######## sdf_delay_ctrl ########
sdf_delay_ctrl/registers.png
Scale: 6 px per um.
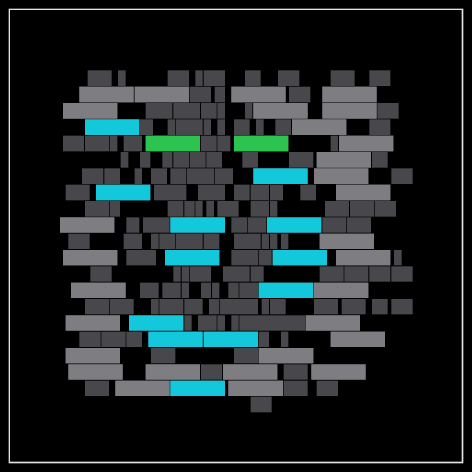
sdf_delay_ctrl/met3.png
Scale: 4 px per um.
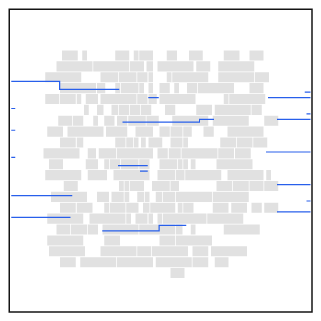
[config.mk]
export PLATFORM = sky130hd
export DESIGN_NAME = sdf_delay_ctrl
export DESIGN_NICKNAME = d
export VERILOG_FILES = /design/src/rtl/sdf_delay_ctrl.sv
export SDC_FILE = /design/constraint.sdc
export NUM_CORES = 1
export LEC_CHECK = 0
export ABC_CLOCK_PERIOD_IN_PS = 2300
export CORE_MARGIN = 8
export CORE_UTILIZATION = 54
export CTS_CLUSTER_SIZE = 20
export DETAILED_ROUTE_END_ITERATION = 12
export PLACE_DENSITY = 0.75
export SYNTH_ARGS = -nofsm -noshare
export SYNTH_HDL_FRONTEND = slang
export SYNTH_SLANG_ARGS = --single-unit
[constraint.sdc]
create_clock -name clk -period 2.3 [get_ports clk]
set_clock_uncertainty 0.2 [all_clocks]
set_input_delay 0.46 -clock clk [delete_from_list [all_inputs] [get_ports clk]]
set_output_delay 0.46 -clock clk [all_outputs]
set_load 0.005 [all_outputs]
[src/rtl/sdf_delay_ctrl.sv]
// Counting sequencer for the delay-line FIFO of one radix-2 SDF FFT stage.
// Optional FIFO protocol checking is built when SDF_CTRL_ERR_CHECK_EN is defined.
module sdf_delay_ctrl #(
  parameter int DEPTH_LOG2     = 12,
  parameter int TF_ADDR_LEN    = 12,
  parameter int TF_STRIDE_LOG2 = 0
) (
  input  logic                   clk,
  input  logic                   rst,
  input  logic                   in_valid,
  input  logic                   in_sop,
  input  logic                   fifo_full,
  input  logic                   fifo_empty,
  output logic                   fifo_wr_en,
  output logic                   fifo_rd_en,
  output logic                   fifo_clr,
  output logic                   pair_valid,
  output logic [TF_ADDR_LEN-1:0] tf_addr,
  output logic                   phase,
  output logic                   busy,
  output logic                   err
);

  localparam int CW = (DEPTH_LOG2 > 0) ? DEPTH_LOG2 : 1;
  localparam int WW = CW + TF_STRIDE_LOG2 + TF_ADDR_LEN;
  localparam logic [CW-1:0] CNT_LAST = CW'((1 << DEPTH_LOG2) - 1);
  localparam logic [CW-1:0] CNT_AFTER_SOP = (DEPTH_LOG2 == 0) ? '0 : CW'(1);

  typedef enum logic [1:0] {
    IDLE = 2'd0,
    FILL = 2'd1,
    PAIR = 2'd2
  } state_t;

  // A D=1 stage has a one-sample FILL half, so the sop sample already ends it.
  localparam state_t STATE_AFTER_SOP = (DEPTH_LOG2 == 0) ? PAIR : FILL;

  state_t                 state_q, state_d;
  logic [CW-1:0]          cnt_q, cnt_d;
  logic [CW-1:0]          idx_q, idx_d;
  logic                   wr_q, wr_d;
  logic                   rd_q, rd_d;
  logic                   clr_q, clr_d;
  logic                   pend_wr_q, pend_wr_d;
  logic                   pv_q, pv_d;
  logic [TF_ADDR_LEN-1:0] tf_q, tf_d;
  logic                   phase_q, phase_d;
  logic                   cnt_last;

  assign cnt_last = (cnt_q == CNT_LAST);

  // NOTE: every always_comb output gets a default first, so no path can leave
  // a signal unassigned and infer a latch.
  always_comb begin
    state_d   = state_q;
    cnt_d     = cnt_q;
    idx_d     = idx_q;
    phase_d   = phase_q;
    wr_d      = pend_wr_q;
    rd_d      = 1'b0;
    clr_d     = 1'b0;
    pend_wr_d = 1'b0;
    pv_d      = rd_q;
    tf_d      = rd_q ? TF_ADDR_LEN'(WW'(idx_q) << TF_STRIDE_LOG2) : tf_q;

    if (in_valid) begin
      if (in_sop) begin
        state_d = STATE_AFTER_SOP;
        cnt_d   = CNT_AFTER_SOP;
        phase_d = 1'b0;
        // A restart flushes the FIFO first; the sop write trails the clear.
        if (state_q == IDLE) begin
          wr_d = 1'b1;
        end else begin
          clr_d     = 1'b1;
          pend_wr_d = 1'b1;
        end
      end else begin
        unique case (state_q)
          FILL: begin
            wr_d    = 1'b1;
            phase_d = 1'b0;
            cnt_d   = cnt_last ? '0 : cnt_q + 1'b1;
            if (cnt_last) state_d = PAIR;
          end
          PAIR: begin
            rd_d    = 1'b1;
            idx_d   = cnt_q;
            phase_d = 1'b1;
            cnt_d   = cnt_last ? '0 : cnt_q + 1'b1;
            if (cnt_last) state_d = FILL;
          end
          default: ;
        endcase
      end
    end
  end

  // NOTE: sequential state uses non-blocking assignments so every flop samples
  // the pre-edge values regardless of statement order.
  always_ff @(posedge clk or posedge rst) begin
    if (rst) begin
      state_q   <= IDLE;
      cnt_q     <= '0;
      idx_q     <= '0;
      wr_q      <= 1'b0;
      rd_q      <= 1'b0;
      clr_q     <= 1'b0;
      pend_wr_q <= 1'b0;
      pv_q      <= 1'b0;
      tf_q      <= '0;
      phase_q   <= 1'b0;
    end else begin
      state_q   <= state_d;
      cnt_q     <= cnt_d;
      idx_q     <= idx_d;
      wr_q      <= wr_d;
      rd_q      <= rd_d;
      clr_q     <= clr_d;
      pend_wr_q <= pend_wr_d;
      pv_q      <= pv_d;
      tf_q      <= tf_d;
      phase_q   <= phase_d;
    end
  end

  assign fifo_wr_en = wr_q;
  assign fifo_rd_en = rd_q;
  assign fifo_clr   = clr_q;
  assign pair_valid = pv_q;
  assign tf_addr    = tf_q;
  assign phase      = phase_q;
  assign busy       = (state_q != IDLE);

`ifdef SDF_CTRL_ERR_CHECK_EN
  logic err_q, err_d;

  // Flags are compared in the same cycle the strobe reaches the FIFO.
  always_comb begin
    err_d = err_q | (wr_q & fifo_full) | (rd_q & fifo_empty);
  end

  always_ff @(posedge clk or posedge rst) begin
    if (rst) err_q <= 1'b0;
    else     err_q <= err_d;
  end

  assign err = err_q;
`else
  logic unused_flags;
  assign unused_flags = fifo_full ^ fifo_empty;
  assign err          = 1'b0;
`endif

endmodule
==> results.sh <==
# physical design summary
export IMPL_outcome="finished, final reports clean"
export IMPL_fp_dieH_um=75.3
export IMPL_gp_congestion=0.832
export IMPL_ys_cells=150
export IMPL_p_leak_nw=1.06
export IMPL_final_cells=227
export IMPL_comb_area_um2=758
export IMPL_ys_seq_share_pct=56.7
export IMPL_clock_fmax_mhz=509
export IMPL_lay_top_count="dfrtp_1"
export IMPL_holdPathStages=2
export IMPL_p_switching_w=0.000414
export IMPL_drtPass1Iterations=4
export IMPL_reg2reg_slack_ns=0.34
export IMPL_io_buffers=21
export IMPL_grt_use_met1_pct=16.8
export IMPL_cts_num_sinks=43
export IMPL_powerComb_w=0.000229
export IMPL_top_level_ports=25
export IMPL_die_w_um=75.3
export IMPL_p_total_w=0.00160
export IMPL_htree_num_levels=2
export IMPL_cpLargestDelayFamily="simple AND/OR/NAND/NOR gates"
export IMPL_whs_endpoint="idx_q[4]"
export IMPL_cp_start_kind="register"
export IMPL_cp_depth=5
export IMPL_grt_overflow_total=0
export IMPL_fin_nets=190
export IMPL_p_clk_w=0.000501
export IMPL_synthArstFlopShare_pct=100
export IMPL_top_layer="met4"
export IMPL_busiest_layer="met2"
export IMPL_ctsRootBufferMaster="clkbuf_4"
export IMPL_drtIter0Drc=51
export IMPL_synth_most_common_cell="dfrtp_1"
## Picture notes: sdf_delay_ctrl/registers.png
state_q -> green  # flops 2
cnt_q -> cyan  # flops 12
not colored = 29
flop share of the area: 47.2%
Layout Utilization: 67.8%
Flop area: 0.00108 mm2
Seq. pwr: 0.000870 W

## Picture notes: sdf_delay_ctrl/met3.png
main direction = horizontal
wire length on this layer = 164 um
share of all routed wire = 4.8%
vias: 1217
met3 usage: 5.33%
final WL: 3.43 mm

## area by class of cell
class | count | share of cell area, %
clock buffer | 6 | 2.25
clock inverter | 2 | 1.54
inverter | 8 | 1.32
multi-input combinational | 93 | 33.2
sequential | 43 | 47.2
tap | 46 | 2.52
timing repair buffer | 29 | 12.0
## repair_timing
action	4_1_cts	5_1_grt
pin swaps	0	0
buffers inserted	1	2
setup endpoints to repair	1	1
hold buffers	0	0
gates cloned	0	0
gates resized	0	1

######## tank_level_sim_flat ########
===== src/rtl/tank_level_sim_if.sv =====
// Controller <-> tank-model link: actuator commands and fault control in,
// probe levels, volume and clip pulses out.
`timescale 1ns/1ps
interface tank_level_sim_if #(
  parameter int VOL_W = 8
);
  logic             ve;
  logic             vs;
  logic             bs;
  logic             fault_en;
  logic [1:0]       fault_sel;
  logic             level_l;
  logic             level_m;
  logic             level_h;
  logic [VOL_W-1:0] volume;
  logic             overflow;
  logic             dry_run;

  modport master (
    output ve, vs, bs, fault_en, fault_sel,
    input  level_l, level_m, level_h, volume, overflow, dry_run
  );

  modport slave (
    input  ve, vs, bs, fault_en, fault_sel,
    output level_l, level_m, level_h, volume, overflow, dry_run
  );
endinterface


===== src/rtl/tank_level_sim.sv =====
// Water-tank behavioural model: ticks a volume integrator from valve/pump
// commands and drives hysteretic level probes with optional fault injection.
`timescale 1ns/1ps
module tank_probe #(
  parameter int VOL_W = 8,
  parameter int TH    = 20,
  parameter int HYST  = 4
) (
  input  logic             clk,
  input  logic             rst,
  input  logic [VOL_W-1:0] vol,
  output logic             q
);
  localparam logic [VOL_W-1:0] SET_V = VOL_W'(TH);
  localparam logic [VOL_W-1:0] CLR_V = VOL_W'(TH - HYST);

  // Between CLR_V and SET_V the probe keeps its last state.
  always_ff @(posedge clk or posedge rst) begin
    if (rst)                q <= 1'b0;
    else if (vol >= SET_V)  q <= 1'b1;
    else if (vol <  CLR_V)  q <= 1'b0;
  end
endmodule

module tank_level_sim #(
  parameter int VOL_W      = 8,
  parameter int CAP        = 200,
  parameter int INIT_VOL   = 0,
  parameter int TICK_DIV   = 1000,
  parameter int FILL_RATE  = 4,
  parameter int DRIP_RATE  = 1,
  parameter int SPRAY_RATE = 2,
  parameter int L_TH       = 20,
  parameter int M_TH       = 100,
  parameter int H_TH       = 180,
  parameter int HYST       = 4
) (
  input  logic clk,
  input  logic rst,
  tank_level_sim_if.slave bus
);
  localparam int CNT_W = $clog2(TICK_DIV);
  localparam int SW    = VOL_W + 2;
  typedef logic signed [SW-1:0] sv_t;
  localparam sv_t CAP_S   = sv_t'(CAP);
  localparam sv_t FILL_S  = sv_t'(FILL_RATE);
  localparam sv_t DRIP_S  = sv_t'(DRIP_RATE);
  localparam sv_t SPRAY_S = sv_t'(SPRAY_RATE);

  logic [CNT_W-1:0] cnt;
  logic             tick;
  logic [VOL_W-1:0] vol;
  logic             ov, dr;
  sv_t              nxt;
  logic [2:0]       probe;
  logic             f_l, f_m, f_h;

  assign tick = (cnt == CNT_W'(TICK_DIV - 1));

  always_ff @(posedge clk or posedge rst) begin
    if (rst)       cnt <= '0;
    else if (tick) cnt <= '0;
    else           cnt <= cnt + CNT_W'(1);
  end

  // Two guard bits keep both the above-CAP and below-zero cases representable.
  always_comb begin
    nxt = sv_t'({2'b00, vol});
    if (bus.ve) nxt = nxt + FILL_S;
    if (bus.vs) nxt = nxt - DRIP_S;
    if (bus.bs) nxt = nxt - SPRAY_S;
  end

  always_ff @(posedge clk or posedge rst) begin
    if (rst) begin
      vol <= VOL_W'(INIT_VOL);
      ov  <= 1'b0;
      dr  <= 1'b0;
    end else begin
      ov <= 1'b0;
      dr <= 1'b0;
      if (tick) begin
        if (nxt > CAP_S) begin
          vol <= VOL_W'(CAP);
          ov  <= 1'b1;
        end else if (nxt < 0) begin
          vol <= '0;
          dr  <= 1'b1;
        end else begin
          vol <= nxt[VOL_W-1:0];
        end
      end
    end
  end

  for (genvar i = 0; i < 3; i++) begin : g_probe
    localparam int TH_I = (i == 0) ? L_TH : (i == 1) ? M_TH : H_TH;
    tank_probe #(.VOL_W(VOL_W), .TH(TH_I), .HYST(HYST)) u_probe (
      .clk (clk),
      .rst (rst),
      .vol (vol),
      .q   (probe[i])
    );
  end

  assign f_l = bus.fault_en && (bus.fault_sel == 2'b01);
  assign f_h = bus.fault_en && (bus.fault_sel == 2'b10);
  assign f_m = bus.fault_en && (bus.fault_sel == 2'b11);

  assign bus.level_l  = probe[0] & ~f_l;
  assign bus.level_m  = probe[1] & ~f_m;
  assign bus.level_h  = probe[2] |  f_h;
  assign bus.volume   = vol;
  assign bus.overflow = ov;
  assign bus.dry_run  = dr;
endmodule


===== src/flat_wrapper.sv =====
// flat-port wrapper written by rule: the top's interface ports become plain ports
module tank_level_sim_flat 
#(
  parameter int VOL_W      = 8,
  parameter int CAP        = 200,
  parameter int INIT_VOL   = 0,
  parameter int TICK_DIV   = 1000,
  parameter int FILL_RATE  = 4,
  parameter int DRIP_RATE  = 1,
  parameter int SPRAY_RATE = 2,
  parameter int L_TH       = 20,
  parameter int M_TH       = 100,
  parameter int H_TH       = 180,
  parameter int HYST       = 4
)
  (clk, rst, bus_ve, bus_vs, bus_bs, bus_fault_en, bus_fault_sel, bus_level_l, bus_level_m, bus_level_h, bus_volume, bus_overflow, bus_dry_run);
  tank_level_sim_if #(.VOL_W(VOL_W)) bus_i ();
  input  logic clk;
  input  logic rst;
  input wire logic [$bits(bus_i.ve)-1:0] bus_ve;
  input wire logic [$bits(bus_i.vs)-1:0] bus_vs;
  input wire logic [$bits(bus_i.bs)-1:0] bus_bs;
  input wire logic [$bits(bus_i.fault_en)-1:0] bus_fault_en;
  input wire logic [$bits(bus_i.fault_sel)-1:0] bus_fault_sel;
  output wire logic [$bits(bus_i.level_l)-1:0] bus_level_l;
  output wire logic [$bits(bus_i.level_m)-1:0] bus_level_m;
  output wire logic [$bits(bus_i.level_h)-1:0] bus_level_h;
  output wire logic [$bits(bus_i.volume)-1:0] bus_volume;
  output wire logic [$bits(bus_i.overflow)-1:0] bus_overflow;
  output wire logic [$bits(bus_i.dry_run)-1:0] bus_dry_run;
  assign bus_i.ve = bus_ve;
  assign bus_i.vs = bus_vs;
  assign bus_i.bs = bus_bs;
  assign bus_i.fault_en = bus_fault_en;
  assign bus_i.fault_sel = bus_fault_sel;
  assign bus_level_l = bus_i.level_l;
  assign bus_level_m = bus_i.level_m;
  assign bus_level_h = bus_i.level_h;
  assign bus_volume = bus_i.volume;
  assign bus_overflow = bus_i.overflow;
  assign bus_dry_run = bus_i.dry_run;
  tank_level_sim #(.VOL_W(VOL_W), .CAP(CAP), .INIT_VOL(INIT_VOL), .TICK_DIV(TICK_DIV), .FILL_RATE(FILL_RATE), .DRIP_RATE(DRIP_RATE), .SPRAY_RATE(SPRAY_RATE), .L_TH(L_TH), .M_TH(M_TH), .H_TH(H_TH), .HYST(HYST)) u_core (.clk(clk), .rst(rst), .bus(bus_i));
endmodule

===== config.mk =====
export PLATFORM = sky130hd
export DESIGN_NAME = tank_level_sim_flat
export DESIGN_NICKNAME = d
export VERILOG_FILES = /design/src/rtl/tank_level_sim_if.sv /design/src/rtl/tank_level_sim.sv /design/src/flat_wrapper.sv
export SDC_FILE = /design/constraint.sdc
export NUM_CORES = 1
export LEC_CHECK = 0
export CAP_MARGIN = 20
export CORE_MARGIN = 3
export CORE_UTILIZATION = 40
export CTS_BUF_LIST = sky130_fd_sc_hd__clkbuf_8 sky130_fd_sc_hd__clkbuf_16
export CTS_CLUSTER_DIAMETER = 150
export DETAILED_ROUTE_END_ITERATION = 8
export PLACE_DENSITY = 0.59
export SLEW_MARGIN = 20
export SYNTH_ARGS = -nofsm -noshare
export SYNTH_HDL_FRONTEND = slang
export SYNTH_HIERARCHICAL = 1
export SYNTH_SLANG_ARGS = --single-unit

===== constraint.sdc =====
create_clock -name clk -period 7.75 [get_ports clk]
set_input_delay 1.55 -clock clk [delete_from_list [all_inputs] [get_ports clk]]
set_output_delay 1.55 -clock clk [all_outputs]
set_load 0.02 [all_outputs]

tank_level_sim_flat/met3.png
Scale: 4 px per um.
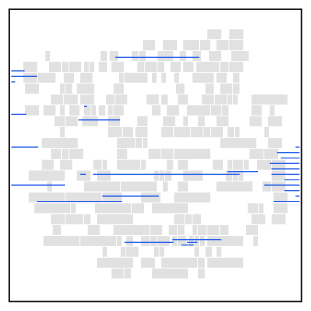
longest straight run = 36.3 um
wire length on this layer = 226 um

==> results.sh <==
# physical design summary
export IMPL_clk_path_buf_depth=2
export IMPL_grt_max_degree=21
export IMPL_p_switching_w=0.0000741
export IMPL_outcome="finished, final reports clean"
export IMPL_synth_warnings=6
export IMPL_p_sw_share_pct=29.0
export IMPL_relSlewSlack_pct=51.3
export IMPL_die_w_um=72.7
export IMPL_internal_power_w=0.000182
export IMPL_vdd_drop_max_v=0.000127
export IMPL_power_density_mw_per_mm2=123
export IMPL_busiest_layer="met2"
export IMPL_top_area_cell="dfrtp_1"
export IMPL_end_kind="register"
export IMPL_holdPathStages=1
export IMPL_ys_sh_xor_pct=12.7
export IMPL_syn_inst=200
export IMPL_cp_cell_sequence="clkdlybuf4s50_1 > xnor2_1 > xnor2_1 > ha_1 > and2_1 > o2111ai_1 > o221ai_1 > o41ai_1 > a211oi_2 > nor2_2 > a32o_1"
export IMPL_antenna_left=0
export IMPL_period_minus_slack_ns=4.46
export IMPL_top_level_ports=21
export IMPL_dieArea_mm2=0.00528
export IMPL_min_from="u_core/cnt[0]"
export IMPL_ys_cells=200
export IMPL_comb_power_share_pct=22.1
[state kept, by name, indices dropped and copies added (netlist names)]
signal and cells:
u_core/cnt 10, u_core/g_probe.u_probe/q 3, u_core/bus.dry_run 1, u_core/bus.volume 8, u_core/bus.overflow 1
[area by class of cell]
type                    count  area, um2
clock buffers               3       41.3
inverters                  10       37.5
multi-input cells         162       1140
clock inverters             1       5.00
repair buffers             21        208
flip-flops and latches     23        576
well taps                  50       62.6
fillers                   425       2070

######## button_event_ctrl ########
## config.mk

```make
export PLATFORM = sky130hd
export DESIGN_NAME = button_event_ctrl
export DESIGN_NICKNAME = d
export VERILOG_FILES = /design/src/rtl/button_pkg.sv /design/src/rtl/btn_debounce_ch.sv /design/src/rtl/button_event_ctrl.sv
export SDC_FILE = /design/constraint.sdc
export NUM_CORES = 1
export LEC_CHECK = 0
export ABC_CLOCK_PERIOD_IN_PS = 2300
export CAP_MARGIN = 25
export CORE_ASPECT_RATIO = 0.6
export CORE_MARGIN = 2
export CORE_UTILIZATION = 40
export CTS_CLUSTER_SIZE = 20
export DETAILED_ROUTE_END_ITERATION = 10
export SLEW_MARGIN = 20
export SYNTH_ARGS = -nofsm -noshare
export SYNTH_HDL_FRONTEND = slang
export SYNTH_SLANG_ARGS = --single-unit
```

## constraint.sdc

```tcl
create_clock -name clk -period 2.3 [get_ports clk]
set_clock_uncertainty 0.2 [all_clocks]
set_input_delay 0.345 -clock clk [delete_from_list [all_inputs] [get_ports clk]]
set_output_delay 0.345 -clock clk [all_outputs]
set_load 0.005 [all_outputs]
```

## src/rtl/button_pkg.sv

```systemverilog
`default_nettype none
// ============================================================================
// Module      : button_pkg
// Description : Shared types and helpers for the front-panel button controller.
// Revision    : 1.0 - initial release
// ============================================================================
package button_pkg;

    localparam int NUM_BTN_MAX = 16;
    localparam int ID_W        = $clog2(NUM_BTN_MAX);

    typedef struct packed {
        logic [ID_W-1:0] id;
        logic            press;
    } btn_evt_t;

    function automatic int rr_next(input int idx, input int n);
        return (idx == n - 1) ? 0 : idx + 1;
    endfunction

endpackage
`default_nettype wire

```

## src/rtl/btn_debounce_ch.sv

```systemverilog
`default_nettype none
// ============================================================================
// Module      : btn_debounce_ch
// Description : One button channel: 2-flop synchronizer, tick-based debounce
//               counter and the accepted (debounced) level.
// Revision    : 1.0 - initial release
// ============================================================================
module btn_debounce_ch #(
    parameter int STABLE_TICKS = 10,
    parameter int ACTIVE_LOW   = 0
) (
    input  logic clk,
    input  logic rst,
    input  logic tick,
    input  logic raw,
    output logic state,
    output logic evt_pulse,
    output logic evt_dir
);

    localparam int                 C_CNT_W    = (STABLE_TICKS > 1) ? $clog2(STABLE_TICKS) : 1;
    localparam logic [C_CNT_W-1:0] C_CNT_LAST = C_CNT_W'(STABLE_TICKS - 1);

    logic               w_raw;
    logic               w_accept;
    logic               r_meta;
    logic               r_sync;
    logic               r_state;
    logic [C_CNT_W-1:0] r_cnt;

    assign w_raw    = (ACTIVE_LOW != 0) ? ~raw : raw;
    // The event leaves the channel on the same edge that updates the state.
    assign w_accept = tick && (r_sync != r_state) && (r_cnt == C_CNT_LAST);

    always_ff @(posedge clk or posedge rst) begin
        if (rst) begin
            r_meta  <= 1'b0;
            r_sync  <= 1'b0;
            r_state <= 1'b0;
            r_cnt   <= '0;
        end else begin
            r_meta <= w_raw;
            r_sync <= r_meta;
            if (tick) begin
                if (r_sync == r_state) begin
                    r_cnt <= '0;
                end else if (r_cnt == C_CNT_LAST) begin
                    r_state <= r_sync;
                    r_cnt   <= '0;
                end else begin
                    r_cnt <= r_cnt + C_CNT_W'(1);
                end
            end
        end
    end

    assign state     = r_state;
    assign evt_pulse = w_accept;
    assign evt_dir   = r_sync;

endmodule
`default_nettype wire

```

## src/rtl/button_event_ctrl.sv

```systemverilog
`default_nettype none
// ============================================================================
// Module      : button_event_ctrl
// Description : Front-panel button controller: per-button debounce, pending
//               event store and round-robin valid/ready event output.
// Revision    : 1.0 - initial release
// ============================================================================
module button_event_ctrl
    import button_pkg::*;
#(
    parameter int NUM_BTN      = 4,
    parameter int TICK_DIV     = 1000,
    parameter int STABLE_TICKS = 10,
    parameter int ACTIVE_LOW   = 0
) (
    input  logic                       clk,
    input  logic                       rst,
    input  logic [NUM_BTN-1:0]         btn_raw,
    output logic [NUM_BTN-1:0]         btn_state,
    output logic                       evt_valid,
    input  logic                       evt_ready,
    output logic [$clog2(NUM_BTN)-1:0] evt_id,
    output logic                       evt_press,
    output logic [NUM_BTN-1:0]         evt_overrun,
    input  logic [NUM_BTN-1:0]         ovr_clr
);

    localparam int                  C_ID_W      = $clog2(NUM_BTN);
    localparam int                  C_TICK_W    = $clog2(TICK_DIV);
    localparam logic [C_TICK_W-1:0] C_TICK_LAST = C_TICK_W'(TICK_DIV - 1);

    logic [C_TICK_W-1:0] r_tick_cnt;
    logic                w_tick;
    logic [NUM_BTN-1:0]  w_pulse;
    logic [NUM_BTN-1:0]  w_dir_in;
    logic [NUM_BTN-1:0]  r_pend;
    logic [NUM_BTN-1:0]  r_dir;
    logic [NUM_BTN-1:0]  r_ovr;
    logic [C_ID_W-1:0]   r_rr_ptr;
    logic                r_valid;
    btn_evt_t            r_evt;

    logic                w_load;
    logic                w_gnt_vld;
    logic [C_ID_W-1:0]   w_gnt_idx;
    logic [NUM_BTN-1:0]  w_gnt_mask;
    int                  w_scan;

    assign w_tick = (r_tick_cnt == C_TICK_LAST);

    always_ff @(posedge clk or posedge rst) begin
        if (rst) begin
            r_tick_cnt <= '0;
        end else if (w_tick) begin
            r_tick_cnt <= '0;
        end else begin
            r_tick_cnt <= r_tick_cnt + C_TICK_W'(1);
        end
    end

    generate
        for (genvar i = 0; i < NUM_BTN; i++) begin : g_ch
            btn_debounce_ch #(
                .STABLE_TICKS (STABLE_TICKS),
                .ACTIVE_LOW   (ACTIVE_LOW)
            ) u_ch (
                .clk       (clk),
                .rst       (rst),
                .tick      (w_tick),
                .raw       (btn_raw[i]),
                .state     (btn_state[i]),
                .evt_pulse (w_pulse[i]),
                .evt_dir   (w_dir_in[i])
            );
        end
    endgenerate

    // First pending index at or after the round-robin pointer, with wrap.
    always_comb begin
        w_gnt_vld = 1'b0;
        w_gnt_idx = '0;
        w_scan    = 0;
        for (int k = 0; k < NUM_BTN; k++) begin
            w_scan = int'(r_rr_ptr) + k;
            if (w_scan >= NUM_BTN) begin
                w_scan = w_scan - NUM_BTN;
            end
            if (!w_gnt_vld && r_pend[w_scan[C_ID_W-1:0]]) begin
                w_gnt_vld = 1'b1;
                w_gnt_idx = w_scan[C_ID_W-1:0];
            end
        end
    end

    assign w_load     = !r_valid || evt_ready;
    assign w_gnt_mask = (w_load && w_gnt_vld) ? (NUM_BTN'(1) << w_gnt_idx) : '0;

    // A fresh edge on the entry being granted re-arms it without an overrun.
    always_ff @(posedge clk or posedge rst) begin
        if (rst) begin
            r_pend <= '0;
            r_dir  <= '0;
            r_ovr  <= '0;
        end else begin
            r_pend <= (r_pend & ~w_gnt_mask) | w_pulse;
            r_dir  <= (w_pulse & w_dir_in) | (~w_pulse & r_dir);
            r_ovr  <= (r_ovr & ~ovr_clr) | (w_pulse & r_pend & ~w_gnt_mask);
        end
    end

    always_ff @(posedge clk or posedge rst) begin
        if (rst) begin
            r_valid  <= 1'b0;
            r_evt    <= '0;
            r_rr_ptr <= '0;
        end else if (w_load) begin
            if (w_gnt_vld) begin
                r_valid     <= 1'b1;
                r_evt.id    <= ID_W'(w_gnt_idx);
                r_evt.press <= r_dir[w_gnt_idx];
                r_rr_ptr    <= C_ID_W'(rr_next(int'(w_gnt_idx), NUM_BTN));
            end else begin
                r_valid <= 1'b0;
            end
        end
    end

    assign evt_valid   = r_valid;
    assign evt_id      = C_ID_W'(r_evt.id);
    assign evt_press   = r_evt.press;
    assign evt_overrun = r_ovr;

endmodule
`default_nettype wire

```

button_event_ctrl/final_congestion.png
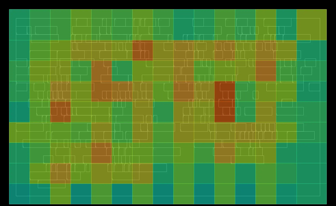
met2 Resource Use GR: 19.4%
met3 usage: 4.37%

==> results.sh <==
# physical design summary
export IMPL_outcome="finished, final reports clean"
export IMPL_cpLargestDelayFamily="simple AND/OR/NAND/NOR gates"
export IMPL_slew_viol_final=0
export IMPL_cp_cell_sequence="ha_1 > nand4_2 > or3_1 > buf_4 > or2_4 > o31ai_2"
export IMPL_largest_reg_flops=16
export IMPL_yosys_top_cells_count="dfrtp_1 (53), nand2_1 (43), nor2_1 (15), o21ai_0 (14)"
export IMPL_flop_cell="dfrtp_1"
export IMPL_initial_core_util_pct=41.4
export IMPL_p_clk_w=0.000741
export IMPL_compound_area_share_pct=10.9
export IMPL_worstReg2RegStart="r_tick_cnt[0]"
export IMPL_final_cells=362
export IMPL_cp_slowest_cell="dfrtp_1"
export IMPL_hold_violations=0
export IMPL_synthArstFlopShare_pct=100
export IMPL_cp_start_kind="register"
export IMPL_reg2reg_to="g_ch[0].u_ch.r_cnt[3]"
export IMPL_placed_cell_area_mm2=0.00286
export IMPL_fin_nets=301
export IMPL_hp_class="register to register"
export IMPL_layout_top_cells="dfrtp_1 (53), nand2_1 (43), clkdlybuf4s50_1 (22)"
export IMPL_clock_fmax_mhz=475
export IMPL_synth_flops=53
export IMPL_clk_insertion_delay_late_ns=0.31
button_event_ctrl/metal_stack.png
Scale: 6 px per um. Two of the layers only.
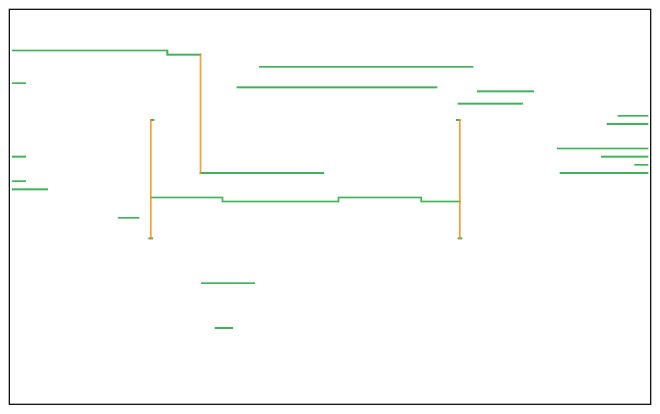
met3 -> green  # wire length 273 um
met4 -> orange  # wire length 59.2 um

[layout make-up]
type / count / area share, %
Inverter: 13 / 1.63
Clock inverter: 3 / 2.17
Sequential cell: 53 / 44.3
Multi-Input combinational cell: 177 / 36.7
Tap cell: 84 / 3.51
Clock buffer: 5 / 2.30
Timing Repair Buffer: 27 / 9.44
[metal layers]
metal / wire [um] / share of wire (%) / up-vias / track usage [%]
met2: 1700 / 37 / 31 / 19.4
li1: - / - / 896 / -
met3: 272 / 5.9 / 8 / 4.37
met1: 2570 / 56 / 834 / 24.3
met5: 0 / 0 / - / 0
met4: 59 / 1.3 / 0 / 4.38

######## sprite_compositor_ctrl_flat ########
sprite_compositor_ctrl_flat/met4.png
Scale: 2 px per um. Supply wires on this layer in gray.
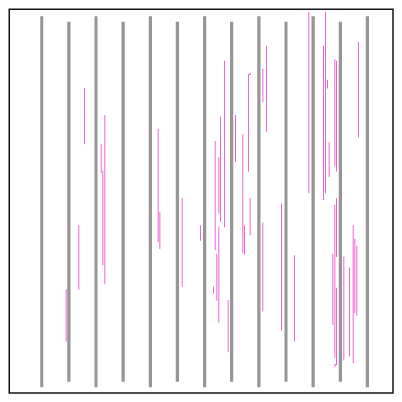
**src/rtl/sprite_compositor_ctrl_if.sv**
```systemverilog
// -----------------------------------------------------------------------------
// sprite_compositor_ctrl_if
// Purpose : bundles the pixel stream, sprite RAM lookup port and composited
//           pixel output of sprite_compositor_ctrl into one interface.
// Modports: master - pixel timing / RAM side (drives frame_start, pixel_*,
//                    sprite_data, sprite_pixel; reads results)
//           slave  - the compositor itself
// Signals : frame_start, pixel_valid, pixel_x[9:0], pixel_y[9:0],
//           sprite_data[32N-1:0], sprite_pixel[32N-1:0], in_sprite[N-1:0],
//           rel_x[4N-1:0], rel_y[4N-1:0], out_valid, out_hit, out_pixel[31:0],
//           out_id[2:0], latch_busy
// Optional: SPRITE_COLLISION_EN adds coll_clear and coll_flags[N-1:0].
// -----------------------------------------------------------------------------
interface sprite_compositor_ctrl_if #(
  parameter int NUM_SPRITES = 4
);
  logic                     frame_start;
  logic                     pixel_valid;
  logic [9:0]               pixel_x;
  logic [9:0]               pixel_y;
  logic [32*NUM_SPRITES-1:0] sprite_data;
  logic [32*NUM_SPRITES-1:0] sprite_pixel;
  logic [NUM_SPRITES-1:0]   in_sprite;
  logic [4*NUM_SPRITES-1:0] rel_x;
  logic [4*NUM_SPRITES-1:0] rel_y;
  logic                     out_valid;
  logic                     out_hit;
  logic [31:0]              out_pixel;
  logic [2:0]               out_id;
  logic                     latch_busy;
`ifdef SPRITE_COLLISION_EN
  logic                     coll_clear;
  logic [NUM_SPRITES-1:0]   coll_flags;

  modport master (
    output frame_start, pixel_valid, pixel_x, pixel_y, sprite_data, sprite_pixel, coll_clear,
    input  in_sprite, rel_x, rel_y, out_valid, out_hit, out_pixel, out_id, latch_busy, coll_flags
  );
  modport slave (
    input  frame_start, pixel_valid, pixel_x, pixel_y, sprite_data, sprite_pixel, coll_clear,
    output in_sprite, rel_x, rel_y, out_valid, out_hit, out_pixel, out_id, latch_busy, coll_flags
  );
`else
  modport master (
    output frame_start, pixel_valid, pixel_x, pixel_y, sprite_data, sprite_pixel,
    input  in_sprite, rel_x, rel_y, out_valid, out_hit, out_pixel, out_id, latch_busy
  );
  modport slave (
    input  frame_start, pixel_valid, pixel_x, pixel_y, sprite_data, sprite_pixel,
    output in_sprite, rel_x, rel_y, out_valid, out_hit, out_pixel, out_id, latch_busy
  );
`endif
endinterface

```
**src/rtl/sprite_compositor_ctrl.sv**
```systemverilog
// -----------------------------------------------------------------------------
// sprite_compositor_ctrl
// Purpose : per-pixel scheduler for NUM_SPRITES 16x16 sprite RAMs. Latches
//           every sprite's control word once per frame (staging -> shadow),
//           drives each RAM's lookup port and composites one sprite pixel per
//           clock with lowest-index-wins priority. Latency pixel -> out is 2.
// Ports   : HCLK   - clock
//           HRESET - asynchronous, active-high reset
//           bus    - sprite_compositor_ctrl_if.slave (pixel stream in, RAM
//                    lookup port, composited pixel out, latch_busy)
// Params  : NUM_SPRITES (1..8), TRANSPARENT (see-through pixel value)
// Macro   : SPRITE_COLLISION_EN - adds sticky per-sprite collision flags
//           (coll_flags) with a clear strobe (coll_clear).
// Control word: [9:0] x, [19:10] y, [31] enable, other bits ignored.
// -----------------------------------------------------------------------------
module sprite_compositor_ctrl #(
  parameter int          NUM_SPRITES = 4,
  parameter logic [31:0] TRANSPARENT = 32'h0000_0000
) (
  input logic                     HCLK,
  input logic                     HRESET,
  sprite_compositor_ctrl_if.slave bus
);

  localparam int N     = NUM_SPRITES;
  localparam int IDX_W = (N > 1) ? $clog2(N) : 1;
  localparam logic [IDX_W-1:0] LAST_IDX = IDX_W'(N - 1);

  typedef enum logic [1:0] {
    ST_IDLE   = 2'd0,
    ST_LATCH  = 2'd1,
    ST_COMMIT = 2'd2
  } state_t;

  // Only enable, y and x are kept: bit 20 = enable, [19:10] = y, [9:0] = x.
  logic [N-1:0][31:0] sprite_data_s;
  logic [N-1:0][31:0] sprite_pixel_s;
  logic [N-1:0][20:0] staging_r;
  logic [N-1:0][20:0] shadow_r;
  state_t             state_r;
  logic [IDX_W-1:0]   idx_r;
  logic               latch_busy_r;
  logic               ctrl_unused_s;

  logic [N-1:0][10:0] dx_s;
  logic [N-1:0][10:0] dy_s;
  logic [N-1:0]       hit_s;
  logic [N-1:0][3:0]  rel_x_next_s;
  logic [N-1:0][3:0]  rel_y_next_s;

  logic [N-1:0]       in_sprite_r;
  logic [N-1:0][3:0]  rel_x_r;
  logic [N-1:0][3:0]  rel_y_r;
  logic               valid_d1_r;

  logic [N-1:0]       opaque_s;
  logic               win_found_s;
  logic [2:0]         win_id_s;
  logic [31:0]        win_pix_s;

  logic               out_valid_r;
  logic               out_hit_r;
  logic [31:0]        out_pixel_r;
  logic [2:0]         out_id_r;

  assign sprite_data_s  = bus.sprite_data;
  assign sprite_pixel_s = bus.sprite_pixel;

  // Reserved control-word bits are deliberately ignored.
  always_comb begin
    ctrl_unused_s = 1'b0;
    for (int i = 0; i < N; i++) begin
      ctrl_unused_s = ctrl_unused_s ^ (^sprite_data_s[i][30:20]);
    end
  end

  // Control-word latch FSM: copies one sprite per cycle into staging, then
  // commits all staging words to the shadow set in a single cycle so active
  // video never sees a half-updated frame. A new frame_start while busy
  // restarts from sprite 0 and skips the commit of the aborted pass.
  always_ff @(posedge HCLK or posedge HRESET) begin
    if (HRESET) begin
      state_r      <= ST_IDLE;
      idx_r        <= {IDX_W{1'b0}};
      latch_busy_r <= 1'b0;
      staging_r    <= {(21*N){1'b0}};
      shadow_r     <= {(21*N){1'b0}};
    end else begin
      case (state_r)
        ST_IDLE: begin
          if (bus.frame_start) begin
            state_r      <= ST_LATCH;
            idx_r        <= {IDX_W{1'b0}};
            latch_busy_r <= 1'b1;
          end else begin
            latch_busy_r <= 1'b0;
          end
        end
        ST_LATCH: begin
          latch_busy_r <= 1'b1;
          if (bus.frame_start) begin
            idx_r <= {IDX_W{1'b0}};
          end else begin
            staging_r[idx_r] <= {sprite_data_s[idx_r][31], sprite_data_s[idx_r][19:0]};
            if (idx_r == LAST_IDX) begin
              state_r <= ST_COMMIT;
            end else begin
              idx_r <= idx_r + {{(IDX_W-1){1'b0}}, 1'b1};
            end
          end
        end
        ST_COMMIT: begin
          if (bus.frame_start) begin
            state_r      <= ST_LATCH;
            idx_r        <= {IDX_W{1'b0}};
            latch_busy_r <= 1'b1;
          end else begin
            shadow_r     <= staging_r;
            state_r      <= ST_IDLE;
            latch_busy_r <= 1'b0;
          end
        end
        default: begin
          state_r      <= ST_IDLE;
          idx_r        <= {IDX_W{1'b0}};
          latch_busy_r <= 1'b0;
        end
      endcase
    end
  end

  // Hit test against the shadow positions. The 11-bit subtraction turns a
  // pixel left of / above the sprite into a large value, so one unsigned
  // compare covers both sides and clips sprites at the screen edge.
  always_comb begin
    dx_s         = {(11*N){1'b0}};
    dy_s         = {(11*N){1'b0}};
    hit_s        = {N{1'b0}};
    rel_x_next_s = {(4*N){1'b0}};
    rel_y_next_s = {(4*N){1'b0}};
    for (int i = 0; i < N; i++) begin
      dx_s[i]  = {1'b0, bus.pixel_x} - {1'b0, shadow_r[i][9:0]};
      dy_s[i]  = {1'b0, bus.pixel_y} - {1'b0, shadow_r[i][19:10]};
      hit_s[i] = shadow_r[i][20] & bus.pixel_valid &
                 (dx_s[i] < 11'd16) & (dy_s[i] < 11'd16);
      if (hit_s[i]) begin
        rel_x_next_s[i] = dx_s[i][3:0];
        rel_y_next_s[i] = dy_s[i][3:0];
      end else begin
        rel_x_next_s[i] = 4'd0;
        rel_y_next_s[i] = 4'd0;
      end
    end
  end

  // Stage 1: register the RAM lookup port and the pixel-valid flag.
  always_ff @(posedge HCLK or posedge HRESET) begin
    if (HRESET) begin
      in_sprite_r <= {N{1'b0}};
      rel_x_r     <= {(4*N){1'b0}};
      rel_y_r     <= {(4*N){1'b0}};
      valid_d1_r  <= 1'b0;
    end else begin
      in_sprite_r <= hit_s;
      rel_x_r     <= rel_x_next_s;
      rel_y_r     <= rel_y_next_s;
      valid_d1_r  <= bus.pixel_valid;
    end
  end

  // Priority resolve: scanning from the top index down lets the lowest
  // opaque index overwrite the result last, so it wins.
  always_comb begin
    opaque_s    = {N{1'b0}};
    win_found_s = 1'b0;
    win_id_s    = 3'd0;
    win_pix_s   = TRANSPARENT;
    for (int i = 0; i < N; i++) begin
      opaque_s[i] = in_sprite_r[i] & (sprite_pixel_s[i] != TRANSPARENT);
    end
    for (int i = N - 1; i >= 0; i--) begin
      if (opaque_s[i]) begin
        win_found_s = 1'b1;
        win_id_s    = 3'(i);
        win_pix_s   = sprite_pixel_s[i];
      end else begin
        win_found_s = win_found_s;
      end
    end
  end

  // Stage 2: register the composited pixel.
  always_ff @(posedge HCLK or posedge HRESET) begin
    if (HRESET) begin
      out_valid_r <= 1'b0;
      out_hit_r   <= 1'b0;
      out_pixel_r <= 32'h0000_0000;
      out_id_r    <= 3'd0;
    end else begin
      out_valid_r <= valid_d1_r;
      out_hit_r   <= win_found_s;
      out_pixel_r <= win_pix_s;
      out_id_r    <= win_id_s;
    end
  end

`ifdef SPRITE_COLLISION_EN
  logic [N-1:0] coll_set_s;
  logic [N-1:0] coll_flags_r;

  // A sprite collides when it is opaque and at least one other sprite is
  // opaque on the same pixel, i.e. two or more opaque sprites in total.
  always_comb begin
    coll_set_s = {N{1'b0}};
    for (int i = 0; i < N; i++) begin
      coll_set_s[i] = opaque_s[i] & ($countones(opaque_s) > 32'd1);
    end
  end

  // Sticky collision flags; a new set takes precedence over coll_clear.
  always_ff @(posedge HCLK or posedge HRESET) begin
    if (HRESET) begin
      coll_flags_r <= {N{1'b0}};
    end else if (bus.coll_clear) begin
      coll_flags_r <= coll_set_s;
    end else begin
      coll_flags_r <= coll_flags_r | coll_set_s;
    end
  end

  assign bus.coll_flags = coll_flags_r;
`endif

  assign bus.in_sprite  = in_sprite_r;
  assign bus.rel_x      = rel_x_r;
  assign bus.rel_y      = rel_y_r;
  assign bus.out_valid  = out_valid_r;
  assign bus.out_hit    = out_hit_r;
  assign bus.out_pixel  = out_pixel_r;
  assign bus.out_id     = out_id_r;
  assign bus.latch_busy = latch_busy_r;

endmodule

```
**src/flat_wrapper.sv**
```systemverilog
// flat-port wrapper written by rule: the top's interface ports become plain ports
module sprite_compositor_ctrl_flat 
#(
  parameter int          NUM_SPRITES = 4,
  parameter logic [31:0] TRANSPARENT = 32'h0000_0000
)
  (HCLK, HRESET, bus_frame_start, bus_pixel_valid, bus_pixel_x, bus_pixel_y, bus_sprite_data, bus_sprite_pixel, bus_in_sprite, bus_rel_x, bus_rel_y, bus_out_valid, bus_out_hit, bus_out_pixel, bus_out_id, bus_latch_busy);
  sprite_compositor_ctrl_if #(.NUM_SPRITES(NUM_SPRITES)) bus_i ();
  input logic HCLK;
  input logic HRESET;
  input wire logic [$bits(bus_i.frame_start)-1:0] bus_frame_start;
  input wire logic [$bits(bus_i.pixel_valid)-1:0] bus_pixel_valid;
  input wire logic [$bits(bus_i.pixel_x)-1:0] bus_pixel_x;
  input wire logic [$bits(bus_i.pixel_y)-1:0] bus_pixel_y;
  input wire logic [$bits(bus_i.sprite_data)-1:0] bus_sprite_data;
  input wire logic [$bits(bus_i.sprite_pixel)-1:0] bus_sprite_pixel;
  output wire logic [$bits(bus_i.in_sprite)-1:0] bus_in_sprite;
  output wire logic [$bits(bus_i.rel_x)-1:0] bus_rel_x;
  output wire logic [$bits(bus_i.rel_y)-1:0] bus_rel_y;
  output wire logic [$bits(bus_i.out_valid)-1:0] bus_out_valid;
  output wire logic [$bits(bus_i.out_hit)-1:0] bus_out_hit;
  output wire logic [$bits(bus_i.out_pixel)-1:0] bus_out_pixel;
  output wire logic [$bits(bus_i.out_id)-1:0] bus_out_id;
  output wire logic [$bits(bus_i.latch_busy)-1:0] bus_latch_busy;
  assign bus_i.frame_start = bus_frame_start;
  assign bus_i.pixel_valid = bus_pixel_valid;
  assign bus_i.pixel_x = bus_pixel_x;
  assign bus_i.pixel_y = bus_pixel_y;
  assign bus_i.sprite_data = bus_sprite_data;
  assign bus_i.sprite_pixel = bus_sprite_pixel;
  assign bus_in_sprite = bus_i.in_sprite;
  assign bus_rel_x = bus_i.rel_x;
  assign bus_rel_y = bus_i.rel_y;
  assign bus_out_valid = bus_i.out_valid;
  assign bus_out_hit = bus_i.out_hit;
  assign bus_out_pixel = bus_i.out_pixel;
  assign bus_out_id = bus_i.out_id;
  assign bus_latch_busy = bus_i.latch_busy;
  sprite_compositor_ctrl #(.NUM_SPRITES(NUM_SPRITES), .TRANSPARENT(TRANSPARENT)) u_core (.HCLK(HCLK), .HRESET(HRESET), .bus(bus_i));
endmodule
```
**config.mk**
```make
export PLATFORM = sky130hd
export DESIGN_NAME = sprite_compositor_ctrl_flat
export DESIGN_NICKNAME = d
export VERILOG_FILES = /design/src/rtl/sprite_compositor_ctrl_if.sv /design/src/rtl/sprite_compositor_ctrl.sv /design/src/flat_wrapper.sv
export SDC_FILE = /design/constraint.sdc
export NUM_CORES = 1
export LEC_CHECK = 0
export ABC_CLOCK_PERIOD_IN_PS = 10200
export CAP_MARGIN = 20
export CORE_MARGIN = 2
export CORE_UTILIZATION = 40
export DETAILED_ROUTE_END_ITERATION = 7
export PLACE_DENSITY = 0.79
export SYNTH_ARGS = -nofsm -noshare
export SYNTH_HDL_FRONTEND = slang
export SYNTH_SLANG_ARGS = --single-unit
```
**constraint.sdc**
```tcl
create_clock -name HCLK -period 10.2 [get_ports HCLK]
set_clock_uncertainty 0.1 [all_clocks]
set_input_delay 2.04 -clock HCLK [delete_from_list [all_inputs] [get_ports HCLK]]
set_output_delay 2.04 -clock HCLK [all_outputs]
set_load 0.02 [all_outputs]
```
==> results.sh <==
# physical design summary
export IMPL_outcome="finished, final reports clean"
export IMPL_synth_area_top_cells="dfrtp_1 (44%), mux2_2 (7.7%), ha_1 (7.5%)"
export IMPL_grt_util_met2_pct=43.4
export IMPL_synth_top_area_share_pct=44.0
export IMPL_top_layer="met4"
export IMPL_whs_endpoint="u_core.bus.out_valid"
export IMPL_worst_r2r_cell_count=10
export IMPL_ys_sh_adder_pct=8.65
export IMPL_fin_area_mm2=0.0186
export IMPL_timing_setup_tns_ns=0
export IMPL_rows=68
export IMPL_vias_per_cell=5.65
export IMPL_post_cts_resized=0
export IMPL_comb_cell_share_pct=38.9
export IMPL_holdPathStages=0
export IMPL_synth_warnings=0
export IMPL_synth_area_mm2=0.0140
export IMPL_seq_power_share_pct=31.6
export IMPL_crit_required_ns=10.48
export IMPL_slew_viol_final=0
export IMPL_cts_num_sinks=246
export IMPL_ctsRootBufferMaster="clkbuf_16"
export IMPL_compound_area_share_pct=16.4
export IMPL_clk_pin_slew_worst_paths_ns=0.06
export IMPL_ys_types=75
export IMPL_num_fill_cells=3031
export IMPL_synth_most_common_cell="dfrtp_1"
export IMPL_antenna_found_initial=5
export IMPL_cts_buffers=28
export IMPL_fin_hold_ws_ns=0.355
export IMPL_seq_cell_share_pct=33.1
export IMPL_grt_overflow_total=0
export IMPL_fp_dieH_um=191
export IMPL_pre_cts_ws_ns=4.17
export IMPL_yosys_area_mm2=0.0140
export IMPL_dp_hpwl_mm=35.4
export IMPL_yosys_top_cells_count="dfrtp_1 (246), o21ai_0 (172), nand2_1 (138), inv_1 (108), mux2_2 (96)"
export IMPL_syn_inst=1384
export IMPL_top_level_ports=354
export IMPL_dominant_cells="logic gates"
export IMPL_clkbuf_count=35
About sprite_compositor_ctrl_flat/met4.png:
wire length on this layer = 1900 um
longest straight run = 90.4 um
main direction = vertical
vias: 12.2k
final WL: 45.9 mm

==> power by group through the flow <==
| stage | registers, W | logic (W) | clock network [W] |
|---|---|---|---|
| 2_1_floorplan | 0.00141 | 0.00144 | 0 |
| 3_3_place_gp | 0.00143 | 0.00195 | 0 |
| 3_5_place_dp | 0.00145 | 0.00201 | 0 |
| 4_1_cts | 0.00143 | 0.00203 | 0.00108 |
| 5_1_grt | 0.00147 | 0.00225 | 0.00112 |
| 6_report | 0.00144 | 0.00205 | 0.00106 |

######## fetch_prefetch_queue ########
fetch_prefetch_queue/final_congestion.png
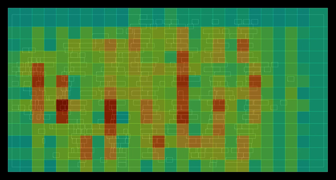
`config.mk`:
```
export PLATFORM = sky130hd
export DESIGN_NAME = fetch_prefetch_queue
export DESIGN_NICKNAME = d
export VERILOG_FILES = /design/src/rtl/fetch_prefetch_queue_pkg.sv /design/src/rtl/fetch_prefetch_queue_storage.sv /design/src/rtl/fetch_prefetch_queue.sv
export SDC_FILE = /design/constraint.sdc
export NUM_CORES = 1
export LEC_CHECK = 0
export CAP_MARGIN = 5
export CORE_ASPECT_RATIO = 0.5
export CORE_MARGIN = 2
export CORE_UTILIZATION = 25
export CTS_CLUSTER_DIAMETER = 60
export DETAILED_ROUTE_END_ITERATION = 8
export GPL_ROUTABILITY_DRIVEN = 0
export PLACE_DENSITY = 0.45
export RECOVER_POWER = 25
export REMOVE_ABC_BUFFERS = 1
export SETUP_SLACK_MARGIN = 0.3
export SYNTH_ARGS = -nofsm -noshare
export SYNTH_HDL_FRONTEND = slang
export SYNTH_SLANG_ARGS = --single-unit
```
`constraint.sdc`:
```
create_clock -name clock -period 4.2 [get_ports clock]
set_input_delay 1.05 -clock clock [delete_from_list [all_inputs] [get_ports clock]]
set_output_delay 1.05 -clock clock [all_outputs]
set_load 0.02 [all_outputs]
```
`src/rtl/fetch_prefetch_queue_pkg.sv`:
```
// Shared defaults for the instruction prefetch queue: geometry, reset PC and
// the EMPTY/FILLING/FULL classification of outstanding work.
package fetch_prefetch_queue_pkg;

    localparam int FPQ_DEPTH    = 4;
    localparam int FPQ_AW       = 8;
    localparam int FPQ_DW       = 8;
    localparam int FPQ_CW       = 3;
    localparam int FPQ_RESET_PC = 0;

    typedef enum logic [1:0] {
        FPQ_EMPTY   = 2'd0,
        FPQ_FILLING = 2'd1,
        FPQ_FULL    = 2'd2
    } fpq_state_e;

    // A level counts both stored entries and the read still in flight, so
    // FULL means no further fetch may be issued without risking overflow.
    function automatic fpq_state_e fpqClassify(input int level, input int depth);
        fpq_state_e state;
        if (level == 0) begin
            state = FPQ_EMPTY;
        end else if (level >= depth) begin
            state = FPQ_FULL;
        end else begin
            state = FPQ_FILLING;
        end
        return state;
    endfunction

endpackage

```
`src/rtl/fetch_prefetch_queue_storage.sv`:
```
// Circular register array holding {instruction, pc} entries; the head entry is
// presented straight from the registers so the outputs never see deq/flush.
module fpq_storage
    import fetch_prefetch_queue_pkg::*;
#(
    parameter int DEPTH = FPQ_DEPTH,
    parameter int WIDTH = FPQ_DW + FPQ_AW
) (
    input  logic             clock,
    input  logic             reset,
    input  logic             i_clear,
    input  logic             i_push,
    input  logic [WIDTH-1:0] i_pushData,
    input  logic             i_pop,
    output logic [WIDTH-1:0] o_headData
);

    localparam int PW = (DEPTH > 1) ? $clog2(DEPTH) : 1;

    logic [WIDTH-1:0] r_mem [DEPTH];
    logic [PW-1:0]    r_head;
    logic [PW-1:0]    r_tail;

    // DEPTH is a power of two, so the pointers wrap by natural overflow.
    always_ff @(posedge clock or posedge reset) begin
        if (reset) begin
            for (int i = 0; i < DEPTH; i++) begin
                r_mem[i] <= '0;
            end
            r_head <= '0;
            r_tail <= '0;
        end else if (i_clear) begin
            r_head <= '0;
            r_tail <= '0;
        end else begin
            if (i_push) begin
                r_mem[r_tail] <= i_pushData;
                r_tail        <= r_tail + PW'(1);
            end
            if (i_pop) begin
                r_head <= r_head + PW'(1);
            end
        end
    end

    assign o_headData = r_mem[r_head];

endmodule

```
`src/rtl/fetch_prefetch_queue.sv`:
```
// Instruction prefetch queue: runs sequential fetches ahead of IR1, buffers the
// returned words with their PCs, and restarts at the branch target on flush.
module fetch_prefetch_queue
    import fetch_prefetch_queue_pkg::*;
#(
    parameter int DEPTH = FPQ_DEPTH,
    parameter int AW    = FPQ_AW,
    parameter int DW    = FPQ_DW,
    parameter int CW    = FPQ_CW
) (
    input  logic          clock,
    input  logic          reset,
    input  logic          flush,
    input  logic [AW-1:0] flush_pc,
    output logic [AW-1:0] mem_addr,
    output logic          mem_req,
    input  logic [DW-1:0] mem_q,
    input  logic          deq,
    output logic          inst_valid,
    output logic [DW-1:0] inst,
    output logic [AW-1:0] inst_pc,
    output logic [CW-1:0] count
);

    logic [AW-1:0] r_pfPc;
    logic          r_inflight;
    logic [AW-1:0] r_inflightPc;
    logic [CW-1:0] r_occ;

    logic [CW-1:0]    w_level;
    fpq_state_e       w_state;
    logic             w_issue;
    logic             w_push;
    logic             w_pop;
    logic [DW+AW-1:0] w_headData;

    // Issue ignores a same-cycle dequeue so the slot budget never depends on deq.
    assign w_level = r_occ + {{(CW-1){1'b0}}, r_inflight};
    assign w_state = fpqClassify(32'(w_level), DEPTH);
    assign w_issue = !reset && !flush && (w_state != FPQ_FULL);
    assign w_push  = r_inflight && !flush;
    assign w_pop   = deq && (r_occ != '0) && !flush;

    always_ff @(posedge clock or posedge reset) begin
        if (reset) begin
            r_pfPc       <= AW'(FPQ_RESET_PC);
            r_inflight   <= 1'b0;
            r_inflightPc <= '0;
            r_occ        <= '0;
        end else if (flush) begin
            r_pfPc     <= flush_pc;
            r_inflight <= 1'b0;
            r_occ      <= '0;
        end else begin
            r_inflight <= w_issue;
            if (w_issue) begin
                r_pfPc       <= r_pfPc + AW'(1);
                r_inflightPc <= r_pfPc;
            end
            case ({w_push, w_pop})
                2'b10:   r_occ <= r_occ + CW'(1);
                2'b01:   r_occ <= r_occ - CW'(1);
                default: r_occ <= r_occ;
            endcase
        end
    end

    fpq_storage #(
        .DEPTH (DEPTH),
        .WIDTH (DW + AW)
    ) uStorage (
        .clock      (clock),
        .reset      (reset),
        .i_clear    (flush),
        .i_push     (w_push),
        .i_pushData ({mem_q, r_inflightPc}),
        .i_pop      (w_pop),
        .o_headData (w_headData)
    );

    assign mem_addr   = r_pfPc;
    assign mem_req    = w_issue;
    assign inst_valid = (r_occ != '0);
    assign inst       = w_headData[DW+AW-1:AW];
    assign inst_pc    = w_headData[AW-1:0];
    assign count      = r_occ;

endmodule

```
==> results.sh <==
# physical design summary
export IMPL_dp_hpwl_mm=6.11
export IMPL_endpoint="mem_req"
export IMPL_synth_top_area_share_pct=55.0
export IMPL_yosys_top_cells_count="dfrtp_1 (88), mux2_2 (72), mux4_2 (16), buf_2 (10), nand2_1 (10)"
export IMPL_rows=32
export IMPL_cts_num_sinks=88
export IMPL_route_met2_wl_mm=4.42
export IMPL_initial_core_util_pct=25.8
export IMPL_syn_avg_cell_area_um2=14.7
export IMPL_worst_r2r_cell_count=4
export IMPL_flop_cell="dfrtp_1"
export IMPL_outcome="finished, final reports clean"
export IMPL_final_cells=531
export IMPL_mux_share_pct=30.0
export IMPL_ys_types=39
export IMPL_layout_top_cells="dfrtp_1 (88), mux2_2 (72), clkdlybuf4s50_1 (35)"
export IMPL_clock_fmax_mhz=280
export IMPL_diodes=0
export IMPL_drtIter0Drc=61
export IMPL_synthArstFlopShare_pct=100
export IMPL_crit_required_ns=3.15
export IMPL_drc=0
export IMPL_reg2reg_to="r_inflightPc[1]"
export IMPL_worst_slack_ns=0.627
export IMPL_busiest_layer="met2"
export IMPL_cts_buffers=9
export IMPL_cts_setup_buffers=0
Notes on fetch_prefetch_queue/final_congestion.png above:
GR met1 Demand/Resource: 14.8%
Layout Utilization: 32.0%

==> cell type report <==
class	instances	area, um2
fillers	1533	10600
flip-flops and latches	88	2200
multi-input cells	167	1710
repair buffers	52	507
well taps	204	255
clock buffers	10	229
clock inverters	6	45.0
inverters	4	16.3
==> where the power goes <==
| part | switching [W] | internal (W) |
|---|---|---|
| registers | 0.000233 | 0.00111 |
| logic | 0.000496 | 0.000672 |
| clock network | 0.000334 | 0.000403 |
| total | 0.00106 | 0.00218 |
==> critical path, cell delays in order <==
cell,delay (ns)
dlygate4sd3_1,0.61
nor3_1,0.22
clkdlybuf4s50_1,0.64

######## demux_behaviour ########
demux_behaviour/final_congestion.png
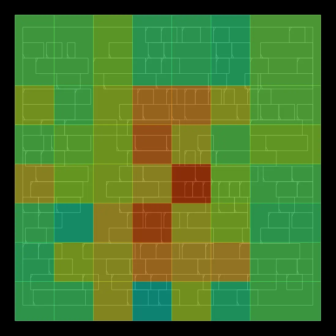
demux_behaviour/registers.png
Scale: 10 px per um.
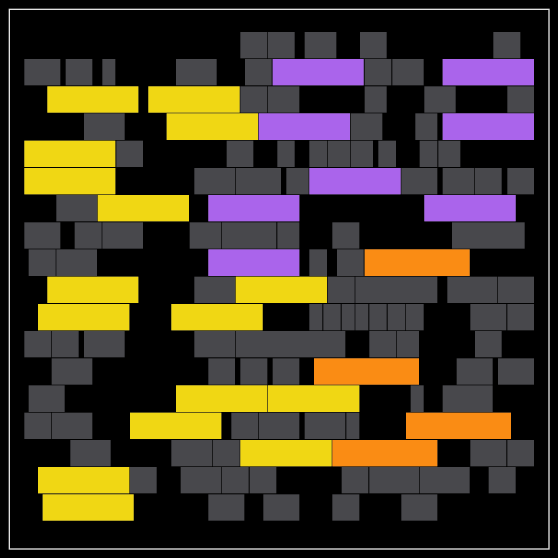
===== src/rtl/demux_behaviour.sv =====
// 1-to-4 registered demultiplexer.
// One input word plus a 2-bit select is steered into one of four single-entry
// holding registers. Each channel has its own valid/ready handshake, so a
// stalled consumer only back-pressures the words addressed to it.
module demux_behaviour #(
  parameter int DW = 4
) (
  input  logic              clk,
  input  logic              rst,
  input  logic [DW-1:0]     y,
  input  logic [1:0]        s,
  input  logic              in_valid,
  output logic              in_ready,
  output logic [4*DW-1:0]   i,
  output logic [3:0]        i_valid,
  input  logic [3:0]        i_ready,
  output logic [7:0]        xfer_cnt
);

  // Per-channel holding registers, valid flags and accepted-word counter.
  logic [3:0][DW-1:0] data_q;
  logic [3:0][DW-1:0] data_d;
  logic [3:0]         valid_q;
  logic [3:0]         valid_d;
  logic [7:0]         cnt_q;
  logic [7:0]         cnt_d;
  logic               accept;

  // Addressed channel can take a word if it is empty or being drained now.
  always_comb begin
    in_ready = ~valid_q[s] | i_ready[s];
    accept   = in_valid & in_ready;
  end

  // Next state: drain consumed channels, then load the selected one; a load
  // on the same edge as a drain keeps the channel full with the new word.
  always_comb begin
    data_d  = data_q;
    valid_d = valid_q & ~i_ready;
    cnt_d   = cnt_q;
    if (accept) begin
      data_d[s]  = y;
      valid_d[s] = 1'b1;
      cnt_d      = cnt_q + 8'd1;
    end
  end

  // State registers; reset drops any pending words immediately.
  always_ff @(posedge clk or posedge rst) begin
    if (rst) begin
      data_q  <= '0;
      valid_q <= '0;
      cnt_q   <= '0;
    end else begin
      data_q  <= data_d;
      valid_q <= valid_d;
      cnt_q   <= cnt_d;
    end
  end

  assign i        = data_q;
  assign i_valid  = valid_q;
  assign xfer_cnt = cnt_q;

endmodule


===== config.mk =====
export PLATFORM = sky130hd
export DESIGN_NAME = demux_behaviour
export DESIGN_NICKNAME = d
export VERILOG_FILES = /design/src/rtl/demux_behaviour.sv
export SDC_FILE = /design/constraint.sdc
export NUM_CORES = 1
export LEC_CHECK = 0
export CORE_UTILIZATION = 43
export DETAILED_ROUTE_END_ITERATION = 16
export GPL_TIMING_DRIVEN = 1
export PLACE_DENSITY_LB_ADDON = 0.05
export SYNTH_ARGS = -nofsm -noshare
export SYNTH_HDL_FRONTEND = slang
export SYNTH_SLANG_ARGS = --single-unit

===== constraint.sdc =====
create_clock -name clk -period 2.05 [get_ports clk]
set_input_delay 0.205 -clock clk [delete_from_list [all_inputs] [get_ports clk]]
set_output_delay 0.205 -clock clk [all_outputs]
set_load 0.1 [all_outputs]

==> results.sh <==
# physical design summary
export IMPL_cts_tree="done"
export IMPL_antenna_found_initial=0
export IMPL_p_clk_w=0.000362
export IMPL_drv_cap=0
export IMPL_internal_power_w=0.00124
export IMPL_p_total_w=0.00268
export IMPL_pre_cts_ws_ns=0.141
export IMPL_drtIter0Drc=23
export IMPL_synthArstFlopShare_pct=100
export IMPL_area_growth_pct=43.6
export IMPL_drtPass1Iterations=4
export IMPL_cp_slowest_cell="mux4_2"
export IMPL_top_level_ports=42
export IMPL_rsz0062_at_grt="false"
export IMPL_rows=18
export IMPL_ys_sh_xor_pct=5.31
export IMPL_p_seq_w=0.000799
export IMPL_antenna_left=0
export IMPL_drc=0
export IMPL_p_leak_nw=0.770
export IMPL_outcome="finished, final reports clean"
export IMPL_crit_required_ns=1.85
export IMPL_power_top_group="combinational cells"
export IMPL_p_clk_share_pct=13.5
export IMPL_synth_top_area_share_pct=60.7
export IMPL_ys_seq_share_pct=60.7
export IMPL_p_sw_share_pct=53.9
export IMPL_end_kind="output port"
export IMPL_flop_cell="dfrtp_1"
## Picture notes: demux_behaviour/final_congestion.png
met3 usage: 3.67%
GR met1 Demand/Resource: 24.5%
met2 Resource Use GR: 28.2%
total track usage: 18.7%

## Picture notes: demux_behaviour/registers.png
i_valid -> orange  # flops 4
i -> yellow  # flops 16
xfer_cnt -> purple  # flops 8

==> through the flow <==
step | util, % | setup TNS (ns) | hold WS [ns]
6_report | 66.3 | 0 | 0.169
2_1_floorplan | - | -0.0186 | 0.270
3_5_place_dp | 64.2 | 0 | 0.464
4_1_cts | 66.3 | 0 | 0.196
5_1_grt | 66.3 | 0 | 0.222
3_3_place_gp | 64.2 | 0 | 0.463
==> synthesized netlist by cell type, types with 2 or more instances <==
master / instances
xnor2_1: 7
nand2b_1: 3
nand4_1: 2
nand2_1: 3
dfrtp_1: 28
mux2_2: 16
nand3_1: 7
o21ai_0: 2
nor2_1: 2
and3_1: 3

######## ifid_stall_ctrl ########
$ cat src/rtl/ifid_stall_ctrl.sv
// ---------------------------------------------------------------------------
// ifid_stall_ctrl
//
// IF/ID pipeline register for the 5-stage pipeline, with the stall and flush
// sequencing built in.
//
// Each cycle it captures the fetched instruction and its PC+4. The Rs/Rt
// fields of the held instruction go to the load-use hazard detector. The
// block reacts to that detector's squash request and to the EX-stage taken
// branch:
//   - a load-use stall freezes the PC and IF/ID and injects a bubble into
//     ID/EX;
//   - a taken branch replaces the next FLUSH_DEPTH wrong-path slots with NOPs.
//
// Instruction buses use big-endian bit numbering: bit 0 is the MSB.
//
// Parameters:
//   NOP_INSTR    encoding loaded into IF/ID on reset or flush
//   FLUSH_DEPTH  NOP slots loaded after a taken branch (1..7)
//
// Ports:
//   clk           rising-edge clock
//   rst_n         synchronous active-low reset
//   freeze        global pipeline hold; highest priority after reset
//   squash        load-use stall request from the hazard detector
//   branch_taken  EX-stage taken branch or jump
//   instr_in      fetched instruction
//   pc4_in        PC+4 of the fetched instruction
//   ifid_instr    registered instruction
//   ifid_pc4      registered PC+4
//   ifid_valid    IF/ID holds a real instruction (not a NOP or bubble)
//   ifid_rs       ifid_instr[6:10], combinational
//   ifid_rt       ifid_instr[11:15], combinational
//   pc_we         PC write enable, combinational
//   idex_bubble   zero the ID/EX control word on the next edge, combinational
//   stall_cnt     number of stall cycles, saturating
//   flush_cnt     number of flushed slots, saturating
//
// Configuration macro:
//   IFID_PERF_CNT_EN  when defined, stall_cnt and flush_cnt are real
//                     counters. Otherwise both are tied to zero.
// ---------------------------------------------------------------------------
module ifid_stall_ctrl #(
  parameter logic [0:31] NOP_INSTR   = 32'h5400_0000,
  parameter int unsigned FLUSH_DEPTH = 1
) (
  input  logic        clk,
  input  logic        rst_n,
  input  logic        freeze,
  input  logic        squash,
  input  logic        branch_taken,
  input  logic [0:31] instr_in,
  input  logic [31:0] pc4_in,
  output logic [0:31] ifid_instr,
  output logic [31:0] ifid_pc4,
  output logic        ifid_valid,
  output logic [4:0]  ifid_rs,
  output logic [4:0]  ifid_rt,
  output logic        pc_we,
  output logic        idex_bubble,
  output logic [15:0] stall_cnt,
  output logic [15:0] flush_cnt
);

  typedef enum logic {
    RUN   = 1'b0,
    FLUSH = 1'b1
  } state_t;

  state_t     state, next_state;
  logic [2:0] fcnt, next_fcnt;
  logic       stl;
  logic       load_nop;
  logic       load_in;

  // Register fields go straight to the hazard detector.
  assign ifid_rs = ifid_instr[6:10];
  assign ifid_rt = ifid_instr[11:15];

  // A NOP in ID never stalls. A taken branch in the same cycle wins over the
  // squash request, because the instruction being stalled is on the wrong
  // path anyway.
  assign stl = squash & ifid_valid & (state == RUN) & ~branch_taken;

  // Next-state and control decode.
  // pc_we and idex_bubble must be valid in the same cycle as squash and
  // branch_taken, so they are decoded here and not registered.
  always_comb begin
    next_state  = state;
    next_fcnt   = fcnt;
    pc_we       = 1'b1;
    idex_bubble = 1'b0;
    load_nop    = 1'b0;
    load_in     = 1'b0;
    if (!rst_n) begin
      pc_we       = 1'b1;
      idex_bubble = 1'b0;
    end else if (freeze) begin
      pc_we = 1'b0;
    end else begin
      case (state)
        RUN: begin
          if (branch_taken) begin
            load_nop = 1'b1;
            // The branch edge already loads the first NOP, so FLUSH covers
            // the remaining FLUSH_DEPTH-1 slots. fcnt counts down to 0.
            if (FLUSH_DEPTH > 1) begin
              next_state = FLUSH;
              next_fcnt  = 3'(FLUSH_DEPTH - 2);
            end
          end else if (stl) begin
            pc_we       = 1'b0;
            idex_bubble = 1'b1;
          end else begin
            load_in = 1'b1;
          end
        end
        FLUSH: begin
          load_nop = 1'b1;
          if (fcnt == 3'd0) begin
            next_state = RUN;
          end else begin
            next_fcnt = fcnt - 3'd1;
          end
        end
        default: begin
          next_state = RUN;
          next_fcnt  = 3'd0;
        end
      endcase
    end
  end

  // State register and the IF/ID pipeline register.
  // Reset also aborts any stall or flush that is in progress.
  // While frozen, no load is decoded, so everything here holds.
  always_ff @(posedge clk) begin
    if (!rst_n) begin
      state      <= RUN;
      fcnt       <= 3'd0;
      ifid_instr <= NOP_INSTR;
      ifid_pc4   <= 32'd0;
      ifid_valid <= 1'b0;
    end else begin
      state <= next_state;
      fcnt  <= next_fcnt;
      if (load_nop) begin
        ifid_instr <= NOP_INSTR;
        ifid_pc4   <= 32'd0;
        ifid_valid <= 1'b0;
      end else if (load_in) begin
        ifid_instr <= instr_in;
        ifid_pc4   <= pc4_in;
        ifid_valid <= 1'b1;
      end
    end
  end

`ifdef IFID_PERF_CNT_EN
  logic [15:0] stall_q;
  logic [15:0] flush_q;

  // Performance counters.
  // They count unfrozen stall cycles and flush NOP loads, and saturate
  // at all-ones.
  always_ff @(posedge clk) begin
    if (!rst_n) begin
      stall_q <= 16'd0;
      flush_q <= 16'd0;
    end else begin
      if (!freeze && stl && (stall_q != 16'hFFFF)) begin
        stall_q <= stall_q + 16'd1;
      end
      if (load_nop && (flush_q != 16'hFFFF)) begin
        flush_q <= flush_q + 16'd1;
      end
    end
  end

  assign stall_cnt = stall_q;
  assign flush_cnt = flush_q;
`else
  assign stall_cnt = 16'h0000;
  assign flush_cnt = 16'h0000;
`endif

endmodule

$ cat config.mk
export PLATFORM = sky130hd
export DESIGN_NAME = ifid_stall_ctrl
export DESIGN_NICKNAME = d
export VERILOG_FILES = /design/src/rtl/ifid_stall_ctrl.sv
export SDC_FILE = /design/constraint.sdc
export NUM_CORES = 1
export LEC_CHECK = 0
export CAP_MARGIN = 10
export CELL_PAD_IN_SITES_DETAIL_PLACEMENT = 0
export CELL_PAD_IN_SITES_GLOBAL_PLACEMENT = 1
export CORE_MARGIN = 2
export CORE_UTILIZATION = 28
export CTS_CLUSTER_SIZE = 30
export DETAILED_ROUTE_END_ITERATION = 16
export PLACE_DENSITY = 0.93
export SETUP_SLACK_MARGIN = 0.4
export SLEW_MARGIN = 40
export SYNTH_ARGS = -nofsm -noshare
export SYNTH_HDL_FRONTEND = slang
export SYNTH_SLANG_ARGS = --single-unit
$ cat constraint.sdc
create_clock -name clk -period 1.8 [get_ports clk]
set_input_delay 0.45 -clock clk [delete_from_list [all_inputs] [get_ports clk]]
set_output_delay 0.45 -clock clk [all_outputs]
set_load 0.01 [all_outputs]
ifid_stall_ctrl/final_congestion.png
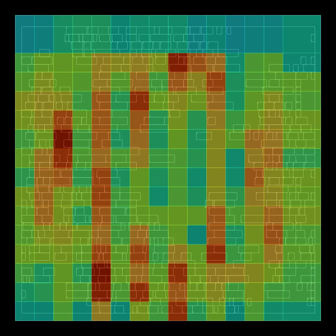
Layout Utilization: 51.2%
total track usage: 17.6%

ifid_stall_ctrl/metal_stack.png
Scale: 4 px per um. Two of the layers only.
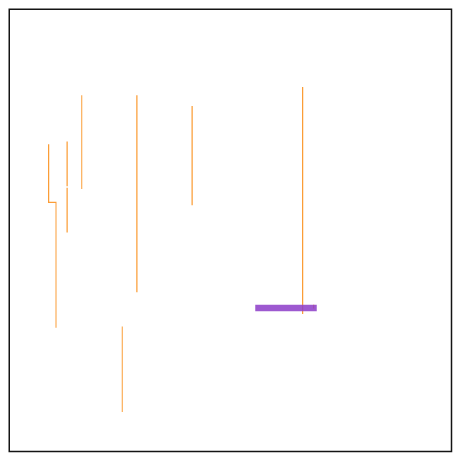
met5 -> purple  # wire length 13.8 um
met4 -> orange  # wire length 244 um

ifid_stall_ctrl/met1.png
Scale: 4 px per um. Supply wires on this layer in gray.
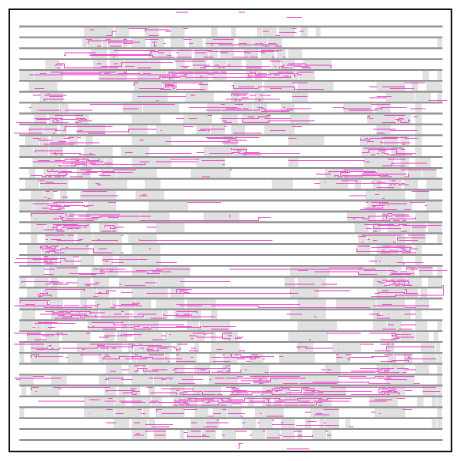
wire length on this layer = 4040 um
longest straight run = 37.7 um
nets with wire on the layer = 426
main direction = horizontal
share of all routed wire = 38%
vias: 3078
final WL: 10.7 mm

[worst max-delay path, cell delays in order (launching register included)]
cell and delay (ns):
dfxtp_2 0.33, buf_6 0.11, buf_6 0.11, a211oi_4 0.26, buf_6 0.17, nand2_8 0.10, buf_12 0.15, buf_16 0.13
a41o_1 0.17
[metrics by stage]
step,TNS [ns],power (W),instance area (um2)
2_1_floorplan,0,0.00200,3280
3_3_place_gp,-18.00,0.00228,4560
3_5_place_dp,-19.34,0.00229,4560
4_1_cts,0,0.00422,5540
5_1_grt,0,0.00440,5600
6_report,0,0.00421,5600
==> results.sh <==
# physical design summary
export IMPL_die_w_um=110
export IMPL_clkbuf_count=14
export IMPL_gp_congestion=0.678
export IMPL_drtIter0Drc=144
export IMPL_seq_area_mm2=0.00139
export IMPL_vias_per_cell=5.02
export IMPL_power_top_group="the clock network"
export IMPL_cts_tree="done"
export IMPL_p_switching_w=0.00104
export IMPL_routedWlPerCell_um=17.5
export IMPL_arrival_ns=1.86
export IMPL_cts_num_sinks=69
export IMPL_finalClockPeriodUsage_pct=91.0
export IMPL_p_clk_w=0.00174
export IMPL_clk_path_buf_depth=2
export IMPL_cts_buffers=9
export IMPL_grt_util_met2_pct=31.3
export IMPL_powerComb_w=0.000836
export IMPL_drive_gt1_share_pct=32.3
export IMPL_taps=140
export IMPL_hold_violations=0
export IMPL_worst_slack_ns=0.161
export IMPL_dp_cells=559
export IMPL_clk_insertion_delay_late_ns=0.33
export IMPL_grt_overflow_total=0
export IMPL_drv_cap=0
export IMPL_outcome="finished, final reports clean"
export IMPL_yosys_top_cells_count="dfxtp_1 (69), and3_1 (64), a41o_1 (61), buf_4 (42), buf_2 (18)"
export IMPL_p_sw_share_pct=24.6
export IMPL_compound_area_share_pct=22.1
export IMPL_clock_fmax_mhz=610
export IMPL_synth_area_top_cells="dfxtp_1 (44%), a41o_1 (19%), and3_1 (13%)"
export IMPL_nMultiInputCombCells=182
export IMPL_ys_sh_adder_pct=0.792

######## tl_channel_buffer ########
`src/rtl/tl_channel_buffer.sv`:
```
// TileLink channel buffer: independent A (master -> widget) and D
// (widget -> master) queues.  Every ready/valid seen at a port comes
// straight from a flop, so there is no combinational path through the
// buffer in either direction.

// Generic queue used for both channels.
// Any DEPTH from 1 to 8 works, power of two or not.
module tl_channel_buffer_fifo #(
  parameter int WIDTH = 1,
  parameter int DEPTH = 2
) (
  input  logic             clock,
  input  logic             reset,
  input  logic             enq_valid,
  output logic             enq_ready,
  input  logic [WIDTH-1:0] enq_bits,
  output logic             deq_valid,
  input  logic             deq_ready,
  output logic [WIDTH-1:0] deq_bits
);
  localparam int PTR_W = (DEPTH > 1) ? $clog2(DEPTH) : 1;
  localparam int CNT_W = $clog2(DEPTH + 1);

  logic [WIDTH-1:0] mem_r [DEPTH];
  logic [PTR_W-1:0] wr_ptr_r;
  logic [PTR_W-1:0] rd_ptr_r;
  logic [CNT_W-1:0] count_r;
  logic [CNT_W-1:0] count_next_s;
  logic             enq_ready_r;
  logic             deq_valid_r;
  logic             enq_fire_s;
  logic             deq_fire_s;

  // Pointers wrap explicitly at DEPTH-1 so non-power-of-two depths work.
  function automatic logic [PTR_W-1:0] ptr_inc(input logic [PTR_W-1:0] p);
    if (p == PTR_W'(DEPTH - 1)) begin
      return {PTR_W{1'b0}};
    end else begin
      return p + PTR_W'(1);
    end
  endfunction

  assign enq_fire_s = enq_valid & enq_ready_r;
  assign deq_fire_s = deq_valid_r & deq_ready;
  assign enq_ready  = enq_ready_r;
  assign deq_valid  = deq_valid_r;
  assign deq_bits   = mem_r[rd_ptr_r];

  // Occupancy after this cycle's transfers.
  // The count is unchanged when both sides fire or neither does.
  always_comb begin
    count_next_s = count_r;
    case ({enq_fire_s, deq_fire_s})
      2'b10:   count_next_s = count_r + CNT_W'(1);
      2'b01:   count_next_s = count_r - CNT_W'(1);
      default: count_next_s = count_r;
    endcase
  end

  // Payload storage; deliberately not reset, stale slots are never presented.
  always_ff @(posedge clock) begin
    if (enq_fire_s) begin
      mem_r[wr_ptr_r] <= enq_bits;
    end
  end

  // Pointers, count and the registered ready/valid flags.
  // The flags are held low while reset is asserted.
  always_ff @(posedge clock or negedge reset) begin
    if (!reset) begin
      wr_ptr_r    <= {PTR_W{1'b0}};
      rd_ptr_r    <= {PTR_W{1'b0}};
      count_r     <= {CNT_W{1'b0}};
      enq_ready_r <= 1'b0;
      deq_valid_r <= 1'b0;
    end else begin
      if (enq_fire_s) begin
        wr_ptr_r <= ptr_inc(wr_ptr_r);
      end
      if (deq_fire_s) begin
        rd_ptr_r <= ptr_inc(rd_ptr_r);
      end
      count_r     <= count_next_s;
      enq_ready_r <= (count_next_s != CNT_W'(DEPTH));
      deq_valid_r <= (count_next_s != CNT_W'(0));
    end
  end
endmodule

// Top level: packs the TileLink fields into one entry per channel.
module tl_channel_buffer #(
  parameter int A_DEPTH = 2,
  parameter int D_DEPTH = 2
) (
  input  logic        clock,
  input  logic        reset,
  output logic        auto_in_a_ready,
  input  logic        auto_in_a_valid,
  input  logic [2:0]  auto_in_a_bits_opcode,
  input  logic [2:0]  auto_in_a_bits_param,
  input  logic [3:0]  auto_in_a_bits_size,
  input  logic [3:0]  auto_in_a_bits_source,
  input  logic [30:0] auto_in_a_bits_address,
  input  logic [7:0]  auto_in_a_bits_mask,
  input  logic [63:0] auto_in_a_bits_data,
  input  logic        auto_in_a_bits_corrupt,
  input  logic        auto_in_d_ready,
  output logic        auto_in_d_valid,
  output logic [2:0]  auto_in_d_bits_opcode,
  output logic [1:0]  auto_in_d_bits_param,
  output logic [3:0]  auto_in_d_bits_size,
  output logic [3:0]  auto_in_d_bits_source,
  output logic        auto_in_d_bits_sink,
  output logic        auto_in_d_bits_denied,
  output logic [63:0] auto_in_d_bits_data,
  output logic        auto_in_d_bits_corrupt,
  input  logic        auto_out_a_ready,
  output logic        auto_out_a_valid,
  output logic [2:0]  auto_out_a_bits_opcode,
  output logic [2:0]  auto_out_a_bits_param,
  output logic [3:0]  auto_out_a_bits_size,
  output logic [3:0]  auto_out_a_bits_source,
  output logic [30:0] auto_out_a_bits_address,
  output logic [7:0]  auto_out_a_bits_mask,
  output logic [63:0] auto_out_a_bits_data,
  output logic        auto_out_a_bits_corrupt,
  output logic        auto_out_d_ready,
  input  logic        auto_out_d_valid,
  input  logic [2:0]  auto_out_d_bits_opcode,
  input  logic [1:0]  auto_out_d_bits_param,
  input  logic [3:0]  auto_out_d_bits_size,
  input  logic [3:0]  auto_out_d_bits_source,
  input  logic        auto_out_d_bits_sink,
  input  logic        auto_out_d_bits_denied,
  input  logic [63:0] auto_out_d_bits_data,
  input  logic        auto_out_d_bits_corrupt
);
  localparam int A_W = 118;
  localparam int D_W = 80;

  logic [A_W-1:0] a_enq_bits_s;
  logic [A_W-1:0] a_deq_bits_s;
  logic [D_W-1:0] d_enq_bits_s;
  logic [D_W-1:0] d_deq_bits_s;

  assign a_enq_bits_s = {auto_in_a_bits_opcode, auto_in_a_bits_param, auto_in_a_bits_size,
                         auto_in_a_bits_source, auto_in_a_bits_address, auto_in_a_bits_mask,
                         auto_in_a_bits_data, auto_in_a_bits_corrupt};
  assign {auto_out_a_bits_opcode, auto_out_a_bits_param, auto_out_a_bits_size,
          auto_out_a_bits_source, auto_out_a_bits_address, auto_out_a_bits_mask,
          auto_out_a_bits_data, auto_out_a_bits_corrupt} = a_deq_bits_s;

  assign d_enq_bits_s = {auto_out_d_bits_opcode, auto_out_d_bits_param, auto_out_d_bits_size,
                         auto_out_d_bits_source, auto_out_d_bits_sink, auto_out_d_bits_denied,
                         auto_out_d_bits_data, auto_out_d_bits_corrupt};
  assign {auto_in_d_bits_opcode, auto_in_d_bits_param, auto_in_d_bits_size,
          auto_in_d_bits_source, auto_in_d_bits_sink, auto_in_d_bits_denied,
          auto_in_d_bits_data, auto_in_d_bits_corrupt} = d_deq_bits_s;

  tl_channel_buffer_fifo #(.WIDTH(A_W), .DEPTH(A_DEPTH)) u_a_fifo (
    .clock     (clock),
    .reset     (reset),
    .enq_valid (auto_in_a_valid),
    .enq_ready (auto_in_a_ready),
    .enq_bits  (a_enq_bits_s),
    .deq_valid (auto_out_a_valid),
    .deq_ready (auto_out_a_ready),
    .deq_bits  (a_deq_bits_s)
  );

  tl_channel_buffer_fifo #(.WIDTH(D_W), .DEPTH(D_DEPTH)) u_d_fifo (
    .clock     (clock),
    .reset     (reset),
    .enq_valid (auto_out_d_valid),
    .enq_ready (auto_out_d_ready),
    .enq_bits  (d_enq_bits_s),
    .deq_valid (auto_in_d_valid),
    .deq_ready (auto_in_d_ready),
    .deq_bits  (d_deq_bits_s)
  );
endmodule

```
`config.mk`:
```
export PLATFORM = sky130hd
export DESIGN_NAME = tl_channel_buffer
export DESIGN_NICKNAME = d
export VERILOG_FILES = /design/src/rtl/tl_channel_buffer.sv
export SDC_FILE = /design/constraint.sdc
export NUM_CORES = 1
export LEC_CHECK = 0
export ABC_AREA = 1
export CAP_MARGIN = 20
export CORE_MARGIN = 2
export CORE_UTILIZATION = 43
export DETAILED_ROUTE_END_ITERATION = 16
export HOLD_SLACK_MARGIN = 0.06
export PLACE_DENSITY = 0.75
export SLEW_MARGIN = 20
export SYNTH_ARGS = -nofsm -noshare
export SYNTH_HDL_FRONTEND = slang
export SYNTH_SLANG_ARGS = --single-unit
```
`constraint.sdc`:
```
create_clock -name clock -period 6.3 [get_ports clock]
set_input_delay 1.26 -clock clock [delete_from_list [all_inputs] [get_ports clock]]
set_output_delay 1.26 -clock clock [all_outputs]
set_load 0.01 [all_outputs]
```
==> results.sh <==
# physical design summary
export IMPL_outcome="finished, final reports clean"
export IMPL_clockNetworkAreaShare_pct=6.18
export IMPL_reg2reg_to="u_a_fifo.mem_r[0][57]"
export IMPL_clk_insertion_delay_late_ns=0.53
export IMPL_hold_violations=0
export IMPL_fp_dieH_um=190
export IMPL_simple_gate_share_pct=15.6
export IMPL_power_density_mw_per_mm2=467
export IMPL_p_seq_w=0.00382
export IMPL_warning_count=27
export IMPL_critPathLaunch="u_a_fifo.rd_ptr_r"
export IMPL_flop_cell="edfxtp_1"
export IMPL_p_clk_share_pct=24.1
export IMPL_yosys_top_cells_count="nand2_1 (608), edfxtp_1 (396), buf_2 (28), inv_1 (15)"
export IMPL_comb_power_share_pct=36.4
export IMPL_area_growth_pct=38.9
export IMPL_die_w_um=190
export IMPL_clkbuf_count=53
export IMPL_dominant_cells="registers"
export IMPL_clock_skew_ns=0.0148
export IMPL_min_from="u_a_fifo.count_r[1]"
export IMPL_drtIter0Drc=725
export IMPL_yosys_area_mm2=0.0149
export IMPL_seq_area_mm2=0.0122
export IMPL_cts_buffers=41
export IMPL_fin_nets=1713
export IMPL_worstReg2RegStart="u_a_fifo.enq_ready"
export IMPL_edf_count=396
export IMPL_top_logic_kind="simple AND/OR/NAND/NOR gates"
export IMPL_vias_per_cell=4.72
export IMPL_cp_start_kind="register"
export IMPL_p_leak_nw=8.00
export IMPL_ctsRootBufferMaster="clkbuf_16"
export IMPL_cp_slowest_cell="dfrtp_4"
export IMPL_synth_area_mm2=0.0149
export IMPL_endpoint="auto_out_a_bits_address[10]"
export IMPL_cts_tree="done"
routing by layer:
metal  global-route usage (%)  vias to the layer above  wire (um)
met2                     33.2                      407      17900
met5                        0                        -         41
li1                         -                     4514          -
met3                     8.83                       55       4430
met4                     5.34                        6        749
met1                     22.5                     4440      13400
flip-flops by register name, indices dropped and copies added (netlist names), 2 cells and up:
signal and count:
u_d_fifo.count_r 2, u_d_fifo.mem_r 160, u_a_fifo.mem_r 236, u_a_fifo.count_r 2
worst register-to-register path: stages (launching register included):
cell     delay (ns)
dfrtp_1        0.34
nand2_1        0.18
nor2_4         0.86
buf_12         0.50
tl_channel_buffer/met1.png
Scale: 3 px per um. Supply wires on this layer in gray.
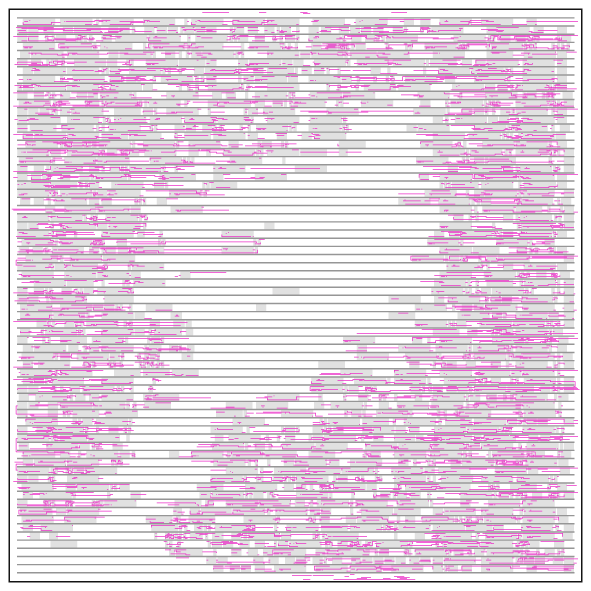
wire length on this layer = 13400 um
nets with wire on the layer = 1510
longest straight run = 52.9 um
share of all routed wire = 37%
main direction = horizontal

tl_channel_buffer/final_congestion.png
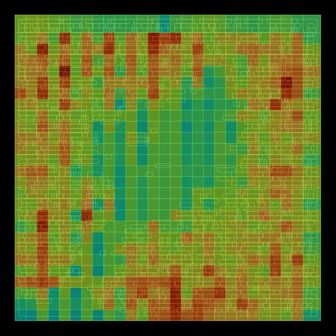
Layout Utilization: 60.3%
Top Usage Layer GRT: met2
GR met1 Demand/Resource: 22.5%
met2 Resource Use GR: 33.2%


######## nmea_feed_ctrl ########
nmea_feed_ctrl/met1.png
Scale: 1.5 px per um. Supply wires on this layer in gray.
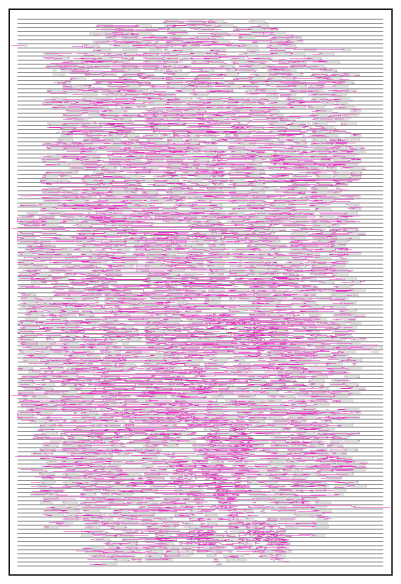
nmea_feed_ctrl/final_congestion.png
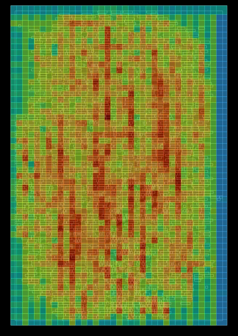
nmea_feed_ctrl/met4.png
Scale: 1 px per um. Supply wires on this layer in gray.
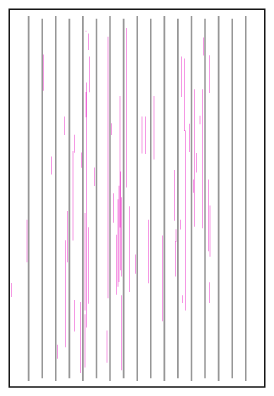
[config.mk]
export PLATFORM = sky130hd
export DESIGN_NAME = nmea_feed_ctrl
export DESIGN_NICKNAME = d
export VERILOG_FILES = /design/src/rtl/nmea_pkg.sv /design/src/rtl/nmea_sent_buf.sv /design/src/rtl/nmea_feed_ctrl.sv
export SDC_FILE = /design/constraint.sdc
export NUM_CORES = 1
export LEC_CHECK = 0
export CORE_ASPECT_RATIO = 1.5
export CORE_MARGIN = 5
export CORE_UTILIZATION = 48
export DETAILED_ROUTE_END_ITERATION = 10
export PLACE_DENSITY_LB_ADDON = 0.15
export SYNTH_ARGS = -nofsm -noshare
export SYNTH_HDL_FRONTEND = slang
export SYNTH_SLANG_ARGS = --single-unit
[constraint.sdc]
create_clock -name clk -period 3.9 [get_ports clk]
set_input_delay 0.78 -clock clk [delete_from_list [all_inputs] [get_ports clk]]
set_output_delay 0.78 -clock clk [all_outputs]
set_load 0.02 [all_outputs]
[src/rtl/nmea_pkg.sv]
// ---------------------------------------------------------------------------
// nmea_pkg
// Shared definitions for the NMEA feed controller: framing characters, the
// controller state encoding and an ASCII hex-digit decoder.
// ---------------------------------------------------------------------------
package nmea_pkg;

    localparam logic [7:0] CH_DOLLAR = 8'h24;  // sentence start '$'
    localparam logic [7:0] CH_STAR   = 8'h2A;  // checksum delimiter '*'
    localparam logic [7:0] CH_COMMA  = 8'h2C;  // field separator ','

    typedef enum logic [2:0] {
        HUNT,
        COLLECT,
        CK_HI,
        CK_LO,
        VERIFY,
        REPLAY,
        WAIT_DONE
    } ctrl_state_e;

    // Decodes one ASCII hex digit (0-9, A-F, a-f).
    // Returns {valid, nibble}; valid = 0 for any other byte.
    function automatic logic [4:0] hex_to_nibble(input logic [7:0] c);
        logic [4:0] r;
        r = 5'b0;
        if (c >= 8'h30 && c <= 8'h39) begin
            r = {1'b1, c[3:0]};
        end else if ((c >= 8'h41 && c <= 8'h46) || (c >= 8'h61 && c <= 8'h66)) begin
            // 'A'/'a' have low nibble 1, so +9 maps them to 10.
            r = {1'b1, c[3:0] + 4'd9};
        end
        return r;
    endfunction

endpackage

[src/rtl/nmea_sent_buf.sv]
// ---------------------------------------------------------------------------
// nmea_sent_buf
// Sentence byte store: synchronous write, combinational read, so the replay
// path can present a new byte every cycle without a read bubble.
//
// Ports:
//   clk    in   system clock
//   we     in   write enable
//   waddr  in   write address
//   wdata  in   write data byte
//   raddr  in   read address
//   rdata  out  byte at raddr (combinational)
// ---------------------------------------------------------------------------
module nmea_sent_buf #(
    parameter int DEPTH = 128,
    parameter int AW    = $clog2(DEPTH)
) (
    input  logic          clk,
    input  logic          we,
    input  logic [AW-1:0] waddr,
    input  logic [7:0]    wdata,
    input  logic [AW-1:0] raddr,
    output logic [7:0]    rdata
);

    logic [7:0] mem [DEPTH];

    // NOTE: the storage array has no reset; the write pointer alone decides
    // which entries are meaningful, so stale contents are never replayed.
    always_ff @(posedge clk) begin
        if (we) begin
            mem[waddr] <= wdata;
        end
    end

    assign rdata = mem[raddr];

endmodule

[src/rtl/nmea_feed_ctrl.sv]
// ---------------------------------------------------------------------------
// nmea_feed_ctrl
// Captures one NMEA sentence ('$' ... '*hh') from the UART receiver, checks
// the XOR checksum and, only if it matches, replays '$' plus the stored body
// into the parser one byte per cycle. It then holds off new traffic until the
// parser signals completion or a timeout expires.
//
// Ports:
//   clk          in   system clock
//   rst          in   synchronous active-high reset
//   rx_char      in   byte from UART receiver
//   rx_valid     in   rx_char strobe
//   parse_done   in   parser completion level, sampled in WAIT_DONE only
//   char         out  byte to parser
//   valid        out  char strobe during replay
//   busy         out  high in every state except HUNT
//   sentence_ok  out  pulse: checksum matched, replay starting
//   cksum_err    out  pulse: checksum mismatch or non-hex digit
//   overflow     out  pulse: sentence body exceeded the buffer
//   timeout      out  pulse: parser handshake abandoned
//   rx_drop      out  pulse: input byte discarded while busy with a sentence
// ---------------------------------------------------------------------------
module nmea_feed_ctrl
    import nmea_pkg::*;
#(
    parameter int BUF_DEPTH   = 128,
    parameter int TIMEOUT_CYC = 4096
) (
    input  logic       clk,
    input  logic       rst,
    input  logic [7:0] rx_char,
    input  logic       rx_valid,
    input  logic       parse_done,
    output logic [7:0] char,
    output logic       valid,
    output logic       busy,
    output logic       sentence_ok,
    output logic       cksum_err,
    output logic       overflow,
    output logic       timeout,
    output logic       rx_drop
);

    localparam int AW = $clog2(BUF_DEPTH);
    localparam int PW = AW + 1;                      // pointer counts 0..BUF_DEPTH
    localparam int TW = $clog2(TIMEOUT_CYC + 1);
    localparam logic [PW-1:0] PTR_FULL = PW'(BUF_DEPTH);
    localparam logic [TW-1:0] TMO_LAST = TW'(TIMEOUT_CYC - 1);

    ctrl_state_e   state_q, state_d;
    logic [PW-1:0] wr_ptr_q, wr_ptr_d;   // stored body length
    logic [PW-1:0] rd_ptr_q, rd_ptr_d;
    logic [7:0]    xor_q, xor_d;         // running checksum of stored bytes
    logic [7:0]    ck_q, ck_d;           // checksum received after '*'
    logic [TW-1:0] tmo_cnt_q, tmo_cnt_d;

    logic [7:0]    char_q, char_d;
    logic          valid_q, valid_d;
    logic          busy_q, busy_d;
    logic          sentence_ok_q, sentence_ok_d;
    logic          cksum_err_q, cksum_err_d;
    logic          overflow_q, overflow_d;
    logic          timeout_q, timeout_d;
    logic          rx_drop_q, rx_drop_d;

    logic          buf_we;
    logic [7:0]    buf_rdata;
    logic [4:0]    hex_dec;

    assign hex_dec = hex_to_nibble(rx_char);

    nmea_sent_buf #(
        .DEPTH (BUF_DEPTH),
        .AW    (AW)
    ) u_buf (
        .clk   (clk),
        .we    (buf_we),
        .waddr (wr_ptr_q[AW-1:0]),
        .wdata (rx_char),
        .raddr (rd_ptr_q[AW-1:0]),
        .rdata (buf_rdata)
    );

    // NOTE: every signal written below gets a default first, so no path
    // through the case can leave one unassigned and infer a latch.
    always_comb begin
        state_d       = state_q;
        wr_ptr_d      = wr_ptr_q;
        rd_ptr_d      = rd_ptr_q;
        xor_d         = xor_q;
        ck_d          = ck_q;
        tmo_cnt_d     = tmo_cnt_q;
        char_d        = 8'h00;
        valid_d       = 1'b0;
        sentence_ok_d = 1'b0;
        cksum_err_d   = 1'b0;
        overflow_d    = 1'b0;
        timeout_d     = 1'b0;
        buf_we        = 1'b0;

        case (state_q)
            HUNT: begin
                if (rx_valid && rx_char == CH_DOLLAR) begin
                    wr_ptr_d = '0;
                    xor_d    = '0;
                    state_d  = COLLECT;
                end
            end

            COLLECT: begin
                if (rx_valid) begin
                    if (rx_char == CH_DOLLAR) begin
                        wr_ptr_d = '0;
                        xor_d    = '0;
                    end else if (rx_char == CH_STAR) begin
                        state_d = CK_HI;
                    end else if (wr_ptr_q == PTR_FULL) begin
                        overflow_d = 1'b1;
                        state_d    = HUNT;
                    end else begin
                        buf_we   = 1'b1;
                        wr_ptr_d = wr_ptr_q + 1'b1;
                        xor_d    = xor_q ^ rx_char;
                    end
                end
            end

            CK_HI, CK_LO: begin
                if (rx_valid) begin
                    if (rx_char == CH_DOLLAR) begin
                        wr_ptr_d = '0;
                        xor_d    = '0;
                        state_d  = COLLECT;
                    end else if (!hex_dec[4]) begin
                        cksum_err_d = 1'b1;
                        state_d     = HUNT;
                    end else if (state_q == CK_HI) begin
                        ck_d    = {hex_dec[3:0], ck_q[3:0]};
                        state_d = CK_LO;
                    end else begin
                        ck_d    = {ck_q[7:4], hex_dec[3:0]};
                        state_d = VERIFY;
                    end
                end
            end

            VERIFY: begin
                if (ck_q == xor_q) begin
                    // Replay opens with the '$' that was never stored.
                    sentence_ok_d = 1'b1;
                    rd_ptr_d      = '0;
                    char_d        = CH_DOLLAR;
                    valid_d       = 1'b1;
                    state_d       = REPLAY;
                end else begin
                    cksum_err_d = 1'b1;
                    state_d     = HUNT;
                end
            end

            REPLAY: begin
                if (rd_ptr_q != wr_ptr_q) begin
                    char_d   = buf_rdata;
                    valid_d  = 1'b1;
                    rd_ptr_d = rd_ptr_q + 1'b1;
                end else begin
                    tmo_cnt_d = '0;
                    state_d   = WAIT_DONE;
                end
            end

            WAIT_DONE: begin
                if (parse_done) begin
                    state_d = HUNT;
                end else if (tmo_cnt_q == TMO_LAST) begin
                    timeout_d = 1'b1;
                    state_d   = HUNT;
                end else begin
                    tmo_cnt_d = tmo_cnt_q + 1'b1;
                end
            end

            default: state_d = HUNT;
        endcase

        // A discarded byte is always reported, even in the cycle that also
        // carries a sentence outcome pulse, so no input loss goes unseen.
        rx_drop_d = rx_valid && (state_q inside {VERIFY, REPLAY, WAIT_DONE});
        busy_d    = (state_d != HUNT);
    end

    // NOTE: sequential state uses non-blocking assignments so every flop
    // samples the pre-edge values regardless of statement order.
    always_ff @(posedge clk) begin
        if (rst) begin
            state_q       <= HUNT;
            wr_ptr_q      <= '0;
            rd_ptr_q      <= '0;
            xor_q         <= '0;
            ck_q          <= '0;
            tmo_cnt_q     <= '0;
            char_q        <= 8'h00;
            valid_q       <= 1'b0;
            busy_q        <= 1'b0;
            sentence_ok_q <= 1'b0;
            cksum_err_q   <= 1'b0;
            overflow_q    <= 1'b0;
            timeout_q     <= 1'b0;
            rx_drop_q     <= 1'b0;
        end else begin
            state_q       <= state_d;
            wr_ptr_q      <= wr_ptr_d;
            rd_ptr_q      <= rd_ptr_d;
            xor_q         <= xor_d;
            ck_q          <= ck_d;
            tmo_cnt_q     <= tmo_cnt_d;
            char_q        <= char_d;
            valid_q       <= valid_d;
            busy_q        <= busy_d;
            sentence_ok_q <= sentence_ok_d;
            cksum_err_q   <= cksum_err_d;
            overflow_q    <= overflow_d;
            timeout_q     <= timeout_d;
            rx_drop_q     <= rx_drop_d;
        end
    end

    assign char        = char_q;
    assign valid       = valid_q;
    assign busy        = busy_q;
    assign sentence_ok = sentence_ok_q;
    assign cksum_err   = cksum_err_q;
    assign overflow    = overflow_q;
    assign timeout     = timeout_q;
    assign rx_drop     = rx_drop_q;

endmodule
==> results.sh <==
# physical design summary
export IMPL_outcome="finished, final reports clean"
export IMPL_antenna_left=0
export IMPL_grt_first_pass_wirelength_mm=157
export IMPL_top_regs="u_buf.mem: 1024 flops, tmo_cnt_q: 13 flops"
export IMPL_internal_power_w=0.0183
export IMPL_seq_power_share_pct=56.4
export IMPL_synth_area_top_cells="edfxtp_1 (72%), mux4_2 (16%), dfxtp_1 (3.3%)"
export IMPL_p_total_w=0.0227
export IMPL_p_sw_share_pct=19.4
export IMPL_placed_cell_area_mm2=0.0457
export IMPL_p_leak_nw=15.1
export IMPL_top_area_cell="edfxtp_1"
export IMPL_vias_per_cell=5.94
export IMPL_finish_utilization_pct=55.0
export IMPL_drv_cap=0
export IMPL_io_buffers=26
export IMPL_power_top_group="registers"
export IMPL_htree_num_levels=3
export IMPL_dp_cells=3352
export IMPL_cp_cell_sequence="buf_12 > mux4_2 > mux4_2 > mux2i_1 > o22a_1 > nand4_1"
export IMPL_drtPass1Iterations=5
export IMPL_reg2reg_to="char[6]"
export IMPL_critPathMostFrequentCell="mux4_2"
export IMPL_wl_met3_mm=5.00
Notes on nmea_feed_ctrl/met1.png above:
share of all routed wire = 37%
longest straight run = 81.4 um
main direction = horizontal

Notes on nmea_feed_ctrl/final_congestion.png above:
met3 usage: 3.05%
total track usage: 22.8%

Notes on nmea_feed_ctrl/met4.png above:
share of all routed wire = 3.3%
main direction = vertical
nets with wire on the layer = 38
longest straight run = 261 um
wire length on this layer = 3550 um

-- cell families (layout without fill, tap and decap cells) --
group | Yosys count | in the layout | synth area share (%)
buffers and inverters | 123 | 429 | 1.50
other | 0 | 1 | 0
DFF | 1094 | 1094 | 74.9
muxes | 346 | 346 | 17.0
AOI/OAI and AO/OA | 106 | 106 | 1.74
xor gates and xnor gates | 41 | 41 | 0.837
and+or+nand+nor | 351 | 351 | 3.74
adders and majority gates | 9 | 9 | 0.262

######## nand_phy_wr_dqs_ctrl ########
<file path="config.mk">
export PLATFORM = sky130hd
export DESIGN_NAME = nand_phy_wr_dqs_ctrl
export DESIGN_NICKNAME = d
export VERILOG_FILES = /design/src/rtl/nand_phy_wr_dqs_ctrl.sv
export SDC_FILE = /design/constraint.sdc
export NUM_CORES = 1
export LEC_CHECK = 0
export CAP_MARGIN = 20
export CORE_UTILIZATION = 50
export CTS_CLUSTER_DIAMETER = 80
export DETAILED_ROUTE_END_ITERATION = 7
export MAX_ROUTING_LAYER = met4
export PLACE_DENSITY = 0.76
export SYNTH_ARGS = -nofsm -noshare
export SYNTH_HDL_FRONTEND = slang
export SYNTH_SLANG_ARGS = --single-unit
</file>
<file path="constraint.sdc">
create_clock -name clk0 -period 3.4 [get_ports clk0]
set_clock_uncertainty 0.2 [all_clocks]
set_input_delay 0.34 -clock clk0 [delete_from_list [all_inputs] [get_ports clk0]]
set_output_delay 0.34 -clock clk0 [all_outputs]
set_load 0.05 [all_outputs]
</file>
<file path="src/rtl/nand_phy_wr_dqs_ctrl.sv">
// NAND DDR PHY write-direction DQS/DQ sequencer.
// Generates the DQS write preamble, the toggling burst and the postamble.
// Delays the rise/fall data and the DQ output enable so they line up with
// the retimed dqs_rst_n inside the DQS IOB.
module nand_phy_wr_dqs_ctrl #(
  parameter int DQ_WIDTH      = 8,
  parameter int LEN_WIDTH     = 16,
  parameter int PREAMBLE_CYC  = 2,
  parameter int POSTAMBLE_CYC = 2,
  parameter int DQ_ALIGN_LAT  = 2
) (
  input  logic                  clk0,
  input  logic                  rst0,
  input  logic                  wr_start,
  input  logic [LEN_WIDTH-1:0]  wr_len,
  input  logic [2*DQ_WIDTH-1:0] wr_data,
  input  logic                  wr_data_valid,
  output logic                  wr_data_rden,
  output logic                  dqs_oe_n,
  output logic                  dqs_rst_n,
  output logic                  dq_oe_n,
  output logic [DQ_WIDTH-1:0]   dq_rise,
  output logic [DQ_WIDTH-1:0]   dq_fall,
  output logic                  busy,
  output logic                  wr_done
);

  // A zero-length pre/postamble cannot be expressed, so it is clamped to one cycle.
  localparam int PRE_N  = (PREAMBLE_CYC  < 1) ? 1 : PREAMBLE_CYC;
  localparam int POST_N = (POSTAMBLE_CYC < 1) ? 1 : POSTAMBLE_CYC;
  localparam int LAT    = (DQ_ALIGN_LAT  < 1) ? 1 : DQ_ALIGN_LAT;
  localparam int CMAX   = (PRE_N > POST_N) ? PRE_N : POST_N;
  localparam int CW     = (CMAX < 2) ? 1 : $clog2(CMAX + 1);
  localparam int WW     = 2 * DQ_WIDTH;

  localparam logic [CW-1:0] PRE_LD  = CW'(PRE_N - 1);
  localparam logic [CW-1:0] POST_LD = CW'(POST_N - 1);

  typedef enum logic [2:0] {S_IDLE, S_PRE, S_BURST, S_POST, S_DONE} state_t;

  state_t               state, state_nx;
  logic [LEN_WIDTH-1:0] word_cnt, word_cnt_nx;
  // PRE and POST never overlap, so one down-counter serves both phases.
  logic [CW-1:0]        ph_cnt, ph_cnt_nx;
  logic                 zlen_done;
  logic                 accept;
  logic                 oe_tag_n;
  logic [WW-1:0]        d_in;
  logic [WW-1:0]        last_word;
  logic [LAT-1:0][WW-1:0] pipe_d;
  logic [LAT-1:0]       pipe_oe_n;

  assign accept       = (state == S_BURST) && wr_data_valid;
  assign wr_data_rden = accept;
  assign busy         = (state != S_IDLE);
  assign wr_done      = (state == S_DONE) || zlen_done;

  // State register and burst/phase counters.
  always_ff @(posedge clk0) begin
    if (rst0) begin
      state    <= S_IDLE;
      word_cnt <= '0;
      ph_cnt   <= '0;
    end else begin
      state    <= state_nx;
      word_cnt <= word_cnt_nx;
      ph_cnt   <= ph_cnt_nx;
    end
  end

  // Next-state and counter update.
  always_comb begin
    state_nx    = state;
    word_cnt_nx = word_cnt;
    ph_cnt_nx   = ph_cnt;
    case (state)
      S_IDLE: begin
        if (wr_start && (wr_len != '0)) begin
          word_cnt_nx = wr_len;
          ph_cnt_nx   = PRE_LD;
          state_nx    = S_PRE;
        end
      end
      S_PRE: begin
        if (ph_cnt == '0) state_nx  = S_BURST;
        else              ph_cnt_nx = ph_cnt - CW'(1);
      end
      S_BURST: begin
        if (wr_data_valid) begin
          word_cnt_nx = word_cnt - LEN_WIDTH'(1);
          if (word_cnt == LEN_WIDTH'(1)) begin
            state_nx  = S_POST;
            ph_cnt_nx = POST_LD;
          end
        end
      end
      S_POST: begin
        if (ph_cnt == '0) state_nx  = S_DONE;
        else              ph_cnt_nx = ph_cnt - CW'(1);
      end
      S_DONE:  state_nx = S_IDLE;
      default: state_nx = S_IDLE;
    endcase
  end

  // DQS IOB controls, registered one cycle behind the state.
  // dqs_rst_n follows acceptance, so a data underflow parks DQS low.
  // A zero-length request only earns a done pulse on the next cycle.
  always_ff @(posedge clk0) begin
    if (rst0) begin
      dqs_oe_n  <= 1'b1;
      dqs_rst_n <= 1'b0;
      zlen_done <= 1'b0;
    end else begin
      dqs_oe_n  <= !(state inside {S_PRE, S_BURST, S_POST});
      dqs_rst_n <= accept;
      zlen_done <= (state == S_IDLE) && wr_start && (wr_len == '0);
    end
  end

  // Stall bubbles repeat the last accepted word so DQ does not glitch.
  // DQ stays driven through the postamble.
  assign d_in     = accept ? wr_data : last_word;
  assign oe_tag_n = !((state == S_BURST) || (state == S_POST));

  // Alignment pipe: data plus oe tag, delayed to line up with DQS.
  always_ff @(posedge clk0) begin
    if (rst0) begin
      last_word <= '0;
      pipe_d    <= '0;
      pipe_oe_n <= '1;
    end else begin
      last_word    <= d_in;
      pipe_d[0]    <= d_in;
      pipe_oe_n[0] <= oe_tag_n;
      for (int i = 1; i < LAT; i++) begin
        pipe_d[i]    <= pipe_d[i-1];
        pipe_oe_n[i] <= pipe_oe_n[i-1];
      end
    end
  end

  assign dq_rise = pipe_d[LAT-1][DQ_WIDTH-1:0];
  assign dq_fall = pipe_d[LAT-1][WW-1:DQ_WIDTH];
  assign dq_oe_n = pipe_oe_n[LAT-1];

endmodule

</file>
nand_phy_wr_dqs_ctrl/met3.png
Scale: 4 px per um.
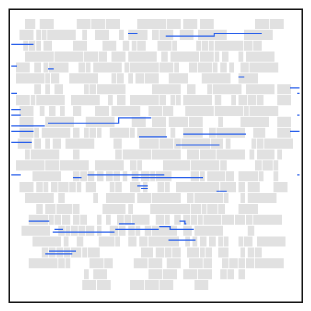
longest straight run = 18.9 um
nets with wire on the layer = 28
wire length on this layer = 235 um
main direction = horizontal
final WL: 5.48 mm
vias: 2225
met3 usage: 6.08%

nand_phy_wr_dqs_ctrl/registers.png
Scale: 6 px per um.
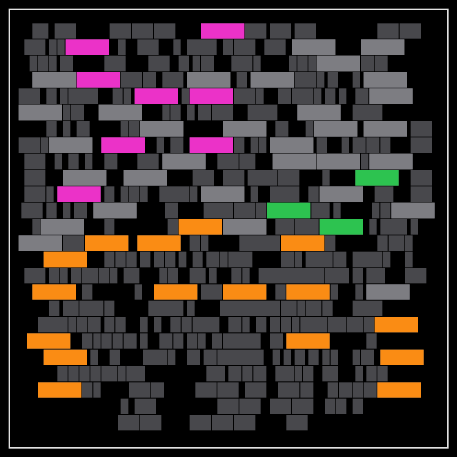
word_cnt -> orange  # flops 16
dq_fall -> magenta  # flops 8
state -> green  # flops 3
not colored = 31

nand_phy_wr_dqs_ctrl/final_congestion.png
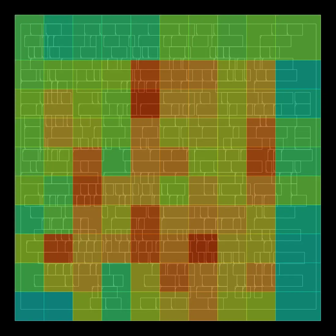
Layout Utilization: 68.6%
Top Usage Layer GRT: met2
total track usage: 23.6%
met2 Resource Use GR: 36.7%

[where the power goes]
part           switching, W  internal (W)
registers         0.0000444      0.000730
clock network      0.000243      0.000378
logic              0.000275      0.000195
[final cells by class]
cell class                 instances  area share [%]
multi-input combinational        215            36.9
sequential                        58            35.4
timing repair buffer              59            18.3
clock buffer                      14            4.96
tap                               67            2.55
clock inverter                     2            1.07
inverter                           7           0.801
[registers in the layout (all words and copies together) (netlist names)]
register,cells
pipe_d,16
word_cnt,16
dq_fall,8
dq_rise,8
state,3
ph_cnt,2
pipe_oe_n,2
dqs_oe_n,1
dqs_rst_n,1
zlen_done,1
==> results.sh <==
# physical design summary
export IMPL_whs_endpoint="pipe_oe_n[1]"
export IMPL_final_cells=422
export IMPL_worst_r2r_cell_count=7
export IMPL_synth_top_area_share_pct=46.3
export IMPL_outcome="finished, final reports clean"
export IMPL_wl_met3_um=235
export IMPL_drc=0
export IMPL_holdPathStages=1
export IMPL_ys_types=48
export IMPL_ys_sh_xor_pct=0.349
export IMPL_comb_area_mm2=0.00121
export IMPL_cp_depth=4
export IMPL_compound_area_share_pct=18.9
export IMPL_warning_count=27
export IMPL_drtPass1Iterations=4
export IMPL_simple_gate_share_pct=27.1
export IMPL_timing_setup_tns_ns=0
export IMPL_antenna_left=0
export IMPL_fin_hold_ws_ns=0.210
export IMPL_drive_gt1_share_pct=9.30
export IMPL_initial_core_util_pct=52.4
export IMPL_ctsRootBufferMaster="clkbuf_8"

######## aes_vector_gen ########
`config.mk`:
```
export PLATFORM = sky130hd
export DESIGN_NAME = aes_vector_gen
export DESIGN_NICKNAME = d
export VERILOG_FILES = /design/src/rtl/aes_vector_gen.sv
export SDC_FILE = /design/constraint.sdc
export NUM_CORES = 1
export LEC_CHECK = 0
export ABC_AREA = 0
export ABC_CLOCK_PERIOD_IN_PS = 14100
export CAP_MARGIN = 20
export CORE_MARGIN = 2
export CORE_UTILIZATION = 35
export CTS_BUF_LIST = sky130_fd_sc_hd__clkbuf_4
export DETAILED_ROUTE_END_ITERATION = 8
export GPL_ROUTABILITY_DRIVEN = 1
export GPL_TIMING_DRIVEN = 1
export PLACE_DENSITY = 0.7
export SETUP_SLACK_MARGIN = 0.15
export SLEW_MARGIN = 40
export SYNTH_ARGS = -nofsm -noshare
export SYNTH_HDL_FRONTEND = slang
export SYNTH_SLANG_ARGS = --single-unit
```
`constraint.sdc`:
```
create_clock -name clk -period 14.1 [get_ports clk]
set_input_delay 2.82 -clock clk [delete_from_list [all_inputs] [get_ports clk]]
set_output_delay 2.82 -clock clk [all_outputs]
set_load 0.02 [all_outputs]
```
`src/rtl/aes_vector_gen.sv`:
```
// aes_vector_gen: builds AES-128 key/plaintext vectors from an LFSR stream behind a valid/ready handshake.
// Optional AES_VECTOR_GEN_FIXED_KEY_EN replaces drawn keys with FIXED_KEY.
module aes_vector_gen #(
   parameter int NUM_VECTORS = 16,
   parameter int KEY_REUSE = 1,
   parameter logic [127:0] FIXED_KEY = 128'h000102030405060708090a0b0c0d0e0f
) (
   input  logic         clk,
   input  logic         rst,
   input  logic         start,
   output logic         lfsr_require,
   input  logic [127:0] lfsr_data,
   output logic [127:0] key,
   output logic [127:0] plaintext,
   output logic         vec_valid,
   input  logic         vec_ready,
   output logic [15:0]  vec_index,
   output logic         busy,
   output logic         done
);
   // one-hot encoding so every status output is a bare state flop
   typedef enum logic [3:0] {
      IDLE  = 4'b0000,
      KEY   = 4'b0001,
      PT    = 4'b0010,
      VALID = 4'b0100,
      DONE  = 4'b1000
   } state_t;
   state_t state;
   logic [7:0] reuse_cnt;
`ifdef AES_VECTOR_GEN_FIXED_KEY_EN
   assign lfsr_require = state[1];
`else
   assign lfsr_require = state[0] | state[1];
`endif
   assign vec_valid = state[2];
   assign done = state[3];
   assign busy = |state[2:0];
   always_ff @(posedge clk or posedge rst) begin
      if (rst) begin
         state <= IDLE;
         key <= '0;
         plaintext <= '0;
         vec_index <= '0;
         reuse_cnt <= '0;
      end else begin
         case (state)
            IDLE, DONE: if (start) begin
               state <= KEY;
               vec_index <= '0;
               reuse_cnt <= '0;
            end
            KEY: begin
`ifdef AES_VECTOR_GEN_FIXED_KEY_EN
               key <= FIXED_KEY;
`else
               key <= lfsr_data;
`endif
               state <= PT;
            end
            PT: begin
               plaintext <= lfsr_data;
               state <= VALID;
            end
            VALID: if (vec_ready) begin
               if (vec_index == 16'(NUM_VECTORS - 1)) state <= DONE;
               else begin
                  vec_index <= vec_index + 16'd1;
                  if (reuse_cnt == 8'(KEY_REUSE - 1)) begin
                     reuse_cnt <= '0;
                     state <= KEY;
                  end else begin
                     reuse_cnt <= reuse_cnt + 8'd1;
                     state <= PT;
                  end
               end
            end
            default: state <= IDLE;
         endcase
      end
   end
endmodule

```
aes_vector_gen/metal_stack.png
Scale: 2 px per um. Two of the layers only.
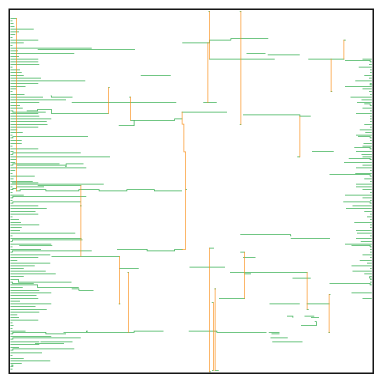
met4 -> orange  # wire length 626 um
met3 -> green  # wire length 3140 um

==> results.sh <==
# physical design summary
export IMPL_top_logic_kind="multiplexers"
export IMPL_ctsRootBufferMaster="clkbuf_4"
export IMPL_drive_gt1_share_pct=31.4
export IMPL_criticalPathCategory="register to output port"
export IMPL_busiest_layer="met2"
export IMPL_holdPathStages=1
export IMPL_use_met3_pct=8.39
export IMPL_outcome="finished, final reports clean"
export IMPL_edf_count=0
export IMPL_cp_slowest_cell="clkdlybuf4s50_1"
export IMPL_synthArstFlopShare_pct=100
export IMPL_grt_max_degree=134
export IMPL_yosys_top_cells_count="dfrtp_1 (284), mux2_2 (256), buf_2 (28), o21ai_0 (25), nand2_1 (19)"
export IMPL_worst_path_max_fanout=6
export IMPL_vdd_drop_max_v=0.000137
export IMPL_reg2reg_slack_ns=11.25
export IMPL_ys_cells=720
export IMPL_rsz0062_at_grt="false"
export IMPL_synth_flops=284
export IMPL_grt_pass1_vias=8504
export IMPL_cts_tree="done"
aes_vector_gen/met1.png
Scale: 3 px per um. Supply wires on this layer in gray.
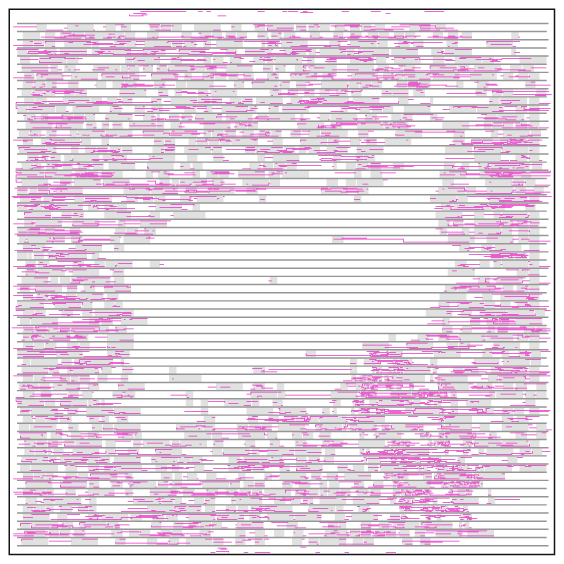
share of all routed wire = 39%
main direction = horizontal
final WL: 30.0 mm
vias: 7846
GR met1 Demand/Resource: 20.5%

[final cells by class]
type / instances / area (um2)
Fill cell: 2650 / 14300
Sequential cell: 284 / 7110
Timing Repair Buffer: 413 / 4140
Multi-Input combinational cell: 394 / 3720
Clock buffer: 108 / 811
Tap cell: 396 / 495
Clock inverter: 22 / 145
Inverter: 9 / 46.3
Antenna cell: 2 / 5.00
[worst max-delay path: cells and delay by family (launching register included)]
kind                   cells  cell delay (ns)
buffers and inverters      1             0.57
DFF                        1             0.46
and+or+nand+nor            1             0.45

######## if_stage ########
if_stage/met1.png
Scale: 4 px per um. Supply wires on this layer in gray.
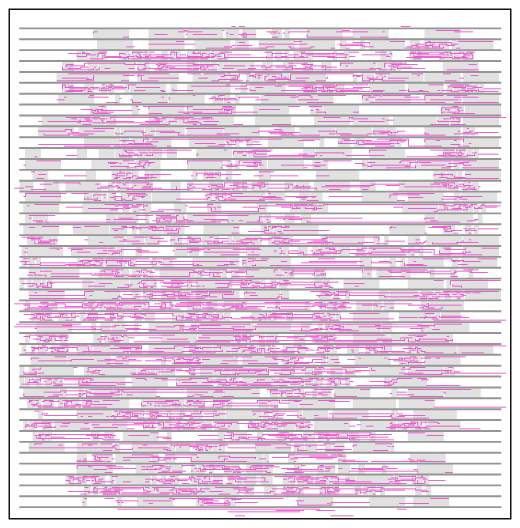
if_stage/met3.png
Scale: 3 px per um.
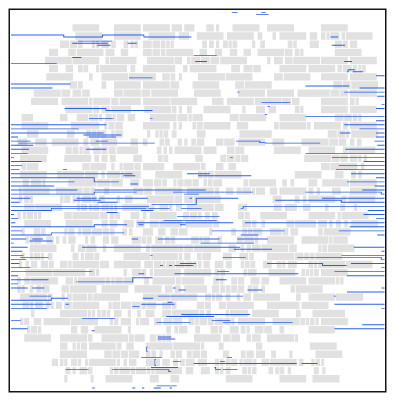
===== config.mk =====
export PLATFORM = sky130hd
export DESIGN_NAME = if_stage
export DESIGN_NICKNAME = d
export VERILOG_FILES = /design/src/rtl/if_stage.sv
export SDC_FILE = /design/constraint.sdc
export NUM_CORES = 1
export LEC_CHECK = 0
export CAP_MARGIN = 10
export CORE_AREA = 2 2 123 125
export DETAILED_ROUTE_END_ITERATION = 8
export DIE_AREA = 0 0 125 127
export DONT_BUFFER_PORTS = 1
export PLACE_DENSITY = 0.75
export SLEW_MARGIN = 20
export SYNTH_ARGS = -nofsm -noshare
export SYNTH_HDL_FRONTEND = slang
export SYNTH_SLANG_ARGS = --single-unit

===== constraint.sdc =====
create_clock -name clk -period 2.2 [get_ports clk]
set_input_delay 0.33 -clock clk [delete_from_list [all_inputs] [get_ports clk]]
set_output_delay 0.33 -clock clk [all_outputs]
set_load 0.02 [all_outputs]

===== src/rtl/if_stage.sv =====
// Instruction fetch stage: PC register, fetch handshake, skid buffer and IF/ID register.
// Optional performance counters are enabled by defining IF_STAGE_PERF_CNT_EN.
module if_stage #(
  parameter logic [31:0] RESET_PC = 32'h0000_0000
) (
  input  logic        clk,
  input  logic        rst_n,
  input  logic [1:0]  pcsrc,
  input  logic [31:0] branch_target,
  input  logic [31:0] jump_target,
  input  logic        stall,
  output logic        imem_req,
  output logic [31:0] imem_addr,
  input  logic        imem_ack,
  input  logic [31:0] imem_rdata,
  output logic [31:0] ifid_instr,
  output logic [31:0] ifid_pc4,
  output logic        ifid_valid
`ifdef IF_STAGE_PERF_CNT_EN
  ,
  output logic [31:0] fetch_cnt,
  output logic [31:0] redirect_cnt
`endif
);

  localparam int unsigned XLEN = 32;

  typedef enum logic [1:0] {
    S_REQ   = 2'd0,
    S_HELD  = 2'd1,
    S_DRAIN = 2'd2
  } state_e;

  state_e            state_q, state_d;
  logic [XLEN-1:0]   pc_q, pc_d;
  logic [XLEN-1:0]   tgt_q, tgt_d;
  logic [XLEN-1:0]   skid_q, skid_d;
  logic [XLEN-1:0]   ifid_instr_q, ifid_instr_d;
  logic [XLEN-1:0]   ifid_pc4_q, ifid_pc4_d;
  logic              ifid_valid_q, ifid_valid_d;
  logic              req_q, req_d;

  logic              redirect_c;
  logic [XLEN-1:0]   redir_tgt_c;
  logic [XLEN-1:0]   pc4_c;
  logic              ack_c;
  logic              load_c;

  // Redirect decode: jump has priority over branch; ack only counts while requesting
  always_comb begin
    redirect_c  = |pcsrc;
    redir_tgt_c = pcsrc[1] ? jump_target : branch_target;
    pc4_c       = pc_q + XLEN'(4);
    ack_c       = imem_ack & req_q;
  end

  // Next-state and datapath control
  always_comb begin
    state_d      = state_q;
    pc_d         = pc_q;
    tgt_d        = tgt_q;
    skid_d       = skid_q;
    ifid_instr_d = ifid_instr_q;
    ifid_pc4_d   = ifid_pc4_q;
    ifid_valid_d = ifid_valid_q;
    load_c       = 1'b0;

    case (state_q)
      S_REQ: begin
        if (redirect_c) begin
          ifid_instr_d = '0;
          ifid_valid_d = 1'b0;
          if (ack_c) begin
            pc_d = redir_tgt_c;
          end else begin
            tgt_d   = redir_tgt_c;
            state_d = S_DRAIN;
          end
        end else if (ack_c) begin
          if (stall) begin
            skid_d  = imem_rdata;
            state_d = S_HELD;
          end else begin
            ifid_instr_d = imem_rdata;
            ifid_pc4_d   = pc4_c;
            ifid_valid_d = 1'b1;
            load_c       = 1'b1;
            pc_d         = pc4_c;
          end
        end
      end
      S_HELD: begin
        if (redirect_c) begin
          ifid_instr_d = '0;
          ifid_valid_d = 1'b0;
          skid_d       = '0;
          pc_d         = redir_tgt_c;
          state_d      = S_REQ;
        end else if (!stall) begin
          ifid_instr_d = skid_q;
          ifid_pc4_d   = pc4_c;
          ifid_valid_d = 1'b1;
          load_c       = 1'b1;
          pc_d         = pc4_c;
          state_d      = S_REQ;
        end
      end
      S_DRAIN: begin
        if (redirect_c) begin
          ifid_instr_d = '0;
          ifid_valid_d = 1'b0;
          tgt_d        = redir_tgt_c;
        end
        if (ack_c) begin
          pc_d    = redirect_c ? redir_tgt_c : tgt_q;
          state_d = S_REQ;
        end
      end
      default: begin
        state_d = S_REQ;
      end
    endcase

    req_d = (state_d != S_HELD);
  end

  // State and datapath registers
  always_ff @(posedge clk or negedge rst_n) begin
    if (!rst_n) begin
      state_q      <= S_REQ;
      pc_q         <= RESET_PC;
      tgt_q        <= '0;
      skid_q       <= '0;
      ifid_instr_q <= '0;
      ifid_pc4_q   <= '0;
      ifid_valid_q <= 1'b0;
      req_q        <= 1'b0;
    end else begin
      state_q      <= state_d;
      pc_q         <= pc_d;
      tgt_q        <= tgt_d;
      skid_q       <= skid_d;
      ifid_instr_q <= ifid_instr_d;
      ifid_pc4_q   <= ifid_pc4_d;
      ifid_valid_q <= ifid_valid_d;
      req_q        <= req_d;
    end
  end

  assign imem_req   = req_q;
  assign imem_addr  = pc_q;
  assign ifid_instr = ifid_instr_q;
  assign ifid_pc4   = ifid_pc4_q;
  assign ifid_valid = ifid_valid_q;

`ifdef IF_STAGE_PERF_CNT_EN
  logic [XLEN-1:0] fetch_cnt_q, fetch_cnt_d;
  logic [XLEN-1:0] redirect_cnt_q, redirect_cnt_d;

  // Counter increments: valid IF/ID loads and redirect cycles, wrapping naturally
  always_comb begin
    fetch_cnt_d    = fetch_cnt_q;
    redirect_cnt_d = redirect_cnt_q;
    if (load_c)     fetch_cnt_d    = fetch_cnt_q + XLEN'(1);
    if (redirect_c) redirect_cnt_d = redirect_cnt_q + XLEN'(1);
  end

  // Counter registers
  always_ff @(posedge clk or negedge rst_n) begin
    if (!rst_n) begin
      fetch_cnt_q    <= '0;
      redirect_cnt_q <= '0;
    end else begin
      fetch_cnt_q    <= fetch_cnt_d;
      redirect_cnt_q <= redirect_cnt_d;
    end
  end

  assign fetch_cnt    = fetch_cnt_q;
  assign redirect_cnt = redirect_cnt_q;
`endif

endmodule


==> results.sh <==
# physical design summary
export IMPL_outcome="complete, but fails checks"
export IMPL_violations="hold timing"
export IMPL_buf_share_pct=4.88
export IMPL_top_logic_kind="AND-OR/OR-AND gates"
export IMPL_fin_hold_ws_ns=-0.408
export IMPL_clock_fmax_mhz=468
export IMPL_grt_use_met1_pct=38.6
export IMPL_internal_power_w=0.00833
export IMPL_hp_class="input port to asynchronous set/reset pin"
export IMPL_cp_start_kind="register"
export IMPL_cp_cell_sequence="nand4_1 > or2_1 > o31a_1 > nor3_1 > a21oi_1"
export IMPL_grt_util_met2_pct=41.9
export IMPL_clockNetworkAreaShare_pct=7.50
export IMPL_path_buffers=0
export IMPL_synth_most_common_cell="dfrtp_1"
export IMPL_worstReg2RegStart="imem_addr[2]"
export IMPL_power_top_group="registers"
export IMPL_end_kind="register"
export IMPL_vdd_drop_max_v=0.000767
export IMPL_hold_violations=164
export IMPL_worst_r2r_cell_count=5
export IMPL_critPathLaunch="imem_addr[2]"
export IMPL_compound_area_share_pct=24.5
export IMPL_yosys_area_mm2=0.00829
export IMPL_synth_warnings=0
export IMPL_seq_cell_share_pct=43.6
export IMPL_reg2reg_to="ifid_pc4[21]"
export IMPL_worst_path_max_fanout=8
export IMPL_relSlewSlack_pct=49.4
export IMPL_cts_num_sinks=164
Notes on if_stage/met1.png above:
main direction = horizontal
wire length on this layer = 9450 um
longest straight run = 51.5 um

Notes on if_stage/met3.png above:
nets with wire on the layer = 174
wire length on this layer = 2370 um
vias: 6920
met3 usage: 10.2%
final WL: 22.3 mm

[stage by stage]
step | power, W | std cells | setup slack, ns | hold WS [ns] | util (%)
2_1_floorplan | 0.00845 | 868 | 0.147 | 0.0344 | -
3_3_place_gp | 0.00973 | 1036 | 0.131 | 0.0382 | 60.3
3_5_place_dp | 0.00997 | 1036 | -0.00502 | 0.0397 | 60.3
4_1_cts | 0.0135 | 1068 | 0.0560 | -0.422 | 65.2
5_1_grt | 0.0143 | 1068 | 0.0152 | -0.431 | 65.2
6_report | 0.0135 | 1068 | 0.0614 | -0.408 | 65.2


==> gallery <==
M1 wires.
panel A
Scale: 12 px per um. Supply wires on this layer in gray.
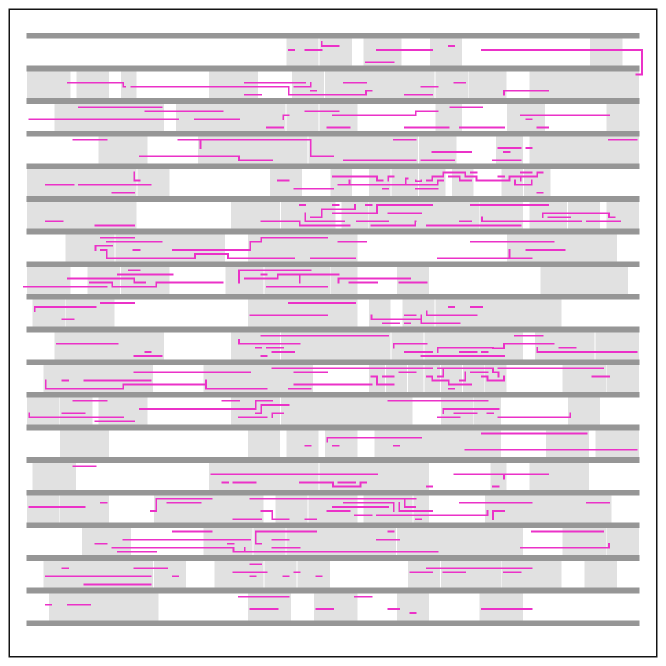
panel B
Scale: 8 px per um. Supply wires on this layer in gray.
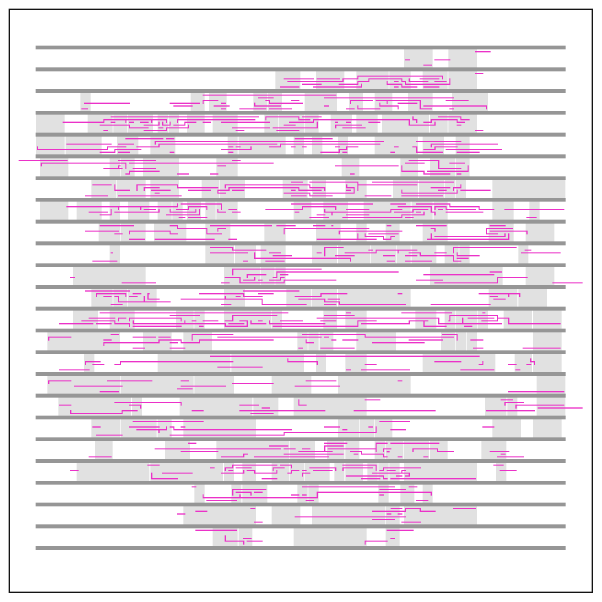
panel C
Scale: 4 px per um. Supply wires on this layer in gray.
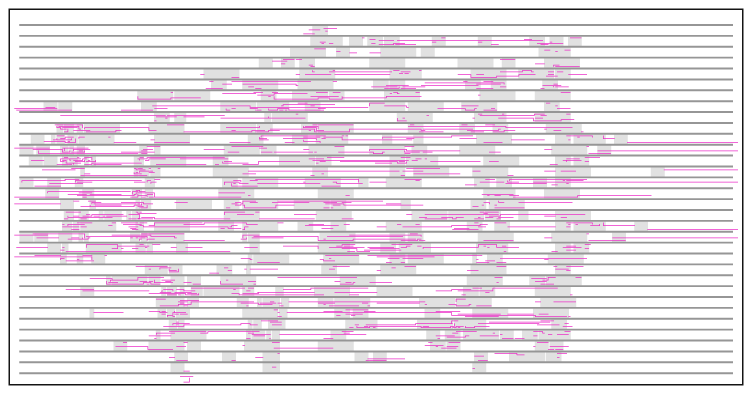
panel D
Scale: 8 px per um. Supply wires on this layer in gray.
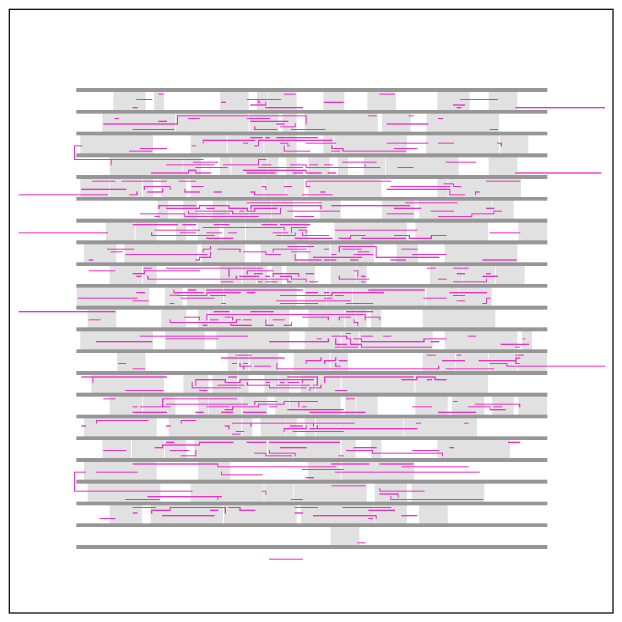
panel E
Scale: 8 px per um. Supply wires on this layer in gray.
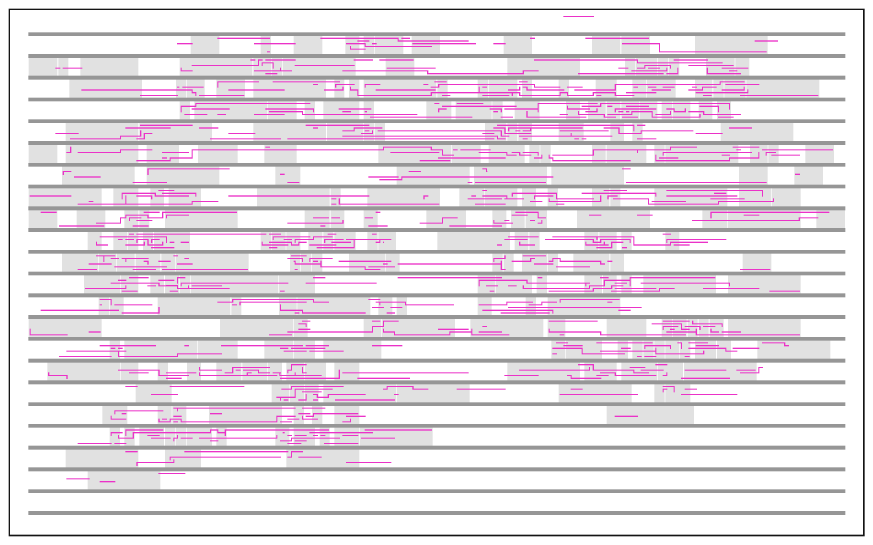
panel F
Scale: 3 px per um. Supply wires on this layer in gray.
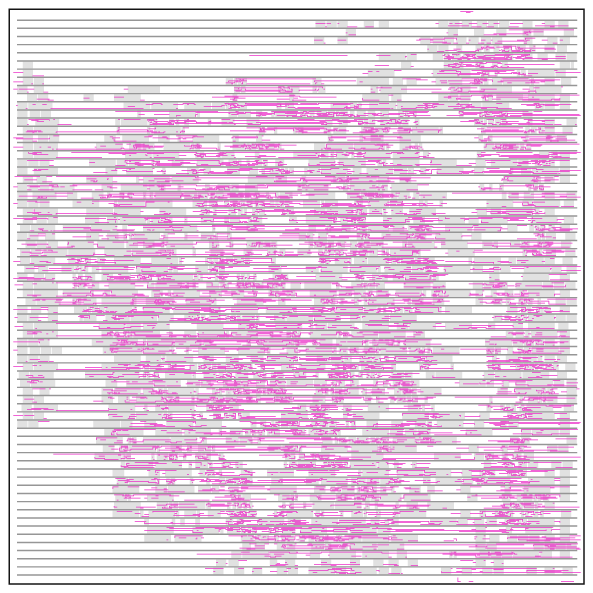
Panel C is fetch_prefetch_queue.
Panel A is demux_behaviour.
Panel E is button_event_ctrl.
Panel D is sdf_delay_ctrl.
Panel B is tank_level_sim_flat.
Panel F is sprite_compositor_ctrl_flat.


==> notes/layouts.md <==
Pictures saved along the way, in no particular order.

Sequential cells colored by netlist name.
image #1
Scale: 1 px per um.
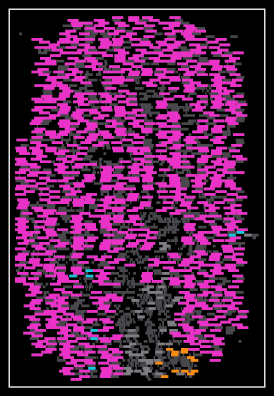
image #2
Scale: 2 px per um.
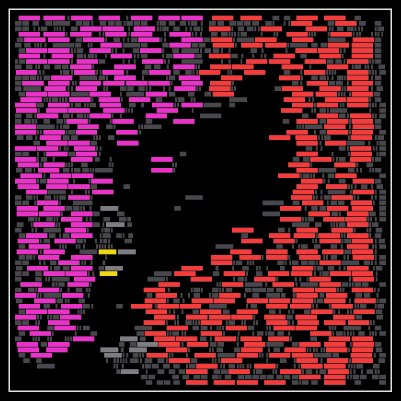
image #3
Scale: 6 px per um.
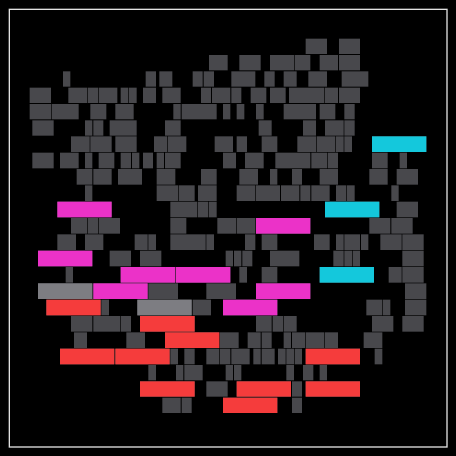
image #4
Scale: 4 px per um.
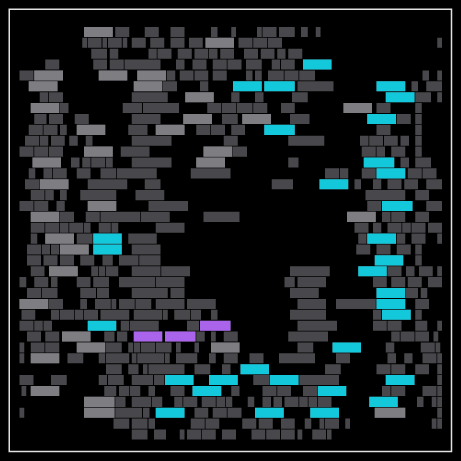
image #5
Scale: 3 px per um.
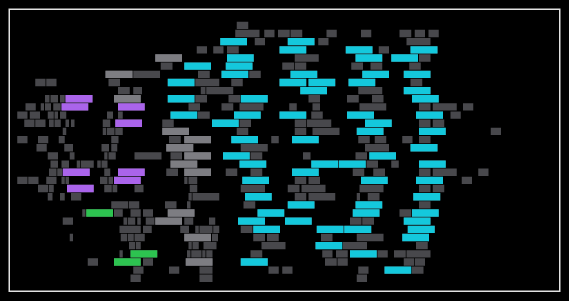
image #6
Scale: 2 px per um.
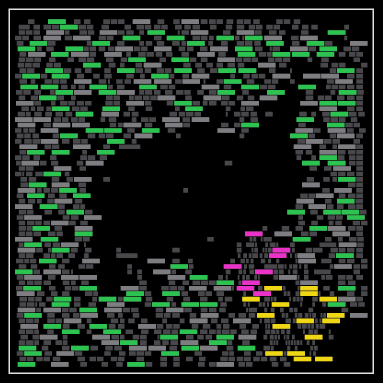
- tl_channel_buffer = image #2
- ifid_stall_ctrl = image #4
- fetch_prefetch_queue = image #5
- tank_level_sim_flat = image #3
- nmea_feed_ctrl = image #1
- aes_vector_gen = image #6
- most cells: image #1
- largest die: image #1

Key to image #1:
u_buf.mem -> magenta  # flops 1024, where all over the die
char -> cyan  # flops 8
tmo_cnt_q -> orange  # flops 13

Power is estimated from default activity; no workload was simulated.
